# design 1

Figure 1. Met2 routing (design 1).
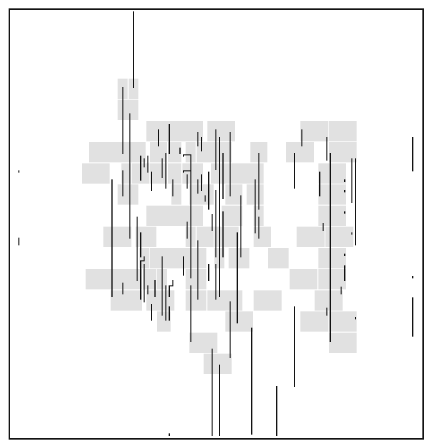

$ cat config.mk
export PLATFORM = sky130hd
export DESIGN_NAME = mac_ctrl
export DESIGN_NICKNAME = d
export VERILOG_FILES = /design/src/rtl/mac_ctrl.sv
export SDC_FILE = /design/constraint.sdc
export NUM_CORES = 1
export LEC_CHECK = 0
export ABC_CLOCK_PERIOD_IN_PS = 3100
export CAP_MARGIN = 20
export CORE_AREA = 8 8 45 47
export DETAILED_ROUTE_END_ITERATION = 10
export DIE_AREA = 0 0 53 55
export PLACE_DENSITY = 0.77
export SLEW_MARGIN = 5
export SYNTH_ARGS = -nofsm -noshare
export SYNTH_HDL_FRONTEND = slang
export SYNTH_SLANG_ARGS = --single-unit
$ cat constraint.sdc
create_clock -name clk_i -period 3.1 [get_ports clk_i]
set_clock_uncertainty 0.1 [all_clocks]
set_input_delay 0.62 -clock clk_i [delete_from_list [all_inputs] [get_ports clk_i]]
set_output_delay 0.62 -clock clk_i [all_outputs]
set_load 0.02 [all_outputs]
$ cat src/rtl/mac_ctrl.sv
// Control sequencer for the complex MAC datapath: one 4-term complex dot product per request.
// Define MAC_CTRL_TIMEOUT_EN to add the MWAIT watchdog and the ABORT state.
module mac_ctrl #(
   parameter int unsigned TIMEOUT_CYC = 64
) (
   input  logic       clk_i,
   input  logic       rst_ni,
   input  logic       start_i,
   output logic       busy_o,
   output logic       done_o,
   output logic       err_o,
   output logic [3:0] ld_x_o,
   output logic [3:0] ld_y_o,
   output logic [1:0] sel_xi_o,
   output logic [1:0] sel_yi_o,
   output logic       init_re_o,
   output logic       init_imag_o,
   output logic       ld_re_o,
   output logic       ld_imag_o,
   output logic       start3_o,
   input  logic       done3_i
);

   localparam logic [2:0] StIdle   = 3'd0;
   localparam logic [2:0] StLoad   = 3'd1;
   localparam logic [2:0] StMstart = 3'd2;
   localparam logic [2:0] StMwait  = 3'd3;
   localparam logic [2:0] StAcc    = 3'd4;
   localparam logic [2:0] StFin    = 3'd5;

   logic [2:0] state_q, state_d;
   logic [1:0] cnt_q, cnt_d;

`ifdef MAC_CTRL_TIMEOUT_EN
   localparam logic [2:0] StAbort  = 3'd6;
   // Compare against TIMEOUT_CYC-1 so ABORT follows exactly TIMEOUT_CYC cycles of MWAIT.
   localparam logic [7:0] WdogLast = 8'(TIMEOUT_CYC - 1);

   logic [7:0] wdog_q, wdog_d;
   logic       wdog_expired;

   assign wdog_expired = (wdog_q == WdogLast);
`else
   logic unused_timeout;

   assign unused_timeout = ^TIMEOUT_CYC;
`endif

   always_comb begin
      state_d = state_q;
      cnt_d   = cnt_q;
`ifdef MAC_CTRL_TIMEOUT_EN
      wdog_d  = wdog_q;
`endif
      case (state_q)
         StIdle: begin
            if (start_i) state_d = StLoad;
         end
         StLoad: begin
            cnt_d   = 2'd0;
            state_d = StMstart;
         end
         StMstart: begin
            state_d = StMwait;
`ifdef MAC_CTRL_TIMEOUT_EN
            wdog_d  = 8'd0;
`endif
         end
         StMwait: begin
            if (done3_i) begin
               state_d = StAcc;
`ifdef MAC_CTRL_TIMEOUT_EN
            end else if (wdog_expired) begin
               state_d = StAbort;
            end else begin
               wdog_d = wdog_q + 8'd1;
`endif
            end
         end
         StAcc: begin
            if (cnt_q == 2'd3) begin
               state_d = StFin;
            end else begin
               cnt_d   = cnt_q + 2'd1;
               state_d = StMstart;
            end
         end
         StFin: begin
            state_d = StIdle;
         end
`ifdef MAC_CTRL_TIMEOUT_EN
         StAbort: begin
            state_d = StIdle;
         end
`endif
         default: begin
            state_d = StIdle;
         end
      endcase
   end

   // Every strobe is a pure decode of the registered state, so none can leak across states.
   always_comb begin
      busy_o      = (state_q != StIdle);
      done_o      = 1'b0;
      err_o       = 1'b0;
      ld_x_o      = 4'h0;
      ld_y_o      = 4'h0;
      sel_xi_o    = 2'd0;
      sel_yi_o    = 2'd0;
      init_re_o   = 1'b0;
      init_imag_o = 1'b0;
      ld_re_o     = 1'b0;
      ld_imag_o   = 1'b0;
      start3_o    = 1'b0;
      case (state_q)
         StLoad: begin
            ld_x_o      = 4'hF;
            ld_y_o      = 4'hF;
            init_re_o   = 1'b1;
            init_imag_o = 1'b1;
         end
         StMstart: begin
            sel_xi_o = cnt_q;
            sel_yi_o = cnt_q;
            start3_o = 1'b1;
         end
         StMwait: begin
            sel_xi_o = cnt_q;
            sel_yi_o = cnt_q;
         end
         StAcc: begin
            sel_xi_o  = cnt_q;
            sel_yi_o  = cnt_q;
            ld_re_o   = 1'b1;
            ld_imag_o = 1'b1;
         end
         StFin: begin
            done_o = 1'b1;
         end
`ifdef MAC_CTRL_TIMEOUT_EN
         StAbort: begin
            err_o = 1'b1;
         end
`endif
         default: begin
         end
      endcase
   end

   always_ff @(posedge clk_i) begin
      if (!rst_ni) begin
         state_q <= StIdle;
         cnt_q   <= 2'd0;
      end else begin
         state_q <= state_d;
         cnt_q   <= cnt_d;
      end
   end

`ifdef MAC_CTRL_TIMEOUT_EN
   always_ff @(posedge clk_i) begin
      if (!rst_ni) begin
         wdog_q <= 8'd0;
      end else begin
         wdog_q <= wdog_d;
      end
   end
`endif

endmodule

# design 2

## src/rtl/ghost_lookup_arbiter.sv

```systemverilog
// Round-robin arbiter sharing one maze wall-collision lookup among the ghost movers.
// Optional watchdog enabled by defining GHOST_LOOKUP_TIMEOUT_EN.
module ghost_lookup_arbiter #(
  parameter int unsigned NUM_GHOSTS = 4,
  parameter int unsigned GID_W      = 2,
  parameter int unsigned TIMEOUT    = 255
) (
  input  logic                    clk,
  input  logic                    rst,
  input  logic [NUM_GHOSTS-1:0]   req,
  input  logic [NUM_GHOSTS*10-1:0] req_x,
  input  logic [NUM_GHOSTS*9-1:0] req_y,
  input  logic [NUM_GHOSTS*2-1:0] req_dir,
  output logic [NUM_GHOSTS-1:0]   ack,
  output logic                    rsp_clear,
  output logic                    lk_valid,
  input  logic                    lk_ready,
  output logic [9:0]              lk_x,
  output logic [8:0]              lk_y,
  output logic [1:0]              lk_dir,
  input  logic                    lk_rsp_valid,
  input  logic                    lk_rsp_clear,
  output logic                    busy,
  output logic [GID_W-1:0]        grant_id,
  output logic                    timeout
);

  typedef enum logic [1:0] {
    S_IDLE  = 2'd0,
    S_ISSUE = 2'd1,
    S_WAIT  = 2'd2,
    S_RESP  = 2'd3
  } state_t;

  if ((NUM_GHOSTS < 2) || (NUM_GHOSTS > 4) || ((1 << GID_W) < NUM_GHOSTS) || (TIMEOUT == 0))
  begin : g_bad_cfg
    $error("ghost_lookup_arbiter: unsupported parameter combination");
  end

  state_t                  r_state;
  state_t                  w_state_nxt;
  logic [NUM_GHOSTS-1:0]   r_ack;
  logic [NUM_GHOSTS-1:0]   w_ack_nxt;
  logic                    r_rsp_clear;
  logic                    w_rsp_clear_nxt;
  logic                    r_lk_valid;
  logic                    w_lk_valid_nxt;
  logic [9:0]              r_lk_x;
  logic [9:0]              w_lk_x_nxt;
  logic [8:0]              r_lk_y;
  logic [8:0]              w_lk_y_nxt;
  logic [1:0]              r_lk_dir;
  logic [1:0]              w_lk_dir_nxt;
  logic                    r_busy;
  logic                    w_busy_nxt;
  logic [GID_W-1:0]        r_grant;
  logic [GID_W-1:0]        w_grant_nxt;
  logic [GID_W-1:0]        r_rr;
  logic [GID_W-1:0]        w_rr_nxt;

  logic                    w_found;
  logic [GID_W-1:0]        w_pick;
  logic [9:0]              w_pick_x;
  logic [8:0]              w_pick_y;
  logic [1:0]              w_pick_dir;
  logic [NUM_GHOSTS-1:0]   w_grant_oh;
  logic [GID_W-1:0]        w_rr_inc;

`ifdef GHOST_LOOKUP_TIMEOUT_EN
  localparam int unsigned WD_W = (TIMEOUT < 2) ? 1 : $clog2(TIMEOUT);
  logic [WD_W-1:0]         r_wd;
  logic [WD_W-1:0]         w_wd_nxt;
  logic                    r_timeout;
  logic                    w_timeout_nxt;
`endif

  // Scan offsets from the rr pointer; the first requesting ghost wins.
  always_comb begin
    w_found    = 1'b0;
    w_pick     = '0;
    w_pick_x   = '0;
    w_pick_y   = '0;
    w_pick_dir = '0;
    for (int unsigned k = 0; k < NUM_GHOSTS; k++) begin
      for (int unsigned i = 0; i < NUM_GHOSTS; i++) begin
        if (!w_found && req[i] && (i == ((32'(r_rr) + k) % NUM_GHOSTS))) begin
          w_found    = 1'b1;
          w_pick     = GID_W'(i);
          w_pick_x   = req_x[10*i +: 10];
          w_pick_y   = req_y[9*i +: 9];
          w_pick_dir = req_dir[2*i +: 2];
        end
      end
    end
  end

  always_comb begin
    w_grant_oh = '0;
    for (int unsigned i = 0; i < NUM_GHOSTS; i++) begin
      w_grant_oh[i] = (r_grant == GID_W'(i));
    end
  end

  assign w_rr_inc = (r_grant == GID_W'(NUM_GHOSTS - 1)) ? '0 : (r_grant + GID_W'(1));

  always_comb begin
    w_state_nxt     = r_state;
    w_ack_nxt       = '0;
    w_rsp_clear_nxt = r_rsp_clear;
    w_lk_valid_nxt  = r_lk_valid;
    w_lk_x_nxt      = r_lk_x;
    w_lk_y_nxt      = r_lk_y;
    w_lk_dir_nxt    = r_lk_dir;
    w_grant_nxt     = r_grant;
    w_rr_nxt        = r_rr;
`ifdef GHOST_LOOKUP_TIMEOUT_EN
    w_wd_nxt        = '0;
    w_timeout_nxt   = 1'b0;
`endif
    case (r_state)
      S_IDLE: begin
        if (w_found) begin
          w_state_nxt    = S_ISSUE;
          w_lk_valid_nxt = 1'b1;
          w_lk_x_nxt     = w_pick_x;
          w_lk_y_nxt     = w_pick_y;
          w_lk_dir_nxt   = w_pick_dir;
          w_grant_nxt    = w_pick;
        end
      end
      S_ISSUE: begin
        if (lk_ready) begin
          w_state_nxt    = S_WAIT;
          w_lk_valid_nxt = 1'b0;
        end
      end
      S_WAIT: begin
        if (lk_rsp_valid) begin
          w_state_nxt     = S_RESP;
          w_rsp_clear_nxt = lk_rsp_clear;
          w_ack_nxt       = w_grant_oh;
        end
      end
      S_RESP: begin
        w_rr_nxt    = w_rr_inc;
        w_state_nxt = S_IDLE;
      end
      default: begin
        w_state_nxt    = S_IDLE;
        w_lk_valid_nxt = 1'b0;
      end
    endcase
`ifdef GHOST_LOOKUP_TIMEOUT_EN
    // Expiry overrides whatever ISSUE/WAIT decided this cycle.
    if ((r_state == S_ISSUE) || (r_state == S_WAIT)) begin
      w_wd_nxt = r_wd + WD_W'(1);
      if (r_wd == WD_W'(TIMEOUT - 1)) begin
        w_state_nxt     = S_RESP;
        w_lk_valid_nxt  = 1'b0;
        w_rsp_clear_nxt = 1'b0;
        w_ack_nxt       = w_grant_oh;
        w_timeout_nxt   = 1'b1;
        w_wd_nxt        = '0;
      end
    end
`endif
    w_busy_nxt = (w_state_nxt != S_IDLE);
  end

  always_ff @(posedge clk or negedge rst) begin
    if (!rst) begin
      r_state     <= S_IDLE;
      r_ack       <= '0;
      r_rsp_clear <= 1'b0;
      r_lk_valid  <= 1'b0;
      r_lk_x      <= '0;
      r_lk_y      <= '0;
      r_lk_dir    <= '0;
      r_busy      <= 1'b0;
      r_grant     <= '0;
      r_rr        <= '0;
    end else begin
      r_state     <= w_state_nxt;
      r_ack       <= w_ack_nxt;
      r_rsp_clear <= w_rsp_clear_nxt;
      r_lk_valid  <= w_lk_valid_nxt;
      r_lk_x      <= w_lk_x_nxt;
      r_lk_y      <= w_lk_y_nxt;
      r_lk_dir    <= w_lk_dir_nxt;
      r_busy      <= w_busy_nxt;
      r_grant     <= w_grant_nxt;
      r_rr        <= w_rr_nxt;
    end
  end

`ifdef GHOST_LOOKUP_TIMEOUT_EN
  always_ff @(posedge clk or negedge rst) begin
    if (!rst) begin
      r_wd      <= '0;
      r_timeout <= 1'b0;
    end else begin
      r_wd      <= w_wd_nxt;
      r_timeout <= w_timeout_nxt;
    end
  end

  assign timeout = r_timeout;
`else
  assign timeout = 1'b0;
`endif

  assign ack       = r_ack;
  assign rsp_clear = r_rsp_clear;
  assign lk_valid  = r_lk_valid;
  assign lk_x      = r_lk_x;
  assign lk_y      = r_lk_y;
  assign lk_dir    = r_lk_dir;
  assign busy      = r_busy;
  assign grant_id  = r_grant;

endmodule

```

## config.mk

```make
export PLATFORM = sky130hd
export DESIGN_NAME = ghost_lookup_arbiter
export DESIGN_NICKNAME = d
export VERILOG_FILES = /design/src/rtl/ghost_lookup_arbiter.sv
export SDC_FILE = /design/constraint.sdc
export NUM_CORES = 1
export LEC_CHECK = 0
export ABC_AREA = 1
export CAP_MARGIN = 0
export CELL_PAD_IN_SITES_DETAIL_PLACEMENT = 1
export CELL_PAD_IN_SITES_GLOBAL_PLACEMENT = 1
export CORE_ASPECT_RATIO = 1.2
export CORE_MARGIN = 2
export CORE_UTILIZATION = 34
export DETAILED_ROUTE_END_ITERATION = 10
export HOLD_SLACK_MARGIN = 0.02
export PLACE_DENSITY = 0.91
export SETUP_SLACK_MARGIN = 0.1
export SLEW_MARGIN = 25
export SYNTH_ARGS = -nofsm -noshare
export SYNTH_HDL_FRONTEND = slang
export SYNTH_SLANG_ARGS = --single-unit
```

## constraint.sdc

```tcl
create_clock -name clk -period 4.1 [get_ports clk]
set_clock_uncertainty 0.15 [all_clocks]
set_input_delay 0.82 -clock clk [delete_from_list [all_inputs] [get_ports clk]]
set_output_delay 0.82 -clock clk [all_outputs]
set_load 0.02 [all_outputs]
```

Figure 2. Signal wires by layer (design 1).
Only two layers are drawn.
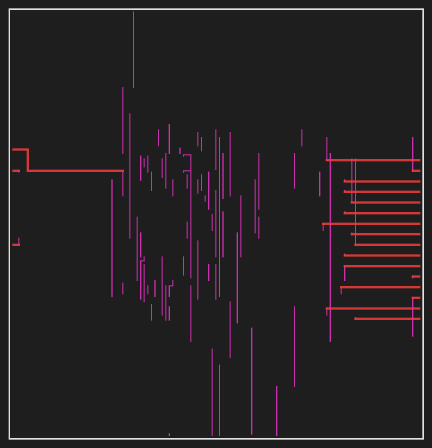
- metal 2: magenta (wire length 397 µm)
- metal 3: red (wire length 149 µm)

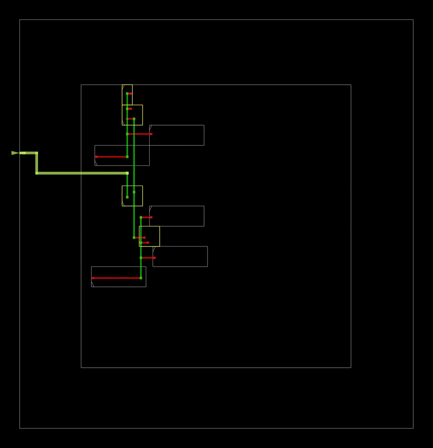
Figure 3: design 1, clock wiring as the flow saved it.
flip-flops: 5
Clk. pwr: 0.0727 mW
total CTS buffers: 3
clk sinks: 5
clock buf count: 4

## Picture notes: Figure 1
- main direction: vertical
- nets with wire on the layer: 62
Post-Route WL: 947 µm
M2 GR Usage: 10.2%
vias post-DR: 392

==> reports/results.txt, design 1 <==
Dominant cells by area after synthesis: dfxtp_1, buf_4, nor2b_1, nor3b_4, nand2_1
Top-count cell post-synth: buf_4
Io pins: 24
Layout fillers: 156
Outcome: finished clean
Yosys top cell by area: dfxtp_1
Sw Share: 31.9%
Wl on met1: 402 µm
Flip-flops with a built-in enable: 0
Met2 wire len: 396 µm
Area leader share: 22.7%
Syn_nets: 59
Crit path from: state_q[2]
Switching pwr: 0.0741 mW
Diodes inserted: 0
Dpl ws: 0.709 ns
Max FO, Critical Path: 9
Adder share: 2.83%
FF/Latch Area: 100 µm²
Comb area leader: simple AND/OR/NAND/NOR gates
CTS-repair resized insts: 0
FP Rows: 14
NonClk Buf Share: 37.4%
Die height: 55 µm
Total power: 0.232 mW
Placed insts: 78
Class of the worst hold path: reg2reg
Syn. warnings: 0
IO Port Bufs: 22
Global route overflow: 0
Area Overhead vs Synth: 37.7%
Hold Path End: cnt_q[1]
CP required: 2.38 ns
Pwr top: combinational cells
Top_reg_cell synth: dfxtp_1
Xor/xnor share: 0%
Aoi/oai-family share of the synthesized area: 15.3%
Non-Filler Instances: 82
Tcrit/Tclk final: 84.3%
Syn avg cell area: 8.18 µm²
Basic Gates by Area: 30.9%
CTS hold repair buffers: 0
Core area: 0.00138 mm²
Fp util: 31.9%
Worst Hold Launch: cnt_q[1]
Post-CTS repair timing setup buffer count: 0
Sum of negative setup slack: 0 ns
Top Registers: state_q (3), cnt_q (2)
Crit path DAT: 1.89 ns
Antenna violations before repair: 0
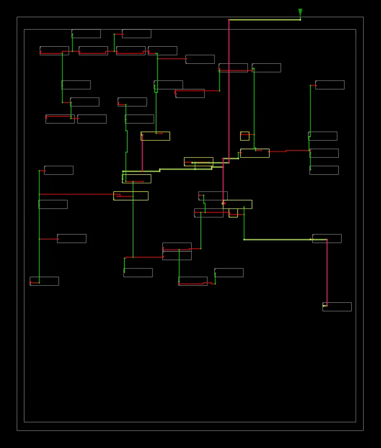
Figure 4: design 2, clock wiring as the flow saved it.
total CTS buffers: 5
clk sinks: 34
Late-Pin Clk Latency: 0.29 ns
clock buf count: 5

==> reports/results.txt, design 2 <==
Vias post-DR: 6624
Most numerous logic cell after layout: nor2_1
# nets final: 1135
Worst-margin pin slew: 0.880 ns
Outcome: finished clean
Placed insts: 1199
Comb pwr share: 71.9%
First-pass GRT wire length: 35500 µm
Syn_nets: 1029
Worst rel slew slack: 41.3%
Non-Filler Instances: 1207
Post-CTS repair timing setup buffer count: 0
Int Power: 1.75 mW
Area Overhead vs Synth: 34.2%
Post-route setup slack: 0.642 ns
Seq power: 0.611 mW
Top-count cell post-synth: nor2_1
YS chip area: 0.00463 mm²
Worst-case vdd ir drop: 0.301 mV
Inverters: 92
Crit path capture type: register
Reg2reg end: lk_y[7]
Adder share: 1.08%
CP bufs+invs: 4
WP depth: 13
Flip-flops: 34
Dpl hpwl: 15300 µm
Die Width: 111 µm
CP Launch Type: input port
Comb power: 2.74 mW
Synthesized flop and latch total: 34
Syn avg cell area: 4.97 µm²
Reg power frac: 16.0%
DRC: 0
Dominant cells by area after synthesis: nor2_1, nand2_1, dfrtp_1, nand3_1, inv_1
M2 GR Usage: 54.4%
Yosys cell count: 932
Fp util: 35.0%
CTS root buffer: clkbuf_16
# Max-Cap Violations: 0
IO Port Bufs: 122
Hold Path End: lk_y[3]
Layout fillers: 1935

==> notes/layouts.md <==
Pictures saved along the way, in no particular order.

Cell sizes after repair.
Bar = 20 µm.
(a)
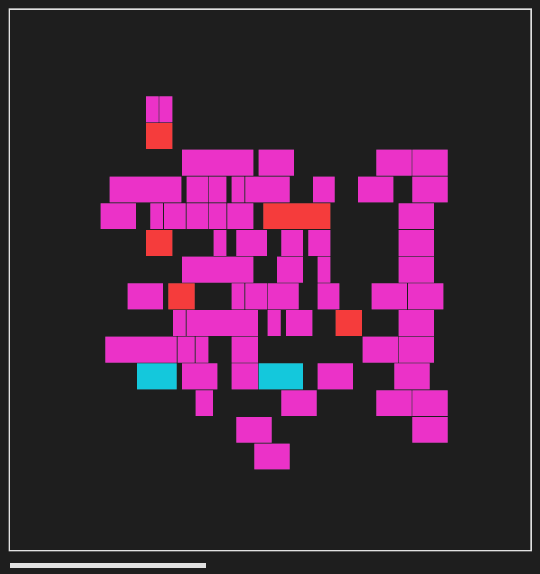
(b)
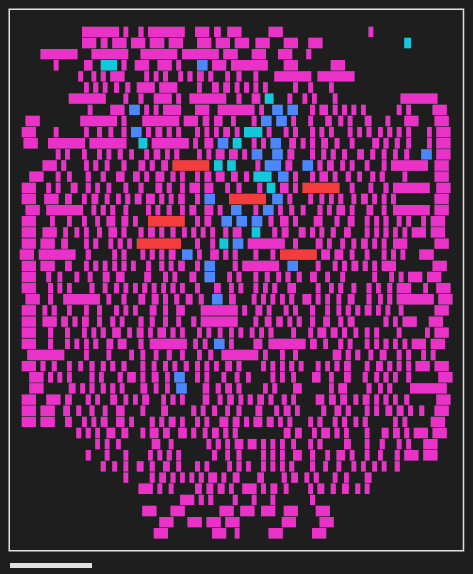
| picture | from |
|---|---|
| (b) | design 2 |
| (a) | design 1 |


# design 3

Figure 5. Clock wiring as the flow saved it (design 3).
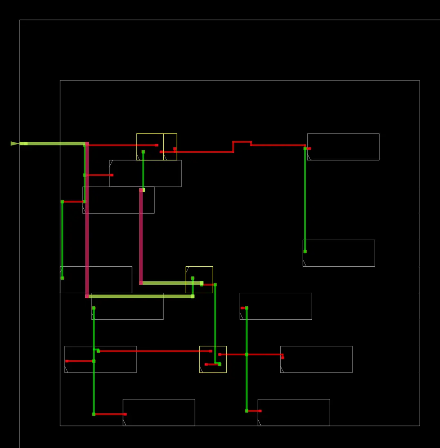

==> config.mk <==
export PLATFORM = sky130hd
export DESIGN_NAME = pipeline_stall_ctrl
export DESIGN_NICKNAME = d
export VERILOG_FILES = /design/src/rtl/pipeline_stall_ctrl_pkg.sv /design/src/rtl/pipeline_stall_ctrl_perf_counter.sv /design/src/rtl/pipeline_stall_ctrl.sv
export SDC_FILE = /design/constraint.sdc
export NUM_CORES = 1
export LEC_CHECK = 0
export ABC_AREA = 0
export CORE_AREA = 4 4 41 43
export DETAILED_ROUTE_END_ITERATION = 10
export DIE_AREA = 0 0 45 47
export PLACE_DENSITY = 0.73
export SLEW_MARGIN = 40
export SYNTH_ARGS = -nofsm -noshare
export SYNTH_HDL_FRONTEND = slang
export SYNTH_SLANG_ARGS = --single-unit
==> constraint.sdc <==
create_clock -name i_clk -period 4.1 [get_ports i_clk]
set_clock_uncertainty 0.05 [all_clocks]
set_input_delay 0.82 -clock i_clk [delete_from_list [all_inputs] [get_ports i_clk]]
set_output_delay 0.82 -clock i_clk [all_outputs]
set_load 0.01 [all_outputs]
==> src/rtl/pipeline_stall_ctrl_pkg.sv <==
`default_nettype none
// ----------------------------------------------------------------------------
// Module   : pipeline_stall_ctrl_pkg
// Brief    : Shared state encoding and default sizes for the stall sequencer.
// Revision : 1.0 - initial release
// ----------------------------------------------------------------------------
package pipeline_stall_ctrl_pkg;

    localparam logic [1:0] c_ST_RUN         = 2'd0;
    localparam logic [1:0] c_ST_MULDIV_WAIT = 2'd1;
    localparam logic [1:0] c_ST_MEM_WAIT    = 2'd2;

    localparam int c_MULDIV_TIMEOUT_DEF = 64;
    localparam int c_CNT_W_DEF          = 32;

endpackage
`default_nettype wire

==> src/rtl/pipeline_stall_ctrl_perf_counter.sv <==
`default_nettype none
// ----------------------------------------------------------------------------
// Module   : stall_perf_counter
// Brief    : Saturating event counter with enable, zeroed by reset.
// Revision : 1.0 - initial release
// ----------------------------------------------------------------------------
module stall_perf_counter #(
    parameter int CNT_W = 32
) (
    input  logic             i_clk,
    input  logic             i_rst,
    input  logic             i_en,
    output logic [CNT_W-1:0] o_cnt
);

    logic [CNT_W-1:0] r_cnt;

    always_ff @(posedge i_clk) begin
        if (i_rst) begin
            r_cnt <= '0;
        end else if (i_en && (r_cnt != '1)) begin
            r_cnt <= r_cnt + 1'b1;
        end
    end

    assign o_cnt = r_cnt;

endmodule
`default_nettype wire

==> src/rtl/pipeline_stall_ctrl.sv <==
`default_nettype none
// ----------------------------------------------------------------------------
// Module   : pipeline_stall_ctrl
// Brief    : Stall/bubble/flush sequencer for the 5-stage pipeline.
//            STALL_PERF_CNT_EN adds saturating stall/flush event counters.
// Revision : 1.0 - initial release
// ----------------------------------------------------------------------------
module pipeline_stall_ctrl
    import pipeline_stall_ctrl_pkg::*;
#(
    parameter int MULDIV_TIMEOUT = c_MULDIV_TIMEOUT_DEF,
    parameter int CNT_W          = c_CNT_W_DEF
) (
    input  logic             i_clk,
    input  logic             i_rst,
    input  logic             i_ID_data_related_confict,
    input  logic             i_EXE_muldiv_start,
    input  logic             i_muldiv_done,
    input  logic             i_MEM_req,
    input  logic             i_MEM_ready,
    input  logic             i_EXE_branch_taken,
    output logic             o_IF_stall,
    output logic             o_ID_stall,
    output logic             o_EXE_stall,
    output logic             o_MEM_stall,
    output logic             o_ID_EXE_bubble,
    output logic             o_EXE_MEM_bubble,
    output logic             o_MEM_WB_bubble,
    output logic             o_IF_ID_flush,
    output logic             o_ID_EXE_flush,
`ifdef STALL_PERF_CNT_EN
    output logic [CNT_W-1:0] o_load_use_cnt,
    output logic [CNT_W-1:0] o_muldiv_stall_cnt,
    output logic [CNT_W-1:0] o_mem_stall_cnt,
    output logic [CNT_W-1:0] o_flush_cnt,
`endif
    output logic             o_muldiv_timeout
);

    localparam int c_TO_W = (MULDIV_TIMEOUT > 2) ? $clog2(MULDIV_TIMEOUT) : 1;
    localparam logic [c_TO_W-1:0] c_TO_LAST = c_TO_W'(MULDIV_TIMEOUT - 1);

    logic [1:0]        r_state;
    logic [1:0]        w_state_nxt;
    logic              r_busy;
    logic              r_pending_flush;
    logic              r_timeout;
    logic [c_TO_W-1:0] r_to_cnt;

    logic w_in_run, w_in_md, w_mem_wait, w_md_stall, w_exe_stall;
    logic w_flush, w_load_use, w_to_hit, w_busy_nxt;

    assign w_in_run    = (r_state == c_ST_RUN);
    assign w_in_md     = (r_state == c_ST_MULDIV_WAIT);
    assign w_mem_wait  = i_MEM_req && !i_MEM_ready;
    assign w_md_stall  = !w_mem_wait &&
                         ((w_in_run && i_EXE_muldiv_start) || (w_in_md && !i_muldiv_done));
    assign w_exe_stall = w_mem_wait || w_md_stall;
    // A fresh or deferred branch flush goes out on the first cycle EXE is free.
    assign w_flush     = !w_exe_stall && (r_pending_flush || i_EXE_branch_taken);
    assign w_load_use  = w_in_run && !w_exe_stall && !w_flush && i_ID_data_related_confict;
    assign w_to_hit    = w_in_md && !i_muldiv_done && (r_to_cnt == c_TO_LAST);
    assign w_busy_nxt  = (w_in_run && i_EXE_muldiv_start) ? 1'b1 :
                         ((i_muldiv_done || w_to_hit) ? 1'b0 : r_busy);

    always_comb begin
        w_state_nxt = r_state;
        if (w_mem_wait) begin
            w_state_nxt = c_ST_MEM_WAIT;
        end else begin
            case (r_state)
                c_ST_RUN:         if (i_EXE_muldiv_start) w_state_nxt = c_ST_MULDIV_WAIT;
                c_ST_MULDIV_WAIT: if (i_muldiv_done || w_to_hit) w_state_nxt = c_ST_RUN;
                c_ST_MEM_WAIT:    w_state_nxt = w_busy_nxt ? c_ST_MULDIV_WAIT : c_ST_RUN;
                default:          w_state_nxt = c_ST_RUN;
            endcase
        end
    end

    always_ff @(posedge i_clk) begin
        if (i_rst) begin
            r_state         <= c_ST_RUN;
            r_busy          <= 1'b0;
            r_pending_flush <= 1'b0;
            r_timeout       <= 1'b0;
            r_to_cnt        <= '0;
        end else begin
            r_state         <= w_state_nxt;
            r_busy          <= w_busy_nxt;
            r_pending_flush <= w_exe_stall && (r_pending_flush || i_EXE_branch_taken);
            if (w_to_hit) begin
                r_timeout <= 1'b1;
            end
            if ((r_busy && i_muldiv_done) || w_to_hit) begin
                r_to_cnt <= '0;
            end else if (w_in_md) begin
                r_to_cnt <= r_to_cnt + 1'b1;
            end
        end
    end

    assign o_IF_stall       = w_exe_stall || w_load_use;
    assign o_ID_stall       = w_exe_stall || w_load_use;
    assign o_EXE_stall      = w_exe_stall;
    assign o_MEM_stall      = w_mem_wait;
    assign o_ID_EXE_bubble  = w_load_use;
    assign o_EXE_MEM_bubble = w_md_stall;
    assign o_MEM_WB_bubble  = w_mem_wait;
    assign o_IF_ID_flush    = w_flush;
    assign o_ID_EXE_flush   = w_flush;
    assign o_muldiv_timeout = r_timeout;

`ifdef STALL_PERF_CNT_EN
    stall_perf_counter #(.CNT_W(CNT_W)) u_load_use_cnt (
        .i_clk(i_clk), .i_rst(i_rst), .i_en(w_load_use), .o_cnt(o_load_use_cnt));
    stall_perf_counter #(.CNT_W(CNT_W)) u_muldiv_cnt (
        .i_clk(i_clk), .i_rst(i_rst), .i_en(w_md_stall), .o_cnt(o_muldiv_stall_cnt));
    stall_perf_counter #(.CNT_W(CNT_W)) u_mem_cnt (
        .i_clk(i_clk), .i_rst(i_rst), .i_en(w_mem_wait), .o_cnt(o_mem_stall_cnt));
    stall_perf_counter #(.CNT_W(CNT_W)) u_flush_cnt (
        .i_clk(i_clk), .i_rst(i_rst), .i_en(w_flush), .o_cnt(o_flush_cnt));
`endif

endmodule
`default_nettype wire

# design 4

==> src/rtl/sd_mux_pkg.sv <==
// Shared phase naming for both ends of the sd_enmux2 -> sd_demux2 narrow link.
package sd_mux_pkg;

  // Receiver phase: which half of the token the next accepted transfer carries.
  typedef enum logic {
    s_upper = 1'b0,
    s_lower = 1'b1
  } demux_state_e;

  // Sender phase, kept here so the two ends agree on what "upper first" means.
  typedef enum logic {
    e_upper = 1'b0,
    e_lower = 1'b1
  } enmux_state_e;

endpackage

==> src/rtl/sd_demux2.sv <==
// 2:1 srdy/drdy demultiplexer: joins upper/lower half-tokens into one full token
// held in a registered output stage.
module sd_demux2
  import sd_mux_pkg::*;
#(
  parameter int width = 8
) (
  input  logic               clk,
  input  logic               reset,
  input  logic               c_srdy,
  output logic               c_drdy,
  input  logic [width/2-1:0] c_data,
  output logic               p_srdy,
  input  logic               p_drdy,
  output logic [width-1:0]   p_data
);

  localparam int HW = width / 2;

  demux_state_e   state_q, state_d;
  logic           p_srdy_q, p_srdy_d;
  logic [HW-1:0]  upper_q, upper_d;
  logic [width-1:0] p_data_q, p_data_d;
  logic           ready;
  logic           load;

  always_comb begin
    state_d  = state_q;
    upper_d  = upper_q;
    p_srdy_d = p_srdy_q;
    p_data_d = p_data_q;
    ready    = 1'b1;
    load     = 1'b0;

    case (state_q)
      s_upper: begin
        // upper_hold is independent of the output register, so never stall here
        ready = 1'b1;
        if (c_srdy) begin
          upper_d = c_data;
          state_d = s_lower;
        end
      end
      s_lower: begin
        ready = !p_srdy_q || p_drdy;
        if (c_srdy && ready) begin
          load    = 1'b1;
          state_d = s_upper;
        end
      end
      default: begin
        state_d = s_upper;
      end
    endcase

    if (load) begin
      p_srdy_d = 1'b1;
      p_data_d = {upper_q, c_data};
    end else if (p_srdy_q && p_drdy) begin
      p_srdy_d = 1'b0;
    end
  end

  always_ff @(posedge clk or posedge reset) begin
    if (reset) begin
      state_q  <= s_upper;
      p_srdy_q <= 1'b0;
    end else begin
      state_q  <= state_d;
      p_srdy_q <= p_srdy_d;
    end
  end

  always_ff @(posedge clk or posedge reset) begin
    if (reset) begin
      upper_q  <= '0;
      p_data_q <= '0;
    end else begin
      upper_q  <= upper_d;
      p_data_q <= p_data_d;
    end
  end

  assign c_drdy = ready;
  assign p_srdy = p_srdy_q;
  assign p_data = p_data_q;

endmodule

==> config.mk <==
export PLATFORM = sky130hd
export DESIGN_NAME = sd_demux2
export DESIGN_NICKNAME = d
export VERILOG_FILES = /design/src/rtl/sd_mux_pkg.sv /design/src/rtl/sd_demux2.sv
export SDC_FILE = /design/constraint.sdc
export NUM_CORES = 1
export LEC_CHECK = 0
export CAP_MARGIN = 10
export CORE_AREA = 5 5 43 45
export DETAILED_ROUTE_END_ITERATION = 8
export DIE_AREA = 0 0 48 50
export GPL_TIMING_DRIVEN = 0
export PLACE_DENSITY = 0.76
export SLEW_MARGIN = 25
export SYNTH_ARGS = -nofsm -noshare
export SYNTH_HDL_FRONTEND = slang
export SYNTH_SLANG_ARGS = --single-unit
export TNS_END_PERCENT = 1
==> constraint.sdc <==
create_clock -name clk -period 1.45 [get_ports clk]
set_input_delay 0.145 -clock clk [delete_from_list [all_inputs] [get_ports clk]]
set_output_delay 0.145 -clock clk [all_outputs]
set_load 0.02 [all_outputs]
Figure 6. M1 wires (design 4).
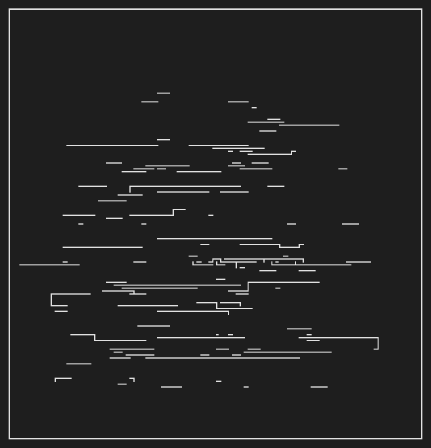
- longest straight run: 17.9 µm
- nets with wire on the layer: 55
- share of all routed wire: 43%

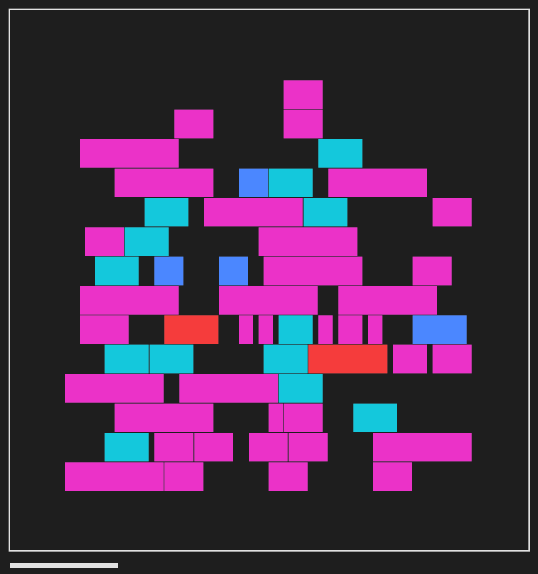
Figure 7: design 4, cell sizes after repair.
Bar = 10 µm.
- _2 cells: cyan (cells 13; most used mux2_2)
- _6 and larger: red (cells 2)
- _3 and _4 cells: blue (cells 4; most used clkbuf_4)
- _0 and _1 cells: magenta (cells 37; most used clkdlybuf4s50_1)

==> reports/results.txt, design 4 <==
NonClk Buf Share: 22.0%
YS chip area: 553 µm²
Mapped Area: 553 µm²
Async set or reset register ratio after synthesis: 100%
Clock Pin Slew Worst Setup and Hold Paths: 0.08 ns
Comb gates: 20
Most frequent cells in the layout: clkdlybuf4s50_1, dfrtp_1, mux2_2, clkbuf_4
Top-count cell post-synth: dfrtp_1
Via/cell ratio: 4.61
Basic Gates by Area: 11.5%
Syn avg cell area: 15.8 µm²
Total tool warning count: 26
Share of layout cells above drive strength 1: 33.9%
DRC: 0
Final core occ: 54.4%
Detailed Routing Iterations Pass 1: 2
Buffer depth of the longest clock path: 2
Number of global-route vias before repair: 363
Met3 WL: 45 µm
M2 GR Usage: 14.3%
Syn_nets: 43
Fp util: 38.5%
Non-Filler Instances: 72
First-pass GRT wire length: 1650 µm
Crit path capture type: primary output
RR Startpoint: state_q
Comb area share: 25.5%
Global route overflow: 0
Vias post-DR: 332
Sw Share: 29.9%
Outcome: finished clean
Crit path DAT: 1.22 ns
Uppermost layer routed: met4
Worst-margin pin slew: 0.524 ns
FF/Latch Area: 350 µm²
Diodes inserted: 0
Critical-path cell with the highest stage delay: clkdlybuf4s50_1
Crit path from: p_data[4]
Seq power: 0.596 mW
CP required: 1.31 ns
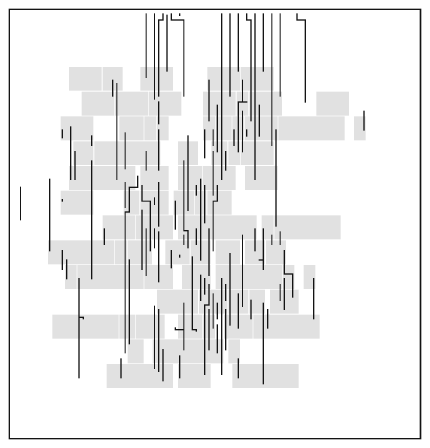
Figure 8: design 3, met2 routing.
- main direction: vertical
- longest straight run: 18.2 µm
- share of all routed wire: 49%

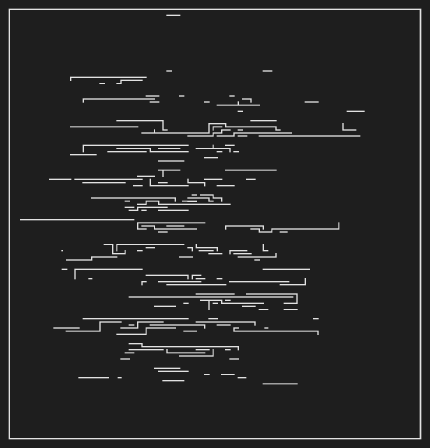
Figure 9: design 3, M1 wires.
- main direction: horizontal
- share of all routed wire: 46%
- nets with wire on the layer: 75
M1 GR Usage: 14.2%
vias post-DR: 473
Post-Route WL: 1090 µm

## Picture notes: Figure 5
total CTS buffers: 3
flip-flops: 11
clk sinks: 11

==> reports/results.txt, design 3 <==
Outcome: finished clean
Inverters: 1
Largest net degree at the start of global routing: 8
Met2 wire len: 534 µm
Comb gate area: 308 µm²
Non-Filler Instances: 92
CTS hold repair buffers: 0
Sw Share: 25.3%
Tap cells: 15
CP Launch Type: input port
Basic Gates by Area: 37.5%
Core area: 0.00130 mm²
PD cells: 313 mW/mm²
Max reg flops: 6
Crit path max-delay family: buffers and inverters
Fp util: 42.6%
Async set or reset register ratio after synthesis: 0%
Area leader share: 39.7%
Final clock-cell share: 3.52%
Reg power frac: 48.7%
Worst-case vdd ir drop: 0.193 mV
Synth Seq Share: 39.7%
Share of layout cells above drive strength 1: 9.09%
Comb area share: 41.2%
GPL Wtd Cong: 0.728
Die Width: 45 µm
Post-route ant nets: 0
Tot GR Track Use: 12.3%
Number of global-route vias before repair: 456
Seq power: 0.114 mW
Final core occ: 57.4%
CP Cell Sequence: clkdlybuf4s50_1 -> nand2b_1 -> a21o_1 -> nor2b_1 -> inv_2 -> nor2_1 -> clkdlybuf4s50_1
Top_reg_cell synth: dfxtp_1
Max incr delay on CP: 0.59 ns
# nets final: 87
Most used cell along the critical path: clkdlybuf4s50_1
Total tool warning count: 26
Critical path class: in2out
Critical-path cell with the highest stage delay: clkdlybuf4s50_1
First-pass GRT wire length: 1800 µm
Area Overhead vs Synth: 34.8%
Die height: 47 µm
Most frequent cells in the layout: clkdlybuf4s50_1, dfxtp_1, nor2_1, nand2_1, nor3_1
R2R depth: 4
Finished Cell Area: 747 µm²
Buffer depth of the longest clock path: 2
Dpl ws: 0.546 ns
Total power: 0.233 mW
Placed insts: 88
Syn avg cell area: 9.39 µm²
Top Registers: r_to_cnt (6), r_state (2)
Drt first-iter violations: 6
Commonest cells post-synth: dfxtp_1, nor2_1, nand2_1, nor3_1
Io pins: 18
M2 GR Usage: 18.6%
# H-tree levels: 1
Xor/xnor share: 6.32%
Met3 WL: 34 µm
Aoi/oai-family share of the synthesized area: 7.67%
Hold Path End: o_muldiv_timeout
Synthesized flop and latch total: 11
Synth Instances: 59
Comb area leader: simple AND/OR/NAND/NOR gates
CTS root buffer: clkbuf_4
Yosys top cell by area: dfxtp_1
Pwr top: sequential cells
Wl on met1: 498 µm
Yosys cell count: 59
Flip-flops with a built-in enable: 0

# design 5

Figure 10. Cell sizes after repair (design 5).
Bar = 20 µm.
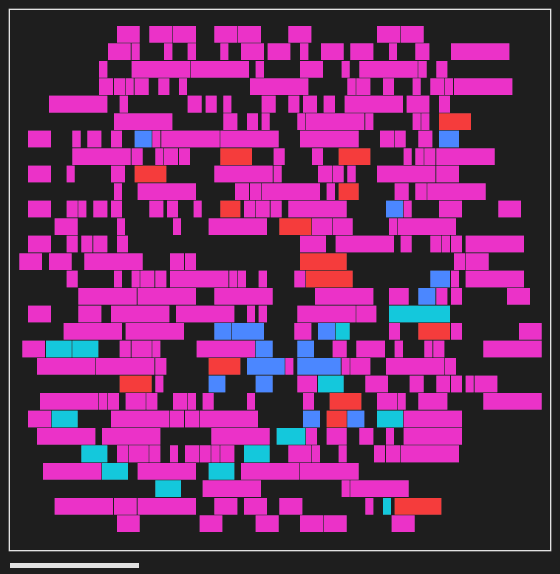

<file path="config.mk">
export PLATFORM = sky130hd
export DESIGN_NAME = spi_mem_master_flat
export DESIGN_NICKNAME = d
export VERILOG_FILES = /design/src/rtl/spi_mem_master_pkg.sv /design/src/rtl/spi_mem_master_if.sv /design/src/rtl/spi_mem_master_sclk_div.sv /design/src/rtl/spi_mem_master.sv /design/src/flat_wrapper.sv
export SDC_FILE = /design/constraint.sdc
export NUM_CORES = 1
export LEC_CHECK = 0
export CAP_MARGIN = 20
export CORE_UTILIZATION = 41
export DETAILED_ROUTE_END_ITERATION = 12
export SYNTH_ARGS = -nofsm -noshare
export SYNTH_HDL_FRONTEND = slang
export SYNTH_HIERARCHICAL = 1
export SYNTH_SLANG_ARGS = --single-unit
</file>
<file path="constraint.sdc">
create_clock -name clk -period 2.2 [get_ports clk]
set_input_delay 0.33 -clock clk [delete_from_list [all_inputs] [get_ports clk]]
set_output_delay 0.33 -clock clk [all_outputs]
set_load 0.02 [all_outputs]
</file>
<file path="src/rtl/spi_mem_master_pkg.sv">
// Shared types for the jrb8 SPI memory master.
// Opcodes, frame geometry and FSM encoding.
package jrb8_spi_pkg;

  localparam logic [7:0] CMD_READ  = 8'h03;
  localparam logic [7:0] CMD_WRITE = 8'h02;

  localparam int FRAME_BITS = 32;
  localparam int BIT_CNT_W  = $clog2(FRAME_BITS);

  typedef enum logic [1:0] {
    IDLE,
    SHIFT,
    DONE
  } spi_state_t;

  // Reads shift out a zero data byte.
  function automatic logic [FRAME_BITS-1:0] build_frame(
    input logic        wr,
    input logic [15:0] addr,
    input logic [7:0]  data
  );
    logic [7:0] op;
    logic [7:0] db;
    op = wr ? CMD_WRITE : CMD_READ;
    db = wr ? data : 8'h00;
    return {op, addr, db};
  endfunction

endpackage

</file>
<file path="src/rtl/spi_mem_master_if.sv">
// Request bus and SPI pins of the jrb8 memory master.
// master = the SPI block, slave = top level plus memory.
interface spi_mem_master_if;

  logic        start;
  logic        write;
  logic [15:0] address;
  logic [7:0]  wdata;
  logic [7:0]  rdata;
  logic        busy;
  logic        done;
  logic        sclk;
  logic        cs;
  logic        mosi;
  logic        miso;

  modport master (
    input  start,
    input  write,
    input  address,
    input  wdata,
    input  miso,
    output rdata,
    output busy,
    output done,
    output sclk,
    output cs,
    output mosi
  );

  modport slave (
    output start,
    output write,
    output address,
    output wdata,
    output miso,
    input  rdata,
    input  busy,
    input  done,
    input  sclk,
    input  cs,
    input  mosi
  );

endinterface

</file>
<file path="src/rtl/spi_mem_master_sclk_div.sv">
// SCLK half-period divider for the SPI memory master.
// Ticks every CLK_DIV cycles while enabled; sclk level picks the edge.
module spi_sclk_div #(
  parameter int CLK_DIV = 1
) (
  input  logic clk,
  input  logic rst,
  input  logic en,
  input  logic sclk,
  output logic rise_tick,
  output logic fall_tick
);

  localparam int W = (CLK_DIV > 1) ? $clog2(CLK_DIV) : 1;
  localparam logic [W-1:0] LAST = W'(CLK_DIV - 1);

  logic [W-1:0] cnt;
  logic         tick;

  assign tick      = en && (cnt == LAST);
  assign rise_tick = tick && !sclk;
  assign fall_tick = tick && sclk;

  // Held at zero while disabled so every frame starts phase-aligned.
  always_ff @(posedge clk or posedge rst) begin
    if (rst) begin
      cnt <= '0;
    end else if (!en || tick) begin
      cnt <= '0;
    end else begin
      cnt <= cnt + 1'b1;
    end
  end

endmodule

</file>
<file path="src/rtl/spi_mem_master.sv">
// jrb8 SPI memory master: one 32-bit mode-0 frame per request.
// Opcode, 16-bit address and one data byte, all MSB first.
module spi_mem_master #(
  parameter int CLK_DIV = 1
) (
  input logic              clk,
  input logic              rst,
  spi_mem_master_if.master bus
);

  import jrb8_spi_pkg::*;

  localparam logic [BIT_CNT_W-1:0] LAST_BIT =
    BIT_CNT_W'(FRAME_BITS - 1);

  spi_state_t state;
  spi_state_t state_n;

  logic [FRAME_BITS-1:0] tx;
  logic [FRAME_BITS-1:0] tx_n;
  logic [7:0]            rx;
  logic [7:0]            rx_n;
  logic [BIT_CNT_W-1:0]  bit_cnt;
  logic [BIT_CNT_W-1:0]  bit_cnt_n;
  logic [7:0]            rdata_q;
  logic [7:0]            rdata_n;
  logic                  wr_q;
  logic                  wr_n;
  logic                  sclk_q;
  logic                  sclk_n;
  logic                  mosi_q;
  logic                  mosi_n;
  logic                  cs_q;
  logic                  cs_n;
  logic                  busy_q;
  logic                  busy_n;
  logic                  done_q;
  logic                  done_n;

  logic div_en;
  logic rise_tick;
  logic fall_tick;

  assign div_en = (state == SHIFT);

  spi_sclk_div #(
    .CLK_DIV(CLK_DIV)
  ) u_div (
    .clk      (clk),
    .rst      (rst),
    .en       (div_en),
    .sclk     (sclk_q),
    .rise_tick(rise_tick),
    .fall_tick(fall_tick)
  );

  always_ff @(posedge clk or posedge rst) begin
    if (rst) begin
      state   <= IDLE;
      tx      <= '0;
      rx      <= '0;
      bit_cnt <= '0;
      rdata_q <= '0;
      wr_q    <= 1'b0;
      sclk_q  <= 1'b0;
      mosi_q  <= 1'b0;
      cs_q    <= 1'b1;
      busy_q  <= 1'b0;
      done_q  <= 1'b0;
    end else begin
      state   <= state_n;
      tx      <= tx_n;
      rx      <= rx_n;
      bit_cnt <= bit_cnt_n;
      rdata_q <= rdata_n;
      wr_q    <= wr_n;
      sclk_q  <= sclk_n;
      mosi_q  <= mosi_n;
      cs_q    <= cs_n;
      busy_q  <= busy_n;
      done_q  <= done_n;
    end
  end

  always_comb begin
    state_n   = state;
    tx_n      = tx;
    rx_n      = rx;
    bit_cnt_n = bit_cnt;
    rdata_n   = rdata_q;
    wr_n      = wr_q;
    sclk_n    = sclk_q;
    mosi_n    = mosi_q;

    unique case (state)
      IDLE: begin
        sclk_n = 1'b0;
        mosi_n = 1'b0;
        if (bus.start) begin
          tx_n      = build_frame(bus.write, bus.address, bus.wdata);
          wr_n      = bus.write;
          rx_n      = '0;
          bit_cnt_n = '0;
          mosi_n    = tx_n[FRAME_BITS-1];
          state_n   = SHIFT;
        end
      end

      SHIFT: begin
        unique case (1'b1)
          rise_tick: begin
            sclk_n = 1'b1;
            rx_n   = {rx[6:0], bus.miso};
          end
          fall_tick: begin
            sclk_n    = 1'b0;
            tx_n      = tx << 1;
            bit_cnt_n = bit_cnt + 1'b1;
            if (bit_cnt == LAST_BIT) begin
              mosi_n  = 1'b0;
              state_n = DONE;
              // rx already holds the final bit sampled on the last rise.
              if (!wr_q) begin
                rdata_n = rx;
              end
            end else begin
              mosi_n = tx[FRAME_BITS-2];
            end
          end
          default: ;
        endcase
      end

      DONE: begin
        sclk_n  = 1'b0;
        mosi_n  = 1'b0;
        state_n = IDLE;
      end

      default: begin
        state_n = IDLE;
      end
    endcase

    cs_n   = (state_n != SHIFT);
    busy_n = (state_n != IDLE);
    done_n = (state_n == DONE);
  end

  assign bus.rdata = rdata_q;
  assign bus.busy  = busy_q;
  assign bus.done  = done_q;
  assign bus.sclk  = sclk_q;
  assign bus.cs    = cs_q;
  assign bus.mosi  = mosi_q;

endmodule

</file>
<file path="src/flat_wrapper.sv">
// flat-port wrapper written by rule: the top's interface ports become plain ports
module spi_mem_master_flat import jrb8_spi_pkg::*;
#(
  parameter int CLK_DIV = 1
)
  (clk, rst, bus_start, bus_write, bus_address, bus_wdata, bus_miso, bus_rdata, bus_busy, bus_done, bus_sclk, bus_cs, bus_mosi);
  spi_mem_master_if bus_i ();
  input logic clk;
  input logic rst;
  input wire logic [$bits(bus_i.start)-1:0] bus_start;
  input wire logic [$bits(bus_i.write)-1:0] bus_write;
  input wire logic [$bits(bus_i.address)-1:0] bus_address;
  input wire logic [$bits(bus_i.wdata)-1:0] bus_wdata;
  input wire logic [$bits(bus_i.miso)-1:0] bus_miso;
  output wire logic [$bits(bus_i.rdata)-1:0] bus_rdata;
  output wire logic [$bits(bus_i.busy)-1:0] bus_busy;
  output wire logic [$bits(bus_i.done)-1:0] bus_done;
  output wire logic [$bits(bus_i.sclk)-1:0] bus_sclk;
  output wire logic [$bits(bus_i.cs)-1:0] bus_cs;
  output wire logic [$bits(bus_i.mosi)-1:0] bus_mosi;
  assign bus_i.start = bus_start;
  assign bus_i.write = bus_write;
  assign bus_i.address = bus_address;
  assign bus_i.wdata = bus_wdata;
  assign bus_i.miso = bus_miso;
  assign bus_rdata = bus_i.rdata;
  assign bus_busy = bus_i.busy;
  assign bus_done = bus_i.done;
  assign bus_sclk = bus_i.sclk;
  assign bus_cs = bus_i.cs;
  assign bus_mosi = bus_i.mosi;
  spi_mem_master #(.CLK_DIV(CLK_DIV)) u_core (.clk(clk), .rst(rst), .bus(bus_i));
endmodule
</file>
# design 6

$ cat src/rtl/array_mult_arbiter_pkg.sv
// Shared types and constants for the array multiplier arbiter:
// FSM state encoding, settle-counter width and requester ID type.
package array_mult_arbiter_pkg;

    // Largest supported settle window; the counter is sized to hold it.
    localparam int SETTLE_MAX = 255;
    localparam int CNT_W      = 8;

    typedef enum logic [1:0] {
        IDLE   = 2'd0,
        SETTLE = 2'd1,
        RESP   = 2'd2
    } state_t;

    // Requester index: 0 or 1.
    typedef logic req_id_t;

endpackage

$ cat src/rtl/array_mult_arbiter_if.sv
// Bundle of the two requester channels, the multiplier operand/product
// wires and the response channel. The arbiter uses the slave view; the
// requesters, multiplier and consumer together form the master view.
interface array_mult_arbiter_if #(
    parameter int BITS = 64
);
    logic              req0_valid;
    logic              req0_ready;
    logic [BITS-1:0]   req0_a;
    logic [BITS-1:0]   req0_b;

    logic              req1_valid;
    logic              req1_ready;
    logic [BITS-1:0]   req1_a;
    logic [BITS-1:0]   req1_b;

    logic [BITS-1:0]   mul_a;
    logic [BITS-1:0]   mul_b;
    logic [2*BITS-1:0] mul_p;

    logic              resp_valid;
    logic              resp_ready;
    logic [2*BITS-1:0] resp_p;
    logic              resp_id;

    logic              busy;

    modport slave (
        input  req0_valid, req0_a, req0_b,
        output req0_ready,
        input  req1_valid, req1_a, req1_b,
        output req1_ready,
        output mul_a, mul_b,
        input  mul_p,
        output resp_valid, resp_p, resp_id,
        input  resp_ready,
        output busy
    );

    modport master (
        output req0_valid, req0_a, req0_b,
        input  req0_ready,
        output req1_valid, req1_a, req1_b,
        input  req1_ready,
        input  mul_a, mul_b,
        output mul_p,
        input  resp_valid, resp_p, resp_id,
        output resp_ready,
        input  busy
    );

endinterface

$ cat src/rtl/array_mult_arbiter_rr_arb2.sv
// Two-way round-robin arbiter. A lone valid requester always wins; on a
// tie the requester that did not win the previous accepted contest wins.
// last_grant only moves when a grant is actually issued, so requests that
// appear while the arbiter is disabled leave no trace.
module rr_arb2
    import array_mult_arbiter_pkg::*;
(
    input  logic       clk,
    input  logic       rst,
    input  logic [1:0] i_valid,
    input  logic       i_enable,
    output logic [1:0] o_grant,
    output req_id_t    o_grant_idx
);

    req_id_t    r_last_grant;
    logic [1:0] w_grant;
    req_id_t    w_grant_idx;

    // Choose the winner for this cycle; no grant at all while disabled.
    always_comb begin
        w_grant     = 2'b00;
        w_grant_idx = 1'b0;
        if (i_enable) begin
            case (i_valid)
                2'b01: begin
                    w_grant     = 2'b01;
                    w_grant_idx = 1'b0;
                end
                2'b10: begin
                    w_grant     = 2'b10;
                    w_grant_idx = 1'b1;
                end
                2'b11: begin
                    if (r_last_grant == 1'b1) begin
                        w_grant     = 2'b01;
                        w_grant_idx = 1'b0;
                    end else begin
                        w_grant     = 2'b10;
                        w_grant_idx = 1'b1;
                    end
                end
                default: begin
                    w_grant     = 2'b00;
                    w_grant_idx = 1'b0;
                end
            endcase
        end
    end

    // Remember who won the last accepted contest; starts at 1 so requester 0 goes first.
    always_ff @(posedge clk) begin
        if (rst) begin
            r_last_grant <= 1'b1;
        end else if (|w_grant) begin
            r_last_grant <= w_grant_idx;
        end
    end

    assign o_grant     = w_grant;
    assign o_grant_idx = w_grant_idx;

endmodule

$ cat src/rtl/array_mult_arbiter.sv
// Shares one external combinational array multiplier between two
// requesters. The granted operand pair is registered onto the multiplier
// inputs and held for SETTLE_CYCLES cycles (a multicycle path through the
// array) before the product is captured and offered on the response
// channel with the requester ID. Legal SETTLE_CYCLES range is 1..255.
module array_mult_arbiter
    import array_mult_arbiter_pkg::*;
#(
    parameter int BITS          = 64,
    parameter int SETTLE_CYCLES = 4
) (
    input  logic               clk,
    input  logic               rst,
    array_mult_arbiter_if.slave bus
);

    localparam logic [CNT_W-1:0] CNT_LOAD = CNT_W'(SETTLE_CYCLES - 1);

    state_t            r_state;
    state_t            w_state_nxt;
    logic [CNT_W-1:0]  r_cnt;
    logic [BITS-1:0]   r_mul_a;
    logic [BITS-1:0]   r_mul_b;
    logic [2*BITS-1:0] r_resp_p;
    logic              r_resp_valid;
    req_id_t           r_resp_id;

    logic              w_arb_en;
    logic [1:0]        w_valid;
    logic [1:0]        w_grant;
    req_id_t           w_grant_idx;

    assign w_valid = {bus.req1_valid, bus.req0_valid};

    rr_arb2 u_arb (
        .clk         (clk),
        .rst         (rst),
        .i_valid     (w_valid),
        .i_enable    (w_arb_en),
        .o_grant     (w_grant),
        .o_grant_idx (w_grant_idx)
    );

    // State register.
    always_ff @(posedge clk) begin
        if (rst) begin
            r_state <= IDLE;
        end else begin
            r_state <= w_state_nxt;
        end
    end

    // Next-state logic; the arbiter is only enabled in IDLE, so a response
    // handshake cycle can never also accept a request.
    always_comb begin
        w_state_nxt = r_state;
        w_arb_en    = 1'b0;
        case (r_state)
            IDLE: begin
                w_arb_en = 1'b1;
                if (|w_grant) begin
                    w_state_nxt = SETTLE;
                end
            end
            SETTLE: begin
                if (r_cnt == '0) begin
                    w_state_nxt = RESP;
                end
            end
            RESP: begin
                if (bus.resp_ready) begin
                    w_state_nxt = IDLE;
                end
            end
            default: begin
                w_state_nxt = IDLE;
            end
        endcase
    end

    // Operand, counter and response registers. Operands are left in place
    // after an operation so the array does not toggle needlessly.
    always_ff @(posedge clk) begin
        if (rst) begin
            r_mul_a      <= '0;
            r_mul_b      <= '0;
            r_cnt        <= '0;
            r_resp_p     <= '0;
            r_resp_valid <= 1'b0;
            r_resp_id    <= 1'b0;
        end else begin
            case (r_state)
                IDLE: begin
                    if (|w_grant) begin
                        r_mul_a   <= w_grant_idx ? bus.req1_a : bus.req0_a;
                        r_mul_b   <= w_grant_idx ? bus.req1_b : bus.req0_b;
                        r_resp_id <= w_grant_idx;
                        r_cnt     <= CNT_LOAD;
                    end
                end
                SETTLE: begin
                    if (r_cnt != '0) begin
                        r_cnt <= r_cnt - CNT_W'(1);
                    end else begin
                        r_resp_p     <= bus.mul_p;
                        r_resp_valid <= 1'b1;
                    end
                end
                RESP: begin
                    if (bus.resp_ready) begin
                        r_resp_valid <= 1'b0;
                    end
                end
                default: begin
                    r_resp_valid <= 1'b0;
                end
            endcase
        end
    end

    assign bus.req0_ready = w_grant[0];
    assign bus.req1_ready = w_grant[1];
    assign bus.mul_a      = r_mul_a;
    assign bus.mul_b      = r_mul_b;
    assign bus.resp_valid = r_resp_valid;
    assign bus.resp_p     = r_resp_p;
    assign bus.resp_id    = r_resp_id;
    assign bus.busy       = (r_state != IDLE);

endmodule
$ cat src/flat_wrapper.sv
// flat-port wrapper written by rule: the top's interface ports become plain ports
module array_mult_arbiter_flat import array_mult_arbiter_pkg::*;
#(
    parameter int BITS          = 64,
    parameter int SETTLE_CYCLES = 4
)
  (clk, rst, bus_req0_valid, bus_req0_a, bus_req0_b, bus_req0_ready, bus_req1_valid, bus_req1_a, bus_req1_b, bus_req1_ready, bus_mul_a, bus_mul_b, bus_mul_p, bus_resp_valid, bus_resp_p, bus_resp_id, bus_resp_ready, bus_busy);
  array_mult_arbiter_if #(.BITS(BITS)) bus_i ();
  input  logic clk;
  input  logic rst;
  input wire logic [$bits(bus_i.req0_valid)-1:0] bus_req0_valid;
  input wire logic [$bits(bus_i.req0_a)-1:0] bus_req0_a;
  input wire logic [$bits(bus_i.req0_b)-1:0] bus_req0_b;
  output wire logic [$bits(bus_i.req0_ready)-1:0] bus_req0_ready;
  input wire logic [$bits(bus_i.req1_valid)-1:0] bus_req1_valid;
  input wire logic [$bits(bus_i.req1_a)-1:0] bus_req1_a;
  input wire logic [$bits(bus_i.req1_b)-1:0] bus_req1_b;
  output wire logic [$bits(bus_i.req1_ready)-1:0] bus_req1_ready;
  output wire logic [$bits(bus_i.mul_a)-1:0] bus_mul_a;
  output wire logic [$bits(bus_i.mul_b)-1:0] bus_mul_b;
  input wire logic [$bits(bus_i.mul_p)-1:0] bus_mul_p;
  output wire logic [$bits(bus_i.resp_valid)-1:0] bus_resp_valid;
  output wire logic [$bits(bus_i.resp_p)-1:0] bus_resp_p;
  output wire logic [$bits(bus_i.resp_id)-1:0] bus_resp_id;
  input wire logic [$bits(bus_i.resp_ready)-1:0] bus_resp_ready;
  output wire logic [$bits(bus_i.busy)-1:0] bus_busy;
  assign bus_i.req0_valid = bus_req0_valid;
  assign bus_i.req0_a = bus_req0_a;
  assign bus_i.req0_b = bus_req0_b;
  assign bus_req0_ready = bus_i.req0_ready;
  assign bus_i.req1_valid = bus_req1_valid;
  assign bus_i.req1_a = bus_req1_a;
  assign bus_i.req1_b = bus_req1_b;
  assign bus_req1_ready = bus_i.req1_ready;
  assign bus_mul_a = bus_i.mul_a;
  assign bus_mul_b = bus_i.mul_b;
  assign bus_i.mul_p = bus_mul_p;
  assign bus_resp_valid = bus_i.resp_valid;
  assign bus_resp_p = bus_i.resp_p;
  assign bus_resp_id = bus_i.resp_id;
  assign bus_i.resp_ready = bus_resp_ready;
  assign bus_busy = bus_i.busy;
  array_mult_arbiter #(.BITS(BITS), .SETTLE_CYCLES(SETTLE_CYCLES)) u_core (.clk(clk), .rst(rst), .bus(bus_i));
endmodule
$ cat config.mk
export PLATFORM = sky130hd
export DESIGN_NAME = array_mult_arbiter_flat
export DESIGN_NICKNAME = d
export VERILOG_FILES = /design/src/rtl/array_mult_arbiter_pkg.sv /design/src/rtl/array_mult_arbiter_if.sv /design/src/rtl/array_mult_arbiter_rr_arb2.sv /design/src/rtl/array_mult_arbiter.sv /design/src/flat_wrapper.sv
export SDC_FILE = /design/constraint.sdc
export NUM_CORES = 1
export LEC_CHECK = 0
export CORE_AREA = 10 10 244 246
export DETAILED_ROUTE_END_ITERATION = 10
export DIE_AREA = 0 0 254 256
export SETUP_SLACK_MARGIN = 0.1
export SYNTH_ARGS = -nofsm -noshare
export SYNTH_HDL_FRONTEND = slang
export SYNTH_SLANG_ARGS = --single-unit
export TNS_END_PERCENT = 30
$ cat constraint.sdc
create_clock -name clk -period 2.6 [get_ports clk]
set_input_delay 0.65 -clock clk [delete_from_list [all_inputs] [get_ports clk]]
set_output_delay 0.65 -clock clk [all_outputs]
set_load 0.02 [all_outputs]
# design 7

## config.mk

```make
export PLATFORM = sky130hd
export DESIGN_NAME = ps2_keymap
export DESIGN_NICKNAME = d
export VERILOG_FILES = /design/src/rtl/ps2_keymap.sv
export SDC_FILE = /design/constraint.sdc
export NUM_CORES = 1
export LEC_CHECK = 0
export ABC_CLOCK_PERIOD_IN_PS = 11400
export CORE_MARGIN = 1
export CORE_UTILIZATION = 35
export DETAILED_ROUTE_END_ITERATION = 8
export GPL_ROUTABILITY_DRIVEN = 1
export GPL_TIMING_DRIVEN = 0
export REMOVE_ABC_BUFFERS = 1
export SYNTH_ARGS = -nofsm -noshare
export SYNTH_HDL_FRONTEND = slang
export SYNTH_SLANG_ARGS = --single-unit
```

## constraint.sdc

```tcl
create_clock -name i_clk -period 11.4 [get_ports i_clk]
set_clock_uncertainty 0.15 [all_clocks]
set_input_delay 3.42 -clock i_clk [delete_from_list [all_inputs] [get_ports i_clk]]
set_output_delay 3.42 -clock i_clk [all_outputs]
set_load 0.05 [all_outputs]
```

## src/rtl/ps2_keymap.sv

```systemverilog
// ps2_keymap: PS/2 scancode decoder tracking up to NKEYS mapped keys, with an event FIFO and a register bus.
// Define PS2_KEYMAP_REPEAT_EN to push typematic (repeat) events for makes of already-pressed keys.
module ps2_keymap #(
  parameter int NKEYS      = 8,
  parameter int FIFO_DEPTH = 8
) (
  input  logic        i_clk,
  input  logic        i_rst,
  input  logic [7:0]  i_code,
  input  logic        i_ncode,
  input  logic [31:0] i_addr,
  input  logic        i_req,
  input  logic        i_wren,
  input  logic [31:0] i_wdata,
  output logic [31:0] o_out,
  output logic        done
);
  localparam int PW = $clog2(FIFO_DEPTH);
  localparam int CW = PW + 1;
`ifdef PS2_KEYMAP_REPEAT_EN
  localparam bit REPEAT_EN = 1'b1;
`else
  localparam bit REPEAT_EN = 1'b0;
`endif

  function automatic logic [8:0] table_default(input int k);
    case (k)
      0:       table_default = 9'h014;
      1:       table_default = 9'h012;
      2:       table_default = 9'h01D;
      3:       table_default = 9'h01C;
      4:       table_default = 9'h01B;
      5:       table_default = 9'h023;
      6:       table_default = 9'h029;
      7:       table_default = 9'h076;
      default: table_default = 9'h000;
    endcase
  endfunction

  logic [8:0]       r_table [NKEYS];
  logic [NKEYS-1:0] r_state;
  logic             r_ext;
  logic             r_brk;
  logic [2:0]       r_skip;
  logic [5:0]       r_fifo [FIFO_DEPTH];
  logic [PW-1:0]    r_wr_ptr;
  logic [PW-1:0]    r_rd_ptr;
  logic [CW-1:0]    r_count;
  logic             r_ovf;
  logic [31:0]      r_out;
  logic             r_done;

  logic             w_live, w_pfx_ext, w_pfx_brk, w_pause, w_key_byte;
  logic [8:0]       w_key;
  logic [NKEYS-1:0] w_match, w_hit_oh, w_wr_oh, w_state_next;
  logic             w_hit;
  logic [3:0]       w_hit_idx;
  logic             w_make, w_was, w_wr_clash, w_push, w_push_ok, w_pop;
  logic [5:0]       w_push_ev, w_head;
  logic             w_empty, w_full, w_ovf_set, w_ovf_clr;
  logic [7:0]       w_addr;
  logic             w_rd, w_wr, w_tbl_sel;
  logic [31:0]      w_rdata;
  logic             w_unused;

  assign w_unused = ^{i_addr[31:8], i_wdata[31:9]};

  // Bytes arriving while the pause-sequence skip counter runs are swallowed entirely.
  assign w_live     = i_ncode && (r_skip == 3'd0);
  assign w_pfx_ext  = w_live && (i_code == 8'hE0);
  assign w_pfx_brk  = w_live && (i_code == 8'hF0);
  assign w_pause    = w_live && (i_code == 8'hE1);
  assign w_key_byte = w_live && !w_pfx_ext && !w_pfx_brk && !w_pause;
  assign w_key      = {r_ext, i_code};

  assign w_addr    = i_addr[7:0];
  assign w_rd      = i_req && !i_wren;
  assign w_wr      = i_req && i_wren;
  assign w_tbl_sel = (w_addr[7:6] == 2'b01) && (w_addr[1:0] == 2'b00) &&
                     ({28'd0, w_addr[5:2]} < 32'(NKEYS));

  for (genvar gi = 0; gi < NKEYS; gi++) begin : g_entry
    assign w_match[gi] = (r_table[gi] == w_key) && (r_table[gi][7:0] != 8'h00);
    assign w_wr_oh[gi] = w_wr && w_tbl_sel && (w_addr[5:2] == 4'(gi));
  end

  // Scan from the top so the lowest matching index is the one left standing.
  always_comb begin
    w_hit_oh  = '0;
    w_hit_idx = 4'd0;
    w_hit     = 1'b0;
    for (int i = NKEYS - 1; i >= 0; i--) begin
      if (w_match[i]) begin
        w_hit_oh    = '0;
        w_hit_oh[i] = 1'b1;
        w_hit_idx   = 4'(i);
        w_hit       = 1'b1;
      end
    end
  end

  assign w_make     = !r_brk;
  assign w_was      = |(r_state & w_hit_oh);
  assign w_wr_clash = |(w_hit_oh & w_wr_oh);
  assign w_push     = w_key_byte && w_hit && !w_wr_clash &&
                      (w_make ? (!w_was || REPEAT_EN) : w_was);
  assign w_push_ev  = {w_make && w_was, w_make, w_hit_idx};

  always_comb begin
    w_state_next = r_state;
    if (w_key_byte && w_hit) begin
      if (w_make) w_state_next = r_state | w_hit_oh;
      else        w_state_next = r_state & ~w_hit_oh;
    end
    w_state_next = w_state_next & ~w_wr_oh;
  end

  assign w_head    = r_fifo[r_rd_ptr];
  assign w_empty   = (r_count == '0);
  assign w_full    = (r_count == CW'(FIFO_DEPTH));
  assign w_pop     = w_rd && (w_addr == 8'h04) && !w_empty;
  assign w_push_ok = w_push && (!w_full || w_pop);
  assign w_ovf_set = w_push && w_full && !w_pop;
  assign w_ovf_clr = w_wr && (w_addr == 8'h08) && i_wdata[8];

  always_comb begin
    w_rdata = 32'd0;
    case (w_addr)
      8'h00: w_rdata[NKEYS-1:0] = r_state;
      8'h04: if (!w_empty) w_rdata = {1'b1, 22'd0, w_head[5], w_head[4], 3'd0, w_head[3:0]};
      8'h08: begin
        w_rdata[8]   = r_ovf;
        w_rdata[4:0] = 5'(r_count);
      end
      default: begin
        for (int i = 0; i < NKEYS; i++) begin
          if (w_tbl_sel && (w_addr[5:2] == 4'(i))) w_rdata[8:0] = r_table[i];
        end
      end
    endcase
  end

  always_ff @(posedge i_clk) begin
    if (w_push_ok) r_fifo[r_wr_ptr] <= w_push_ev;
  end

  always_ff @(posedge i_clk) begin
    if (i_rst) begin
      r_state  <= '0;
      r_ext    <= 1'b0;
      r_brk    <= 1'b0;
      r_skip   <= 3'd0;
      r_wr_ptr <= '0;
      r_rd_ptr <= '0;
      r_count  <= '0;
      r_ovf    <= 1'b0;
      r_out    <= 32'd0;
      r_done   <= 1'b0;
      for (int i = 0; i < NKEYS; i++) r_table[i] <= table_default(i);
    end else begin
      r_state <= w_state_next;
      r_done  <= i_req;
      if (w_rd) r_out <= w_rdata;
      if (i_ncode) begin
        if (r_skip != 3'd0) r_skip <= r_skip - 3'd1;
        else if (w_pause)   r_skip <= 3'd7;
      end
      // F0 after E0 must keep ext: an extended break arrives as E0 F0 xx.
      if (w_pfx_ext)                    r_ext <= 1'b1;
      else if (w_key_byte || w_pause)   r_ext <= 1'b0;
      if (w_pfx_brk)                    r_brk <= 1'b1;
      else if (w_key_byte || w_pause)   r_brk <= 1'b0;
      for (int i = 0; i < NKEYS; i++) begin
        if (w_wr_oh[i]) r_table[i] <= i_wdata[8:0];
      end
      if (w_push_ok) r_wr_ptr <= r_wr_ptr + PW'(1);
      if (w_pop)     r_rd_ptr <= r_rd_ptr + PW'(1);
      r_count <= r_count + CW'(w_push_ok) - CW'(w_pop);
      if (w_ovf_set)      r_ovf <= 1'b1;
      else if (w_ovf_clr) r_ovf <= 1'b0;
    end
  end

  assign o_out = r_out;
  assign done  = r_done;
endmodule

```

# design 8

[src/rtl/loop_counter_sched_pkg.sv]
// Shared types and defaults for the loop counter scheduler.
// State encodings are fixed so that a state dump reads the same in every tool.
package loop_counter_sched_pkg;

  localparam int unsigned CntW  = 7;
  localparam int unsigned LoopW = 4;

  typedef enum logic [1:0] {
    StIdle = 2'd0,
    StRun  = 2'd1,
    StHold = 2'd2,
    StDone = 2'd3
  } state_e;

  // A sequence counts as in flight while counting or paused.
  function automatic logic is_busy(input state_e st);
    return (st == StRun) || (st == StHold);
  endfunction

endpackage

[src/rtl/loop_cnt_core.sv]
// Counter datapath for one pass: counts up to limit, then wraps back to 0.
// clr has priority over en.
module loop_cnt_core
  import loop_counter_sched_pkg::*;
#(
  parameter int unsigned CNT_W = CntW
) (
  input  logic             clk,
  input  logic             rst_n,
  input  logic             en,
  input  logic             clr,
  input  logic [CNT_W-1:0] limit,
  output logic [CNT_W-1:0] cnt,
  output logic             at_limit
);

  logic [CNT_W-1:0] cnt_d, cnt_q;

  assign at_limit = (cnt_q == limit);

  always_comb begin
    cnt_d = cnt_q;
    if (clr) begin
      cnt_d = '0;
    end else if (en) begin
      cnt_d = at_limit ? '0 : cnt_q + 1'b1;
    end
  end

  always_ff @(posedge clk or negedge rst_n) begin
    if (!rst_n) begin
      cnt_q <= '0;
    end else begin
      cnt_q <= cnt_d;
    end
  end

  assign cnt = cnt_q;

endmodule

[src/rtl/loop_counter_sched.sv]
// Programmable pass sequencer around loop_cnt_core: start/pause/stop control,
// pass counting, and registered wrap/done pulses.
module loop_counter_sched
  import loop_counter_sched_pkg::*;
#(
  parameter int unsigned CNT_W  = CntW,
  parameter int unsigned LOOP_W = LoopW
) (
  input  logic              clk,
  input  logic              rst_n,
  input  logic              start,
  input  logic              stop,
  input  logic              pause,
  input  logic [CNT_W-1:0]  limit,
  input  logic [LOOP_W-1:0] loops,
  output logic [CNT_W-1:0]  cnt,
  output logic [LOOP_W-1:0] loop_idx,
  output logic              busy,
  output logic              wrap,
  output logic              done
);

  state_e            state_d, state_q;
  logic [CNT_W-1:0]  limit_d, limit_q;
  logic [LOOP_W-1:0] loops_d, loops_q;
  logic [LOOP_W-1:0] loop_idx_d, loop_idx_q;
  logic              busy_d, busy_q;
  logic              wrap_d, wrap_q;
  logic              done_d, done_q;

  logic              cnt_en, cnt_clr, at_limit;
  logic [LOOP_W-1:0] loop_nxt;
  logic              last_pass;

  loop_cnt_core #(
    .CNT_W(CNT_W)
  ) u_core (
    .clk     (clk),
    .rst_n   (rst_n),
    .en      (cnt_en),
    .clr     (cnt_clr),
    .limit   (limit_q),
    .cnt     (cnt),
    .at_limit(at_limit)
  );

  // loops_q == 0 means run until stopped, so it never marks a last pass.
  assign loop_nxt  = loop_idx_q + 1'b1;
  assign last_pass = (loops_q != '0) && (loop_nxt == loops_q);

  always_comb begin
    state_d    = state_q;
    limit_d    = limit_q;
    loops_d    = loops_q;
    loop_idx_d = loop_idx_q;
    wrap_d     = 1'b0;
    done_d     = 1'b0;
    cnt_en     = 1'b0;
    cnt_clr    = 1'b0;

    unique case (state_q)
      StIdle: begin
        cnt_clr    = 1'b1;
        loop_idx_d = '0;
        if (start) begin
          state_d = StRun;
          limit_d = limit;
          loops_d = loops;
        end
      end

      StRun: begin
        if (stop) begin
          state_d    = StIdle;
          cnt_clr    = 1'b1;
          loop_idx_d = '0;
        end else if (pause) begin
          state_d = StHold;
        end else begin
          cnt_en = 1'b1;
          if (at_limit) begin
            wrap_d     = 1'b1;
            loop_idx_d = loop_nxt;
            if (last_pass) begin
              state_d = StDone;
              done_d  = 1'b1;
            end
          end
        end
      end

      StHold: begin
        // Leaving HOLD does not count; the count resumes on the following edge.
        if (stop) begin
          state_d    = StIdle;
          cnt_clr    = 1'b1;
          loop_idx_d = '0;
        end else if (!pause) begin
          state_d = StRun;
        end
      end

      StDone: begin
        state_d    = StIdle;
        cnt_clr    = 1'b1;
        loop_idx_d = '0;
      end

      default: begin
        state_d    = StIdle;
        cnt_clr    = 1'b1;
        loop_idx_d = '0;
      end
    endcase

    busy_d = is_busy(state_d);
  end

  always_ff @(posedge clk or negedge rst_n) begin
    if (!rst_n) begin
      state_q    <= StIdle;
      limit_q    <= '0;
      loops_q    <= '0;
      loop_idx_q <= '0;
      busy_q     <= 1'b0;
      wrap_q     <= 1'b0;
      done_q     <= 1'b0;
    end else begin
      state_q    <= state_d;
      limit_q    <= limit_d;
      loops_q    <= loops_d;
      loop_idx_q <= loop_idx_d;
      busy_q     <= busy_d;
      wrap_q     <= wrap_d;
      done_q     <= done_d;
    end
  end

  assign loop_idx = loop_idx_q;
  assign busy     = busy_q;
  assign wrap     = wrap_q;
  assign done     = done_q;

endmodule

[config.mk]
export PLATFORM = sky130hd
export DESIGN_NAME = loop_counter_sched
export DESIGN_NICKNAME = d
export VERILOG_FILES = /design/src/rtl/loop_counter_sched_pkg.sv /design/src/rtl/loop_cnt_core.sv /design/src/rtl/loop_counter_sched.sv
export SDC_FILE = /design/constraint.sdc
export NUM_CORES = 1
export LEC_CHECK = 0
export CAP_MARGIN = 20
export CORE_MARGIN = 10
export CORE_UTILIZATION = 45
export DETAILED_ROUTE_END_ITERATION = 12
export GPL_TIMING_DRIVEN = 0
export PLACE_DENSITY = 0.73
export SETUP_SLACK_MARGIN = 0.05
export SLEW_MARGIN = 20
export SYNTH_ARGS = -nofsm -noshare
export SYNTH_HDL_FRONTEND = slang
export SYNTH_HIERARCHICAL = 1
export SYNTH_SLANG_ARGS = --single-unit
[constraint.sdc]
create_clock -name clk -period 2.39 [get_ports clk]
set_input_delay 0.3585 -clock clk [delete_from_list [all_inputs] [get_ports clk]]
set_output_delay 0.3585 -clock clk [all_outputs]
set_load 0.01 [all_outputs]
Figure 11. M1 wires (design 5).
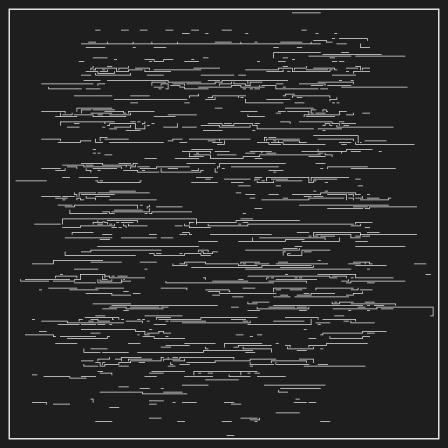
- wire length on this layer: 2890 µm
- longest straight run: 46.9 µm
vias post-DR: 2099
M1 GR Usage: 25.7%
Post-Route WL: 5730 µm

About Figure 10:
- _3 and _4 cells: blue (cells 16; most used buf_4)
- _6 and larger: red (cells 15; most used clkbuf_8)
- _0 and _1 cells: magenta (cells 271; most used dfrtp_1)
- _2 cells: cyan (cells 14; most used mux2_2)
post-route setup slack: 0.257 ns
Area Overhead vs Synth: 24.2%
non-clock buffer count: 52
Finished Cell Area: 0.00342 mm²

==> reports/results.txt, design 5 <==
Outcome: finished with violations
Failing checks: design-rule violations
Uppermost layer routed: met4
Syn. warnings: 6
Core area: 0.00642 mm²
DRC: 2
Worst rel slew slack: 54.9%
Tcrit/Tclk final: 88.3%
Worst R2R Setup Slack: 0.26 ns
Total tool warning count: 26
# Max-Cap Violations: 0
Crit path capture type: register
Synthesized flop and latch total: 61
Flip-flops: 61
Syn_nets: 298
Comb area share: 31.2%
Clk sinks: 61
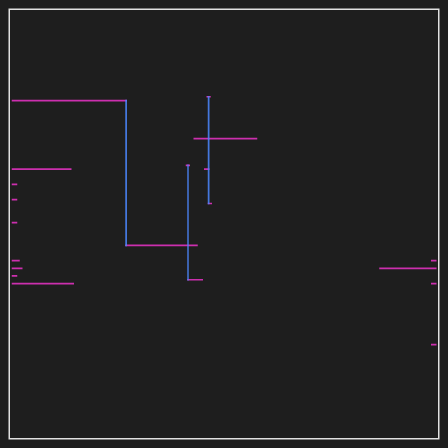
Figure 12: design 8, signal wires by layer.
Only two layers are drawn.
- metal 4: blue (wire length 65.3 µm)
- metal 3: magenta (wire length 86.5 µm)
Avg WL per Cell: 14.4 µm
Post-Route WL: 2950 µm

==> reports/results.txt, design 8 <==
Layout fillers: 283
Met3 Resource Use GR: 2.12%
Dpl ws: 0.151 ns
Adder share: 5.26%
Fp util: 46.8%
Total tool warning count: 29
Max FO, Critical Path: 9
Leak: 0.706 nW
CP Cell Sequence: inv_1 -> ha_1 -> nor3b_4 -> nor2_2 -> or3_1 -> a221oi_1
Worst-case vdd ir drop: 0.406 mV
YS chip area: 0.00143 mm²
Area leader share: 47.3%
Synth Instances: 128
Synthesized flop and latch total: 27
Outcome: finished clean
Top_reg_cell synth: dfrtp_1
Antenna violations before repair: 0
Buffer depth of the longest clock path: 2
Aoi/oai-family share of the synthesized area: 11.7%
# H-tree levels: 1
Number of global-route vias before repair: 1084
FF/Latch Area: 676 µm²
FP Rows: 20
First-pass GRT wire length: 4960 µm
Comb gates: 97
Pwr top: sequential cells
Largest cell class by area: combinational gates
Fmax achieved: 0.488 GHz
CP bufs+invs: 1
Critical path class: reg2reg
Clock share of power: 14.3%
Non-clock buffer count: 30
Cell Type Count: 33
Wl on met1: 1360 µm
Detailed Routing Iterations Pass 1: 4
Die Width: 76.3 µm
Commonest cells post-synth: dfrtp_1, mux2_2, nand2_1, o21ai_0, xnor2_1
CP required: 2.63 ns
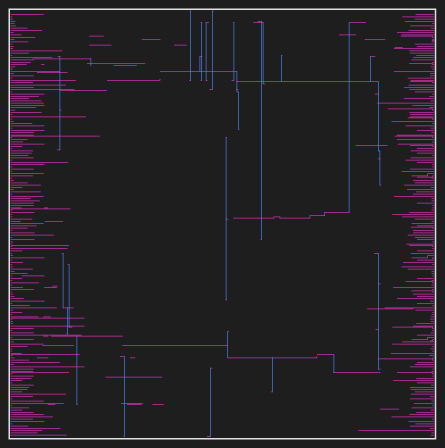
Figure 13: design 6, signal wires by layer.
Only two layers are drawn.
- metal 4: blue (wire length 1100 µm)
- metal 3: magenta (wire length 5160 µm)

==> reports/results.txt, design 6 <==
Outcome: finished clean
Met3 WL: 5160 µm
Most numerous logic cell after layout: clkdlybuf4s50_1
GPL Wtd Cong: 0.850
Dominant cells by area after synthesis: dfxtp_1, nand2_1, a311oi_1, a21oi_1, nor2_1
Buffer depth of the longest clock path: 3
Critical path class: in2out
Comb gates: 952
Critical Path Sink: bus_req0_ready
Io pins: 650
Clock buf count: 40
Fp util: 19.1%
Comb gate area: 0.00457 mm²
First-pass GRT wire length: 71000 µm
Crit path from: bus_req1_valid
Critical-path cell with the highest stage delay: clkdlybuf4s50_1
Largest cell class by area: buffers
Diodes inserted: 1
Reg power frac: 31.0%
Flip-flops: 269
Crit path DAT: 1.85 ns
Xor/xnor share: 0%
Die height: 256 µm
Tcrit/Tclk final: 96.0%
Commonest cells post-synth: nand2_1, dfxtp_1, a21oi_1
Synth Instances: 1342
Final min period: 2.50 ns
Yosys top cell by area: dfxtp_1
RR Startpoint: u_core.r_cnt[0]
Adder share: 0.240%
Synth Seq Share: 51.6%
CTS hold repair buffers: 0
Uppermost layer routed: met5
Area leader share: 51.6%
Worst R2R Setup Slack: 0.43 ns
Worst rel slew slack: 63.7%
Int Power: 12.0 mW
Core area: 0.0547 mm²
Clock Pin Slew Worst Setup and Hold Paths: 0.06 ns
Post-route setup slack: 0.103 ns
FF/Latch Area: 0.00539 mm²
Post-DP Area: 0.0180 mm²
Top_reg_cell synth: dfxtp_1
# nets final: 2359
Syn_nets: 1733
Drt first-iter violations: 423
Mapped Area: 0.0104 mm²
Clk. pwr: 4.82 mW
Tap cells: 704
Dpl ws: -0.178 ns
Final clock-cell share: 5.95%
Final setup violation count: 0
Die Width: 254 µm
Global route overflow: 0
Vias post-DR: 11654
Sw Share: 36.7%
Placed insts: 2639
Syn avg cell area: 7.77 µm²
Post-route ant nets: 0
Final Slew Violations: 0
Comb area leader: simple AND/OR/NAND/NOR gates
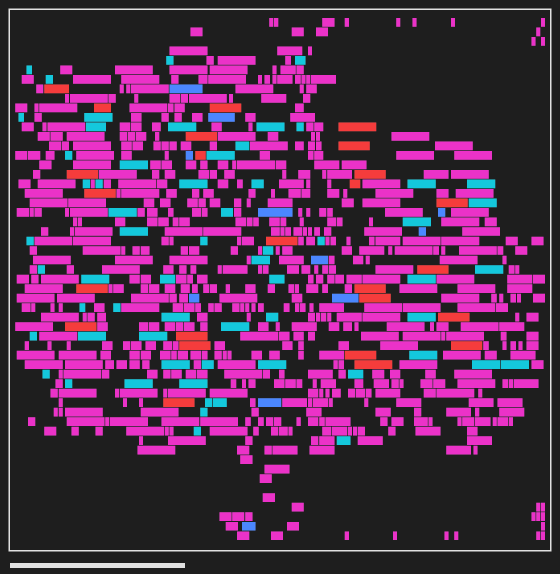
Figure 14: design 7, cell sizes after repair.
Bar = 50 µm.
- _2 cells: cyan (cells 61; most used mux4_2)
- _6 and larger: red (cells 25; most used clkbuf_16)
- _3 and _4 cells: blue (cells 11; most used inv_4)
- _0 and _1 cells: magenta (cells 628; most used edfxtp_1)
Finished Cell Area: 0.00925 mm²
post-route setup slack: 3.52 ns
non-clock buffer count: 41

==> reports/results.txt, design 7 <==
Outcome: finished clean
Critical Path Sink: r_fifo[4][4]
GRT busiest layer: met2
Number of global-route vias before repair: 5334
Core area: 0.0227 mm²
Crit path max-delay family: simple AND/OR/NAND/NOR gates
Clk. pwr: 0.582 mW
Clock buf count: 23
Tap cells: 285
Cell Type Count: 74
Worst-case vdd ir drop: 0.0928 mV
Worst R2R Setup Slack: 6.84 ns
Leak: 3.16 nW
Met2 wire len: 9790 µm
M1 GR Usage: 23.2%
Post-DP Area: 0.00864 mm²
# Max-Cap Violations: 0
Flip-flops: 150
IO Port Bufs: 40
GPL Wtd Cong: 0.869
CP required: 11.30 ns
Reg power frac: 45.6%


==> notes/layouts.md <==
Pictures saved along the way, in no particular order.

Clock wiring as the flow saved it.
image #1
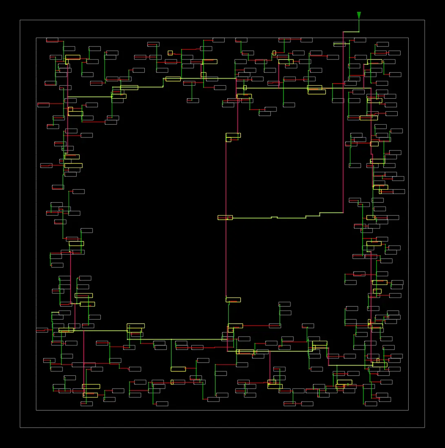
image #2
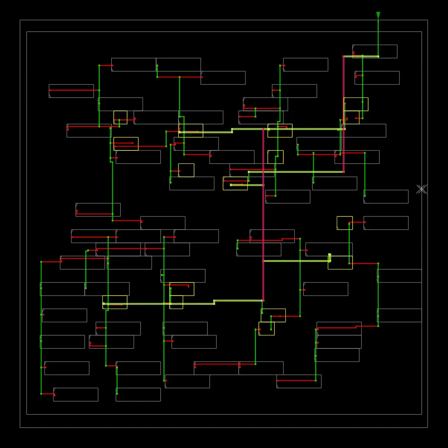
image #3
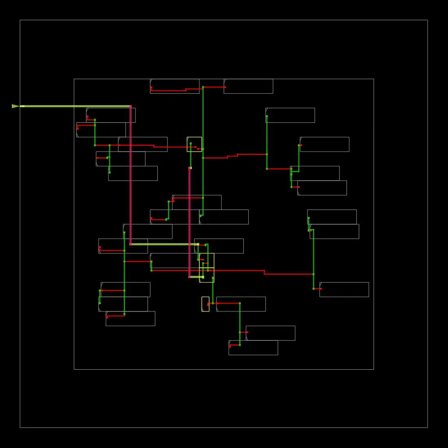
image #4
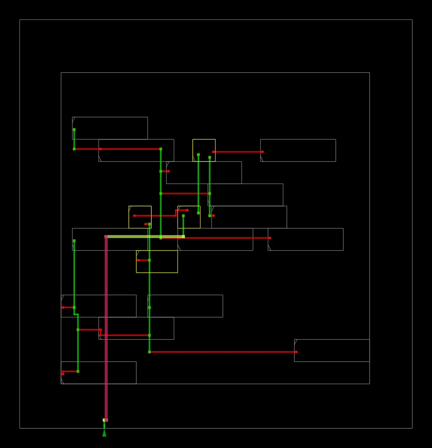
image #5
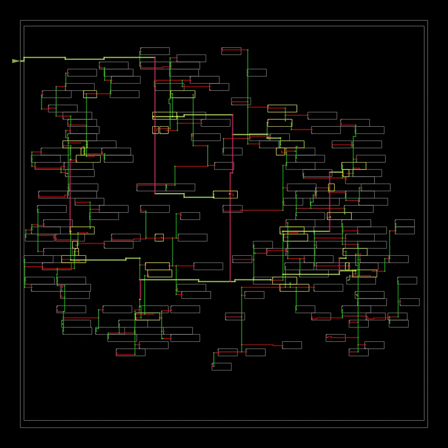
| picture | from |
|---|---|
| image #4 | design 4 |
| image #2 | design 5 |
| image #3 | design 8 |
| image #1 | design 6 |
| image #5 | design 7 |
Of these, fewest sequential cells: image #4
Of these, most clock buffers: image #1


==> notes/layouts.md <==
Pictures saved along the way, in no particular order.

M4 wires.
panel A
Bar = 100 µm.
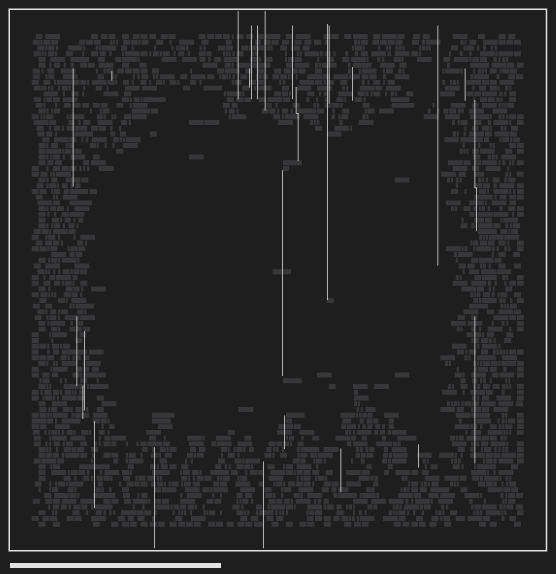
panel B
Bar = 50 µm.
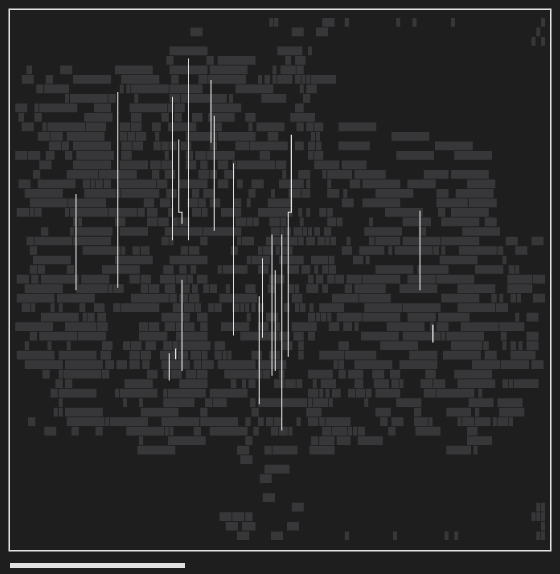
panel C
Bar = 20 µm.
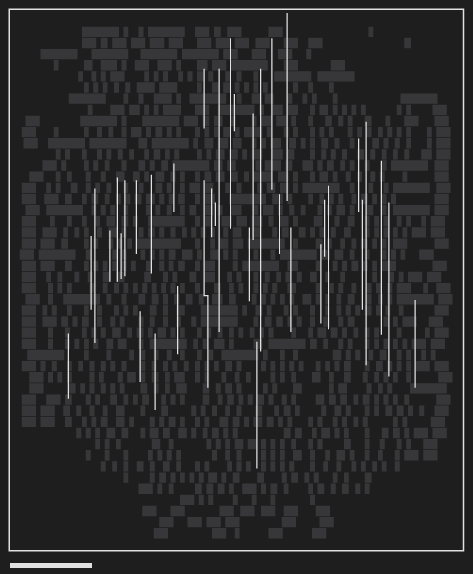
Of these, largest die: panel A
Of these, smallest die: panel C
Panel A is design 6.
Panel B is design 7.
Panel C is design 2.

Key to panel A:
- nets with wire on the layer: 15
- share of all routed wire: 2.3%
- wire length on this layer: 1100 µm

No activity file was given, so power comes from the tool's default toggle rates.
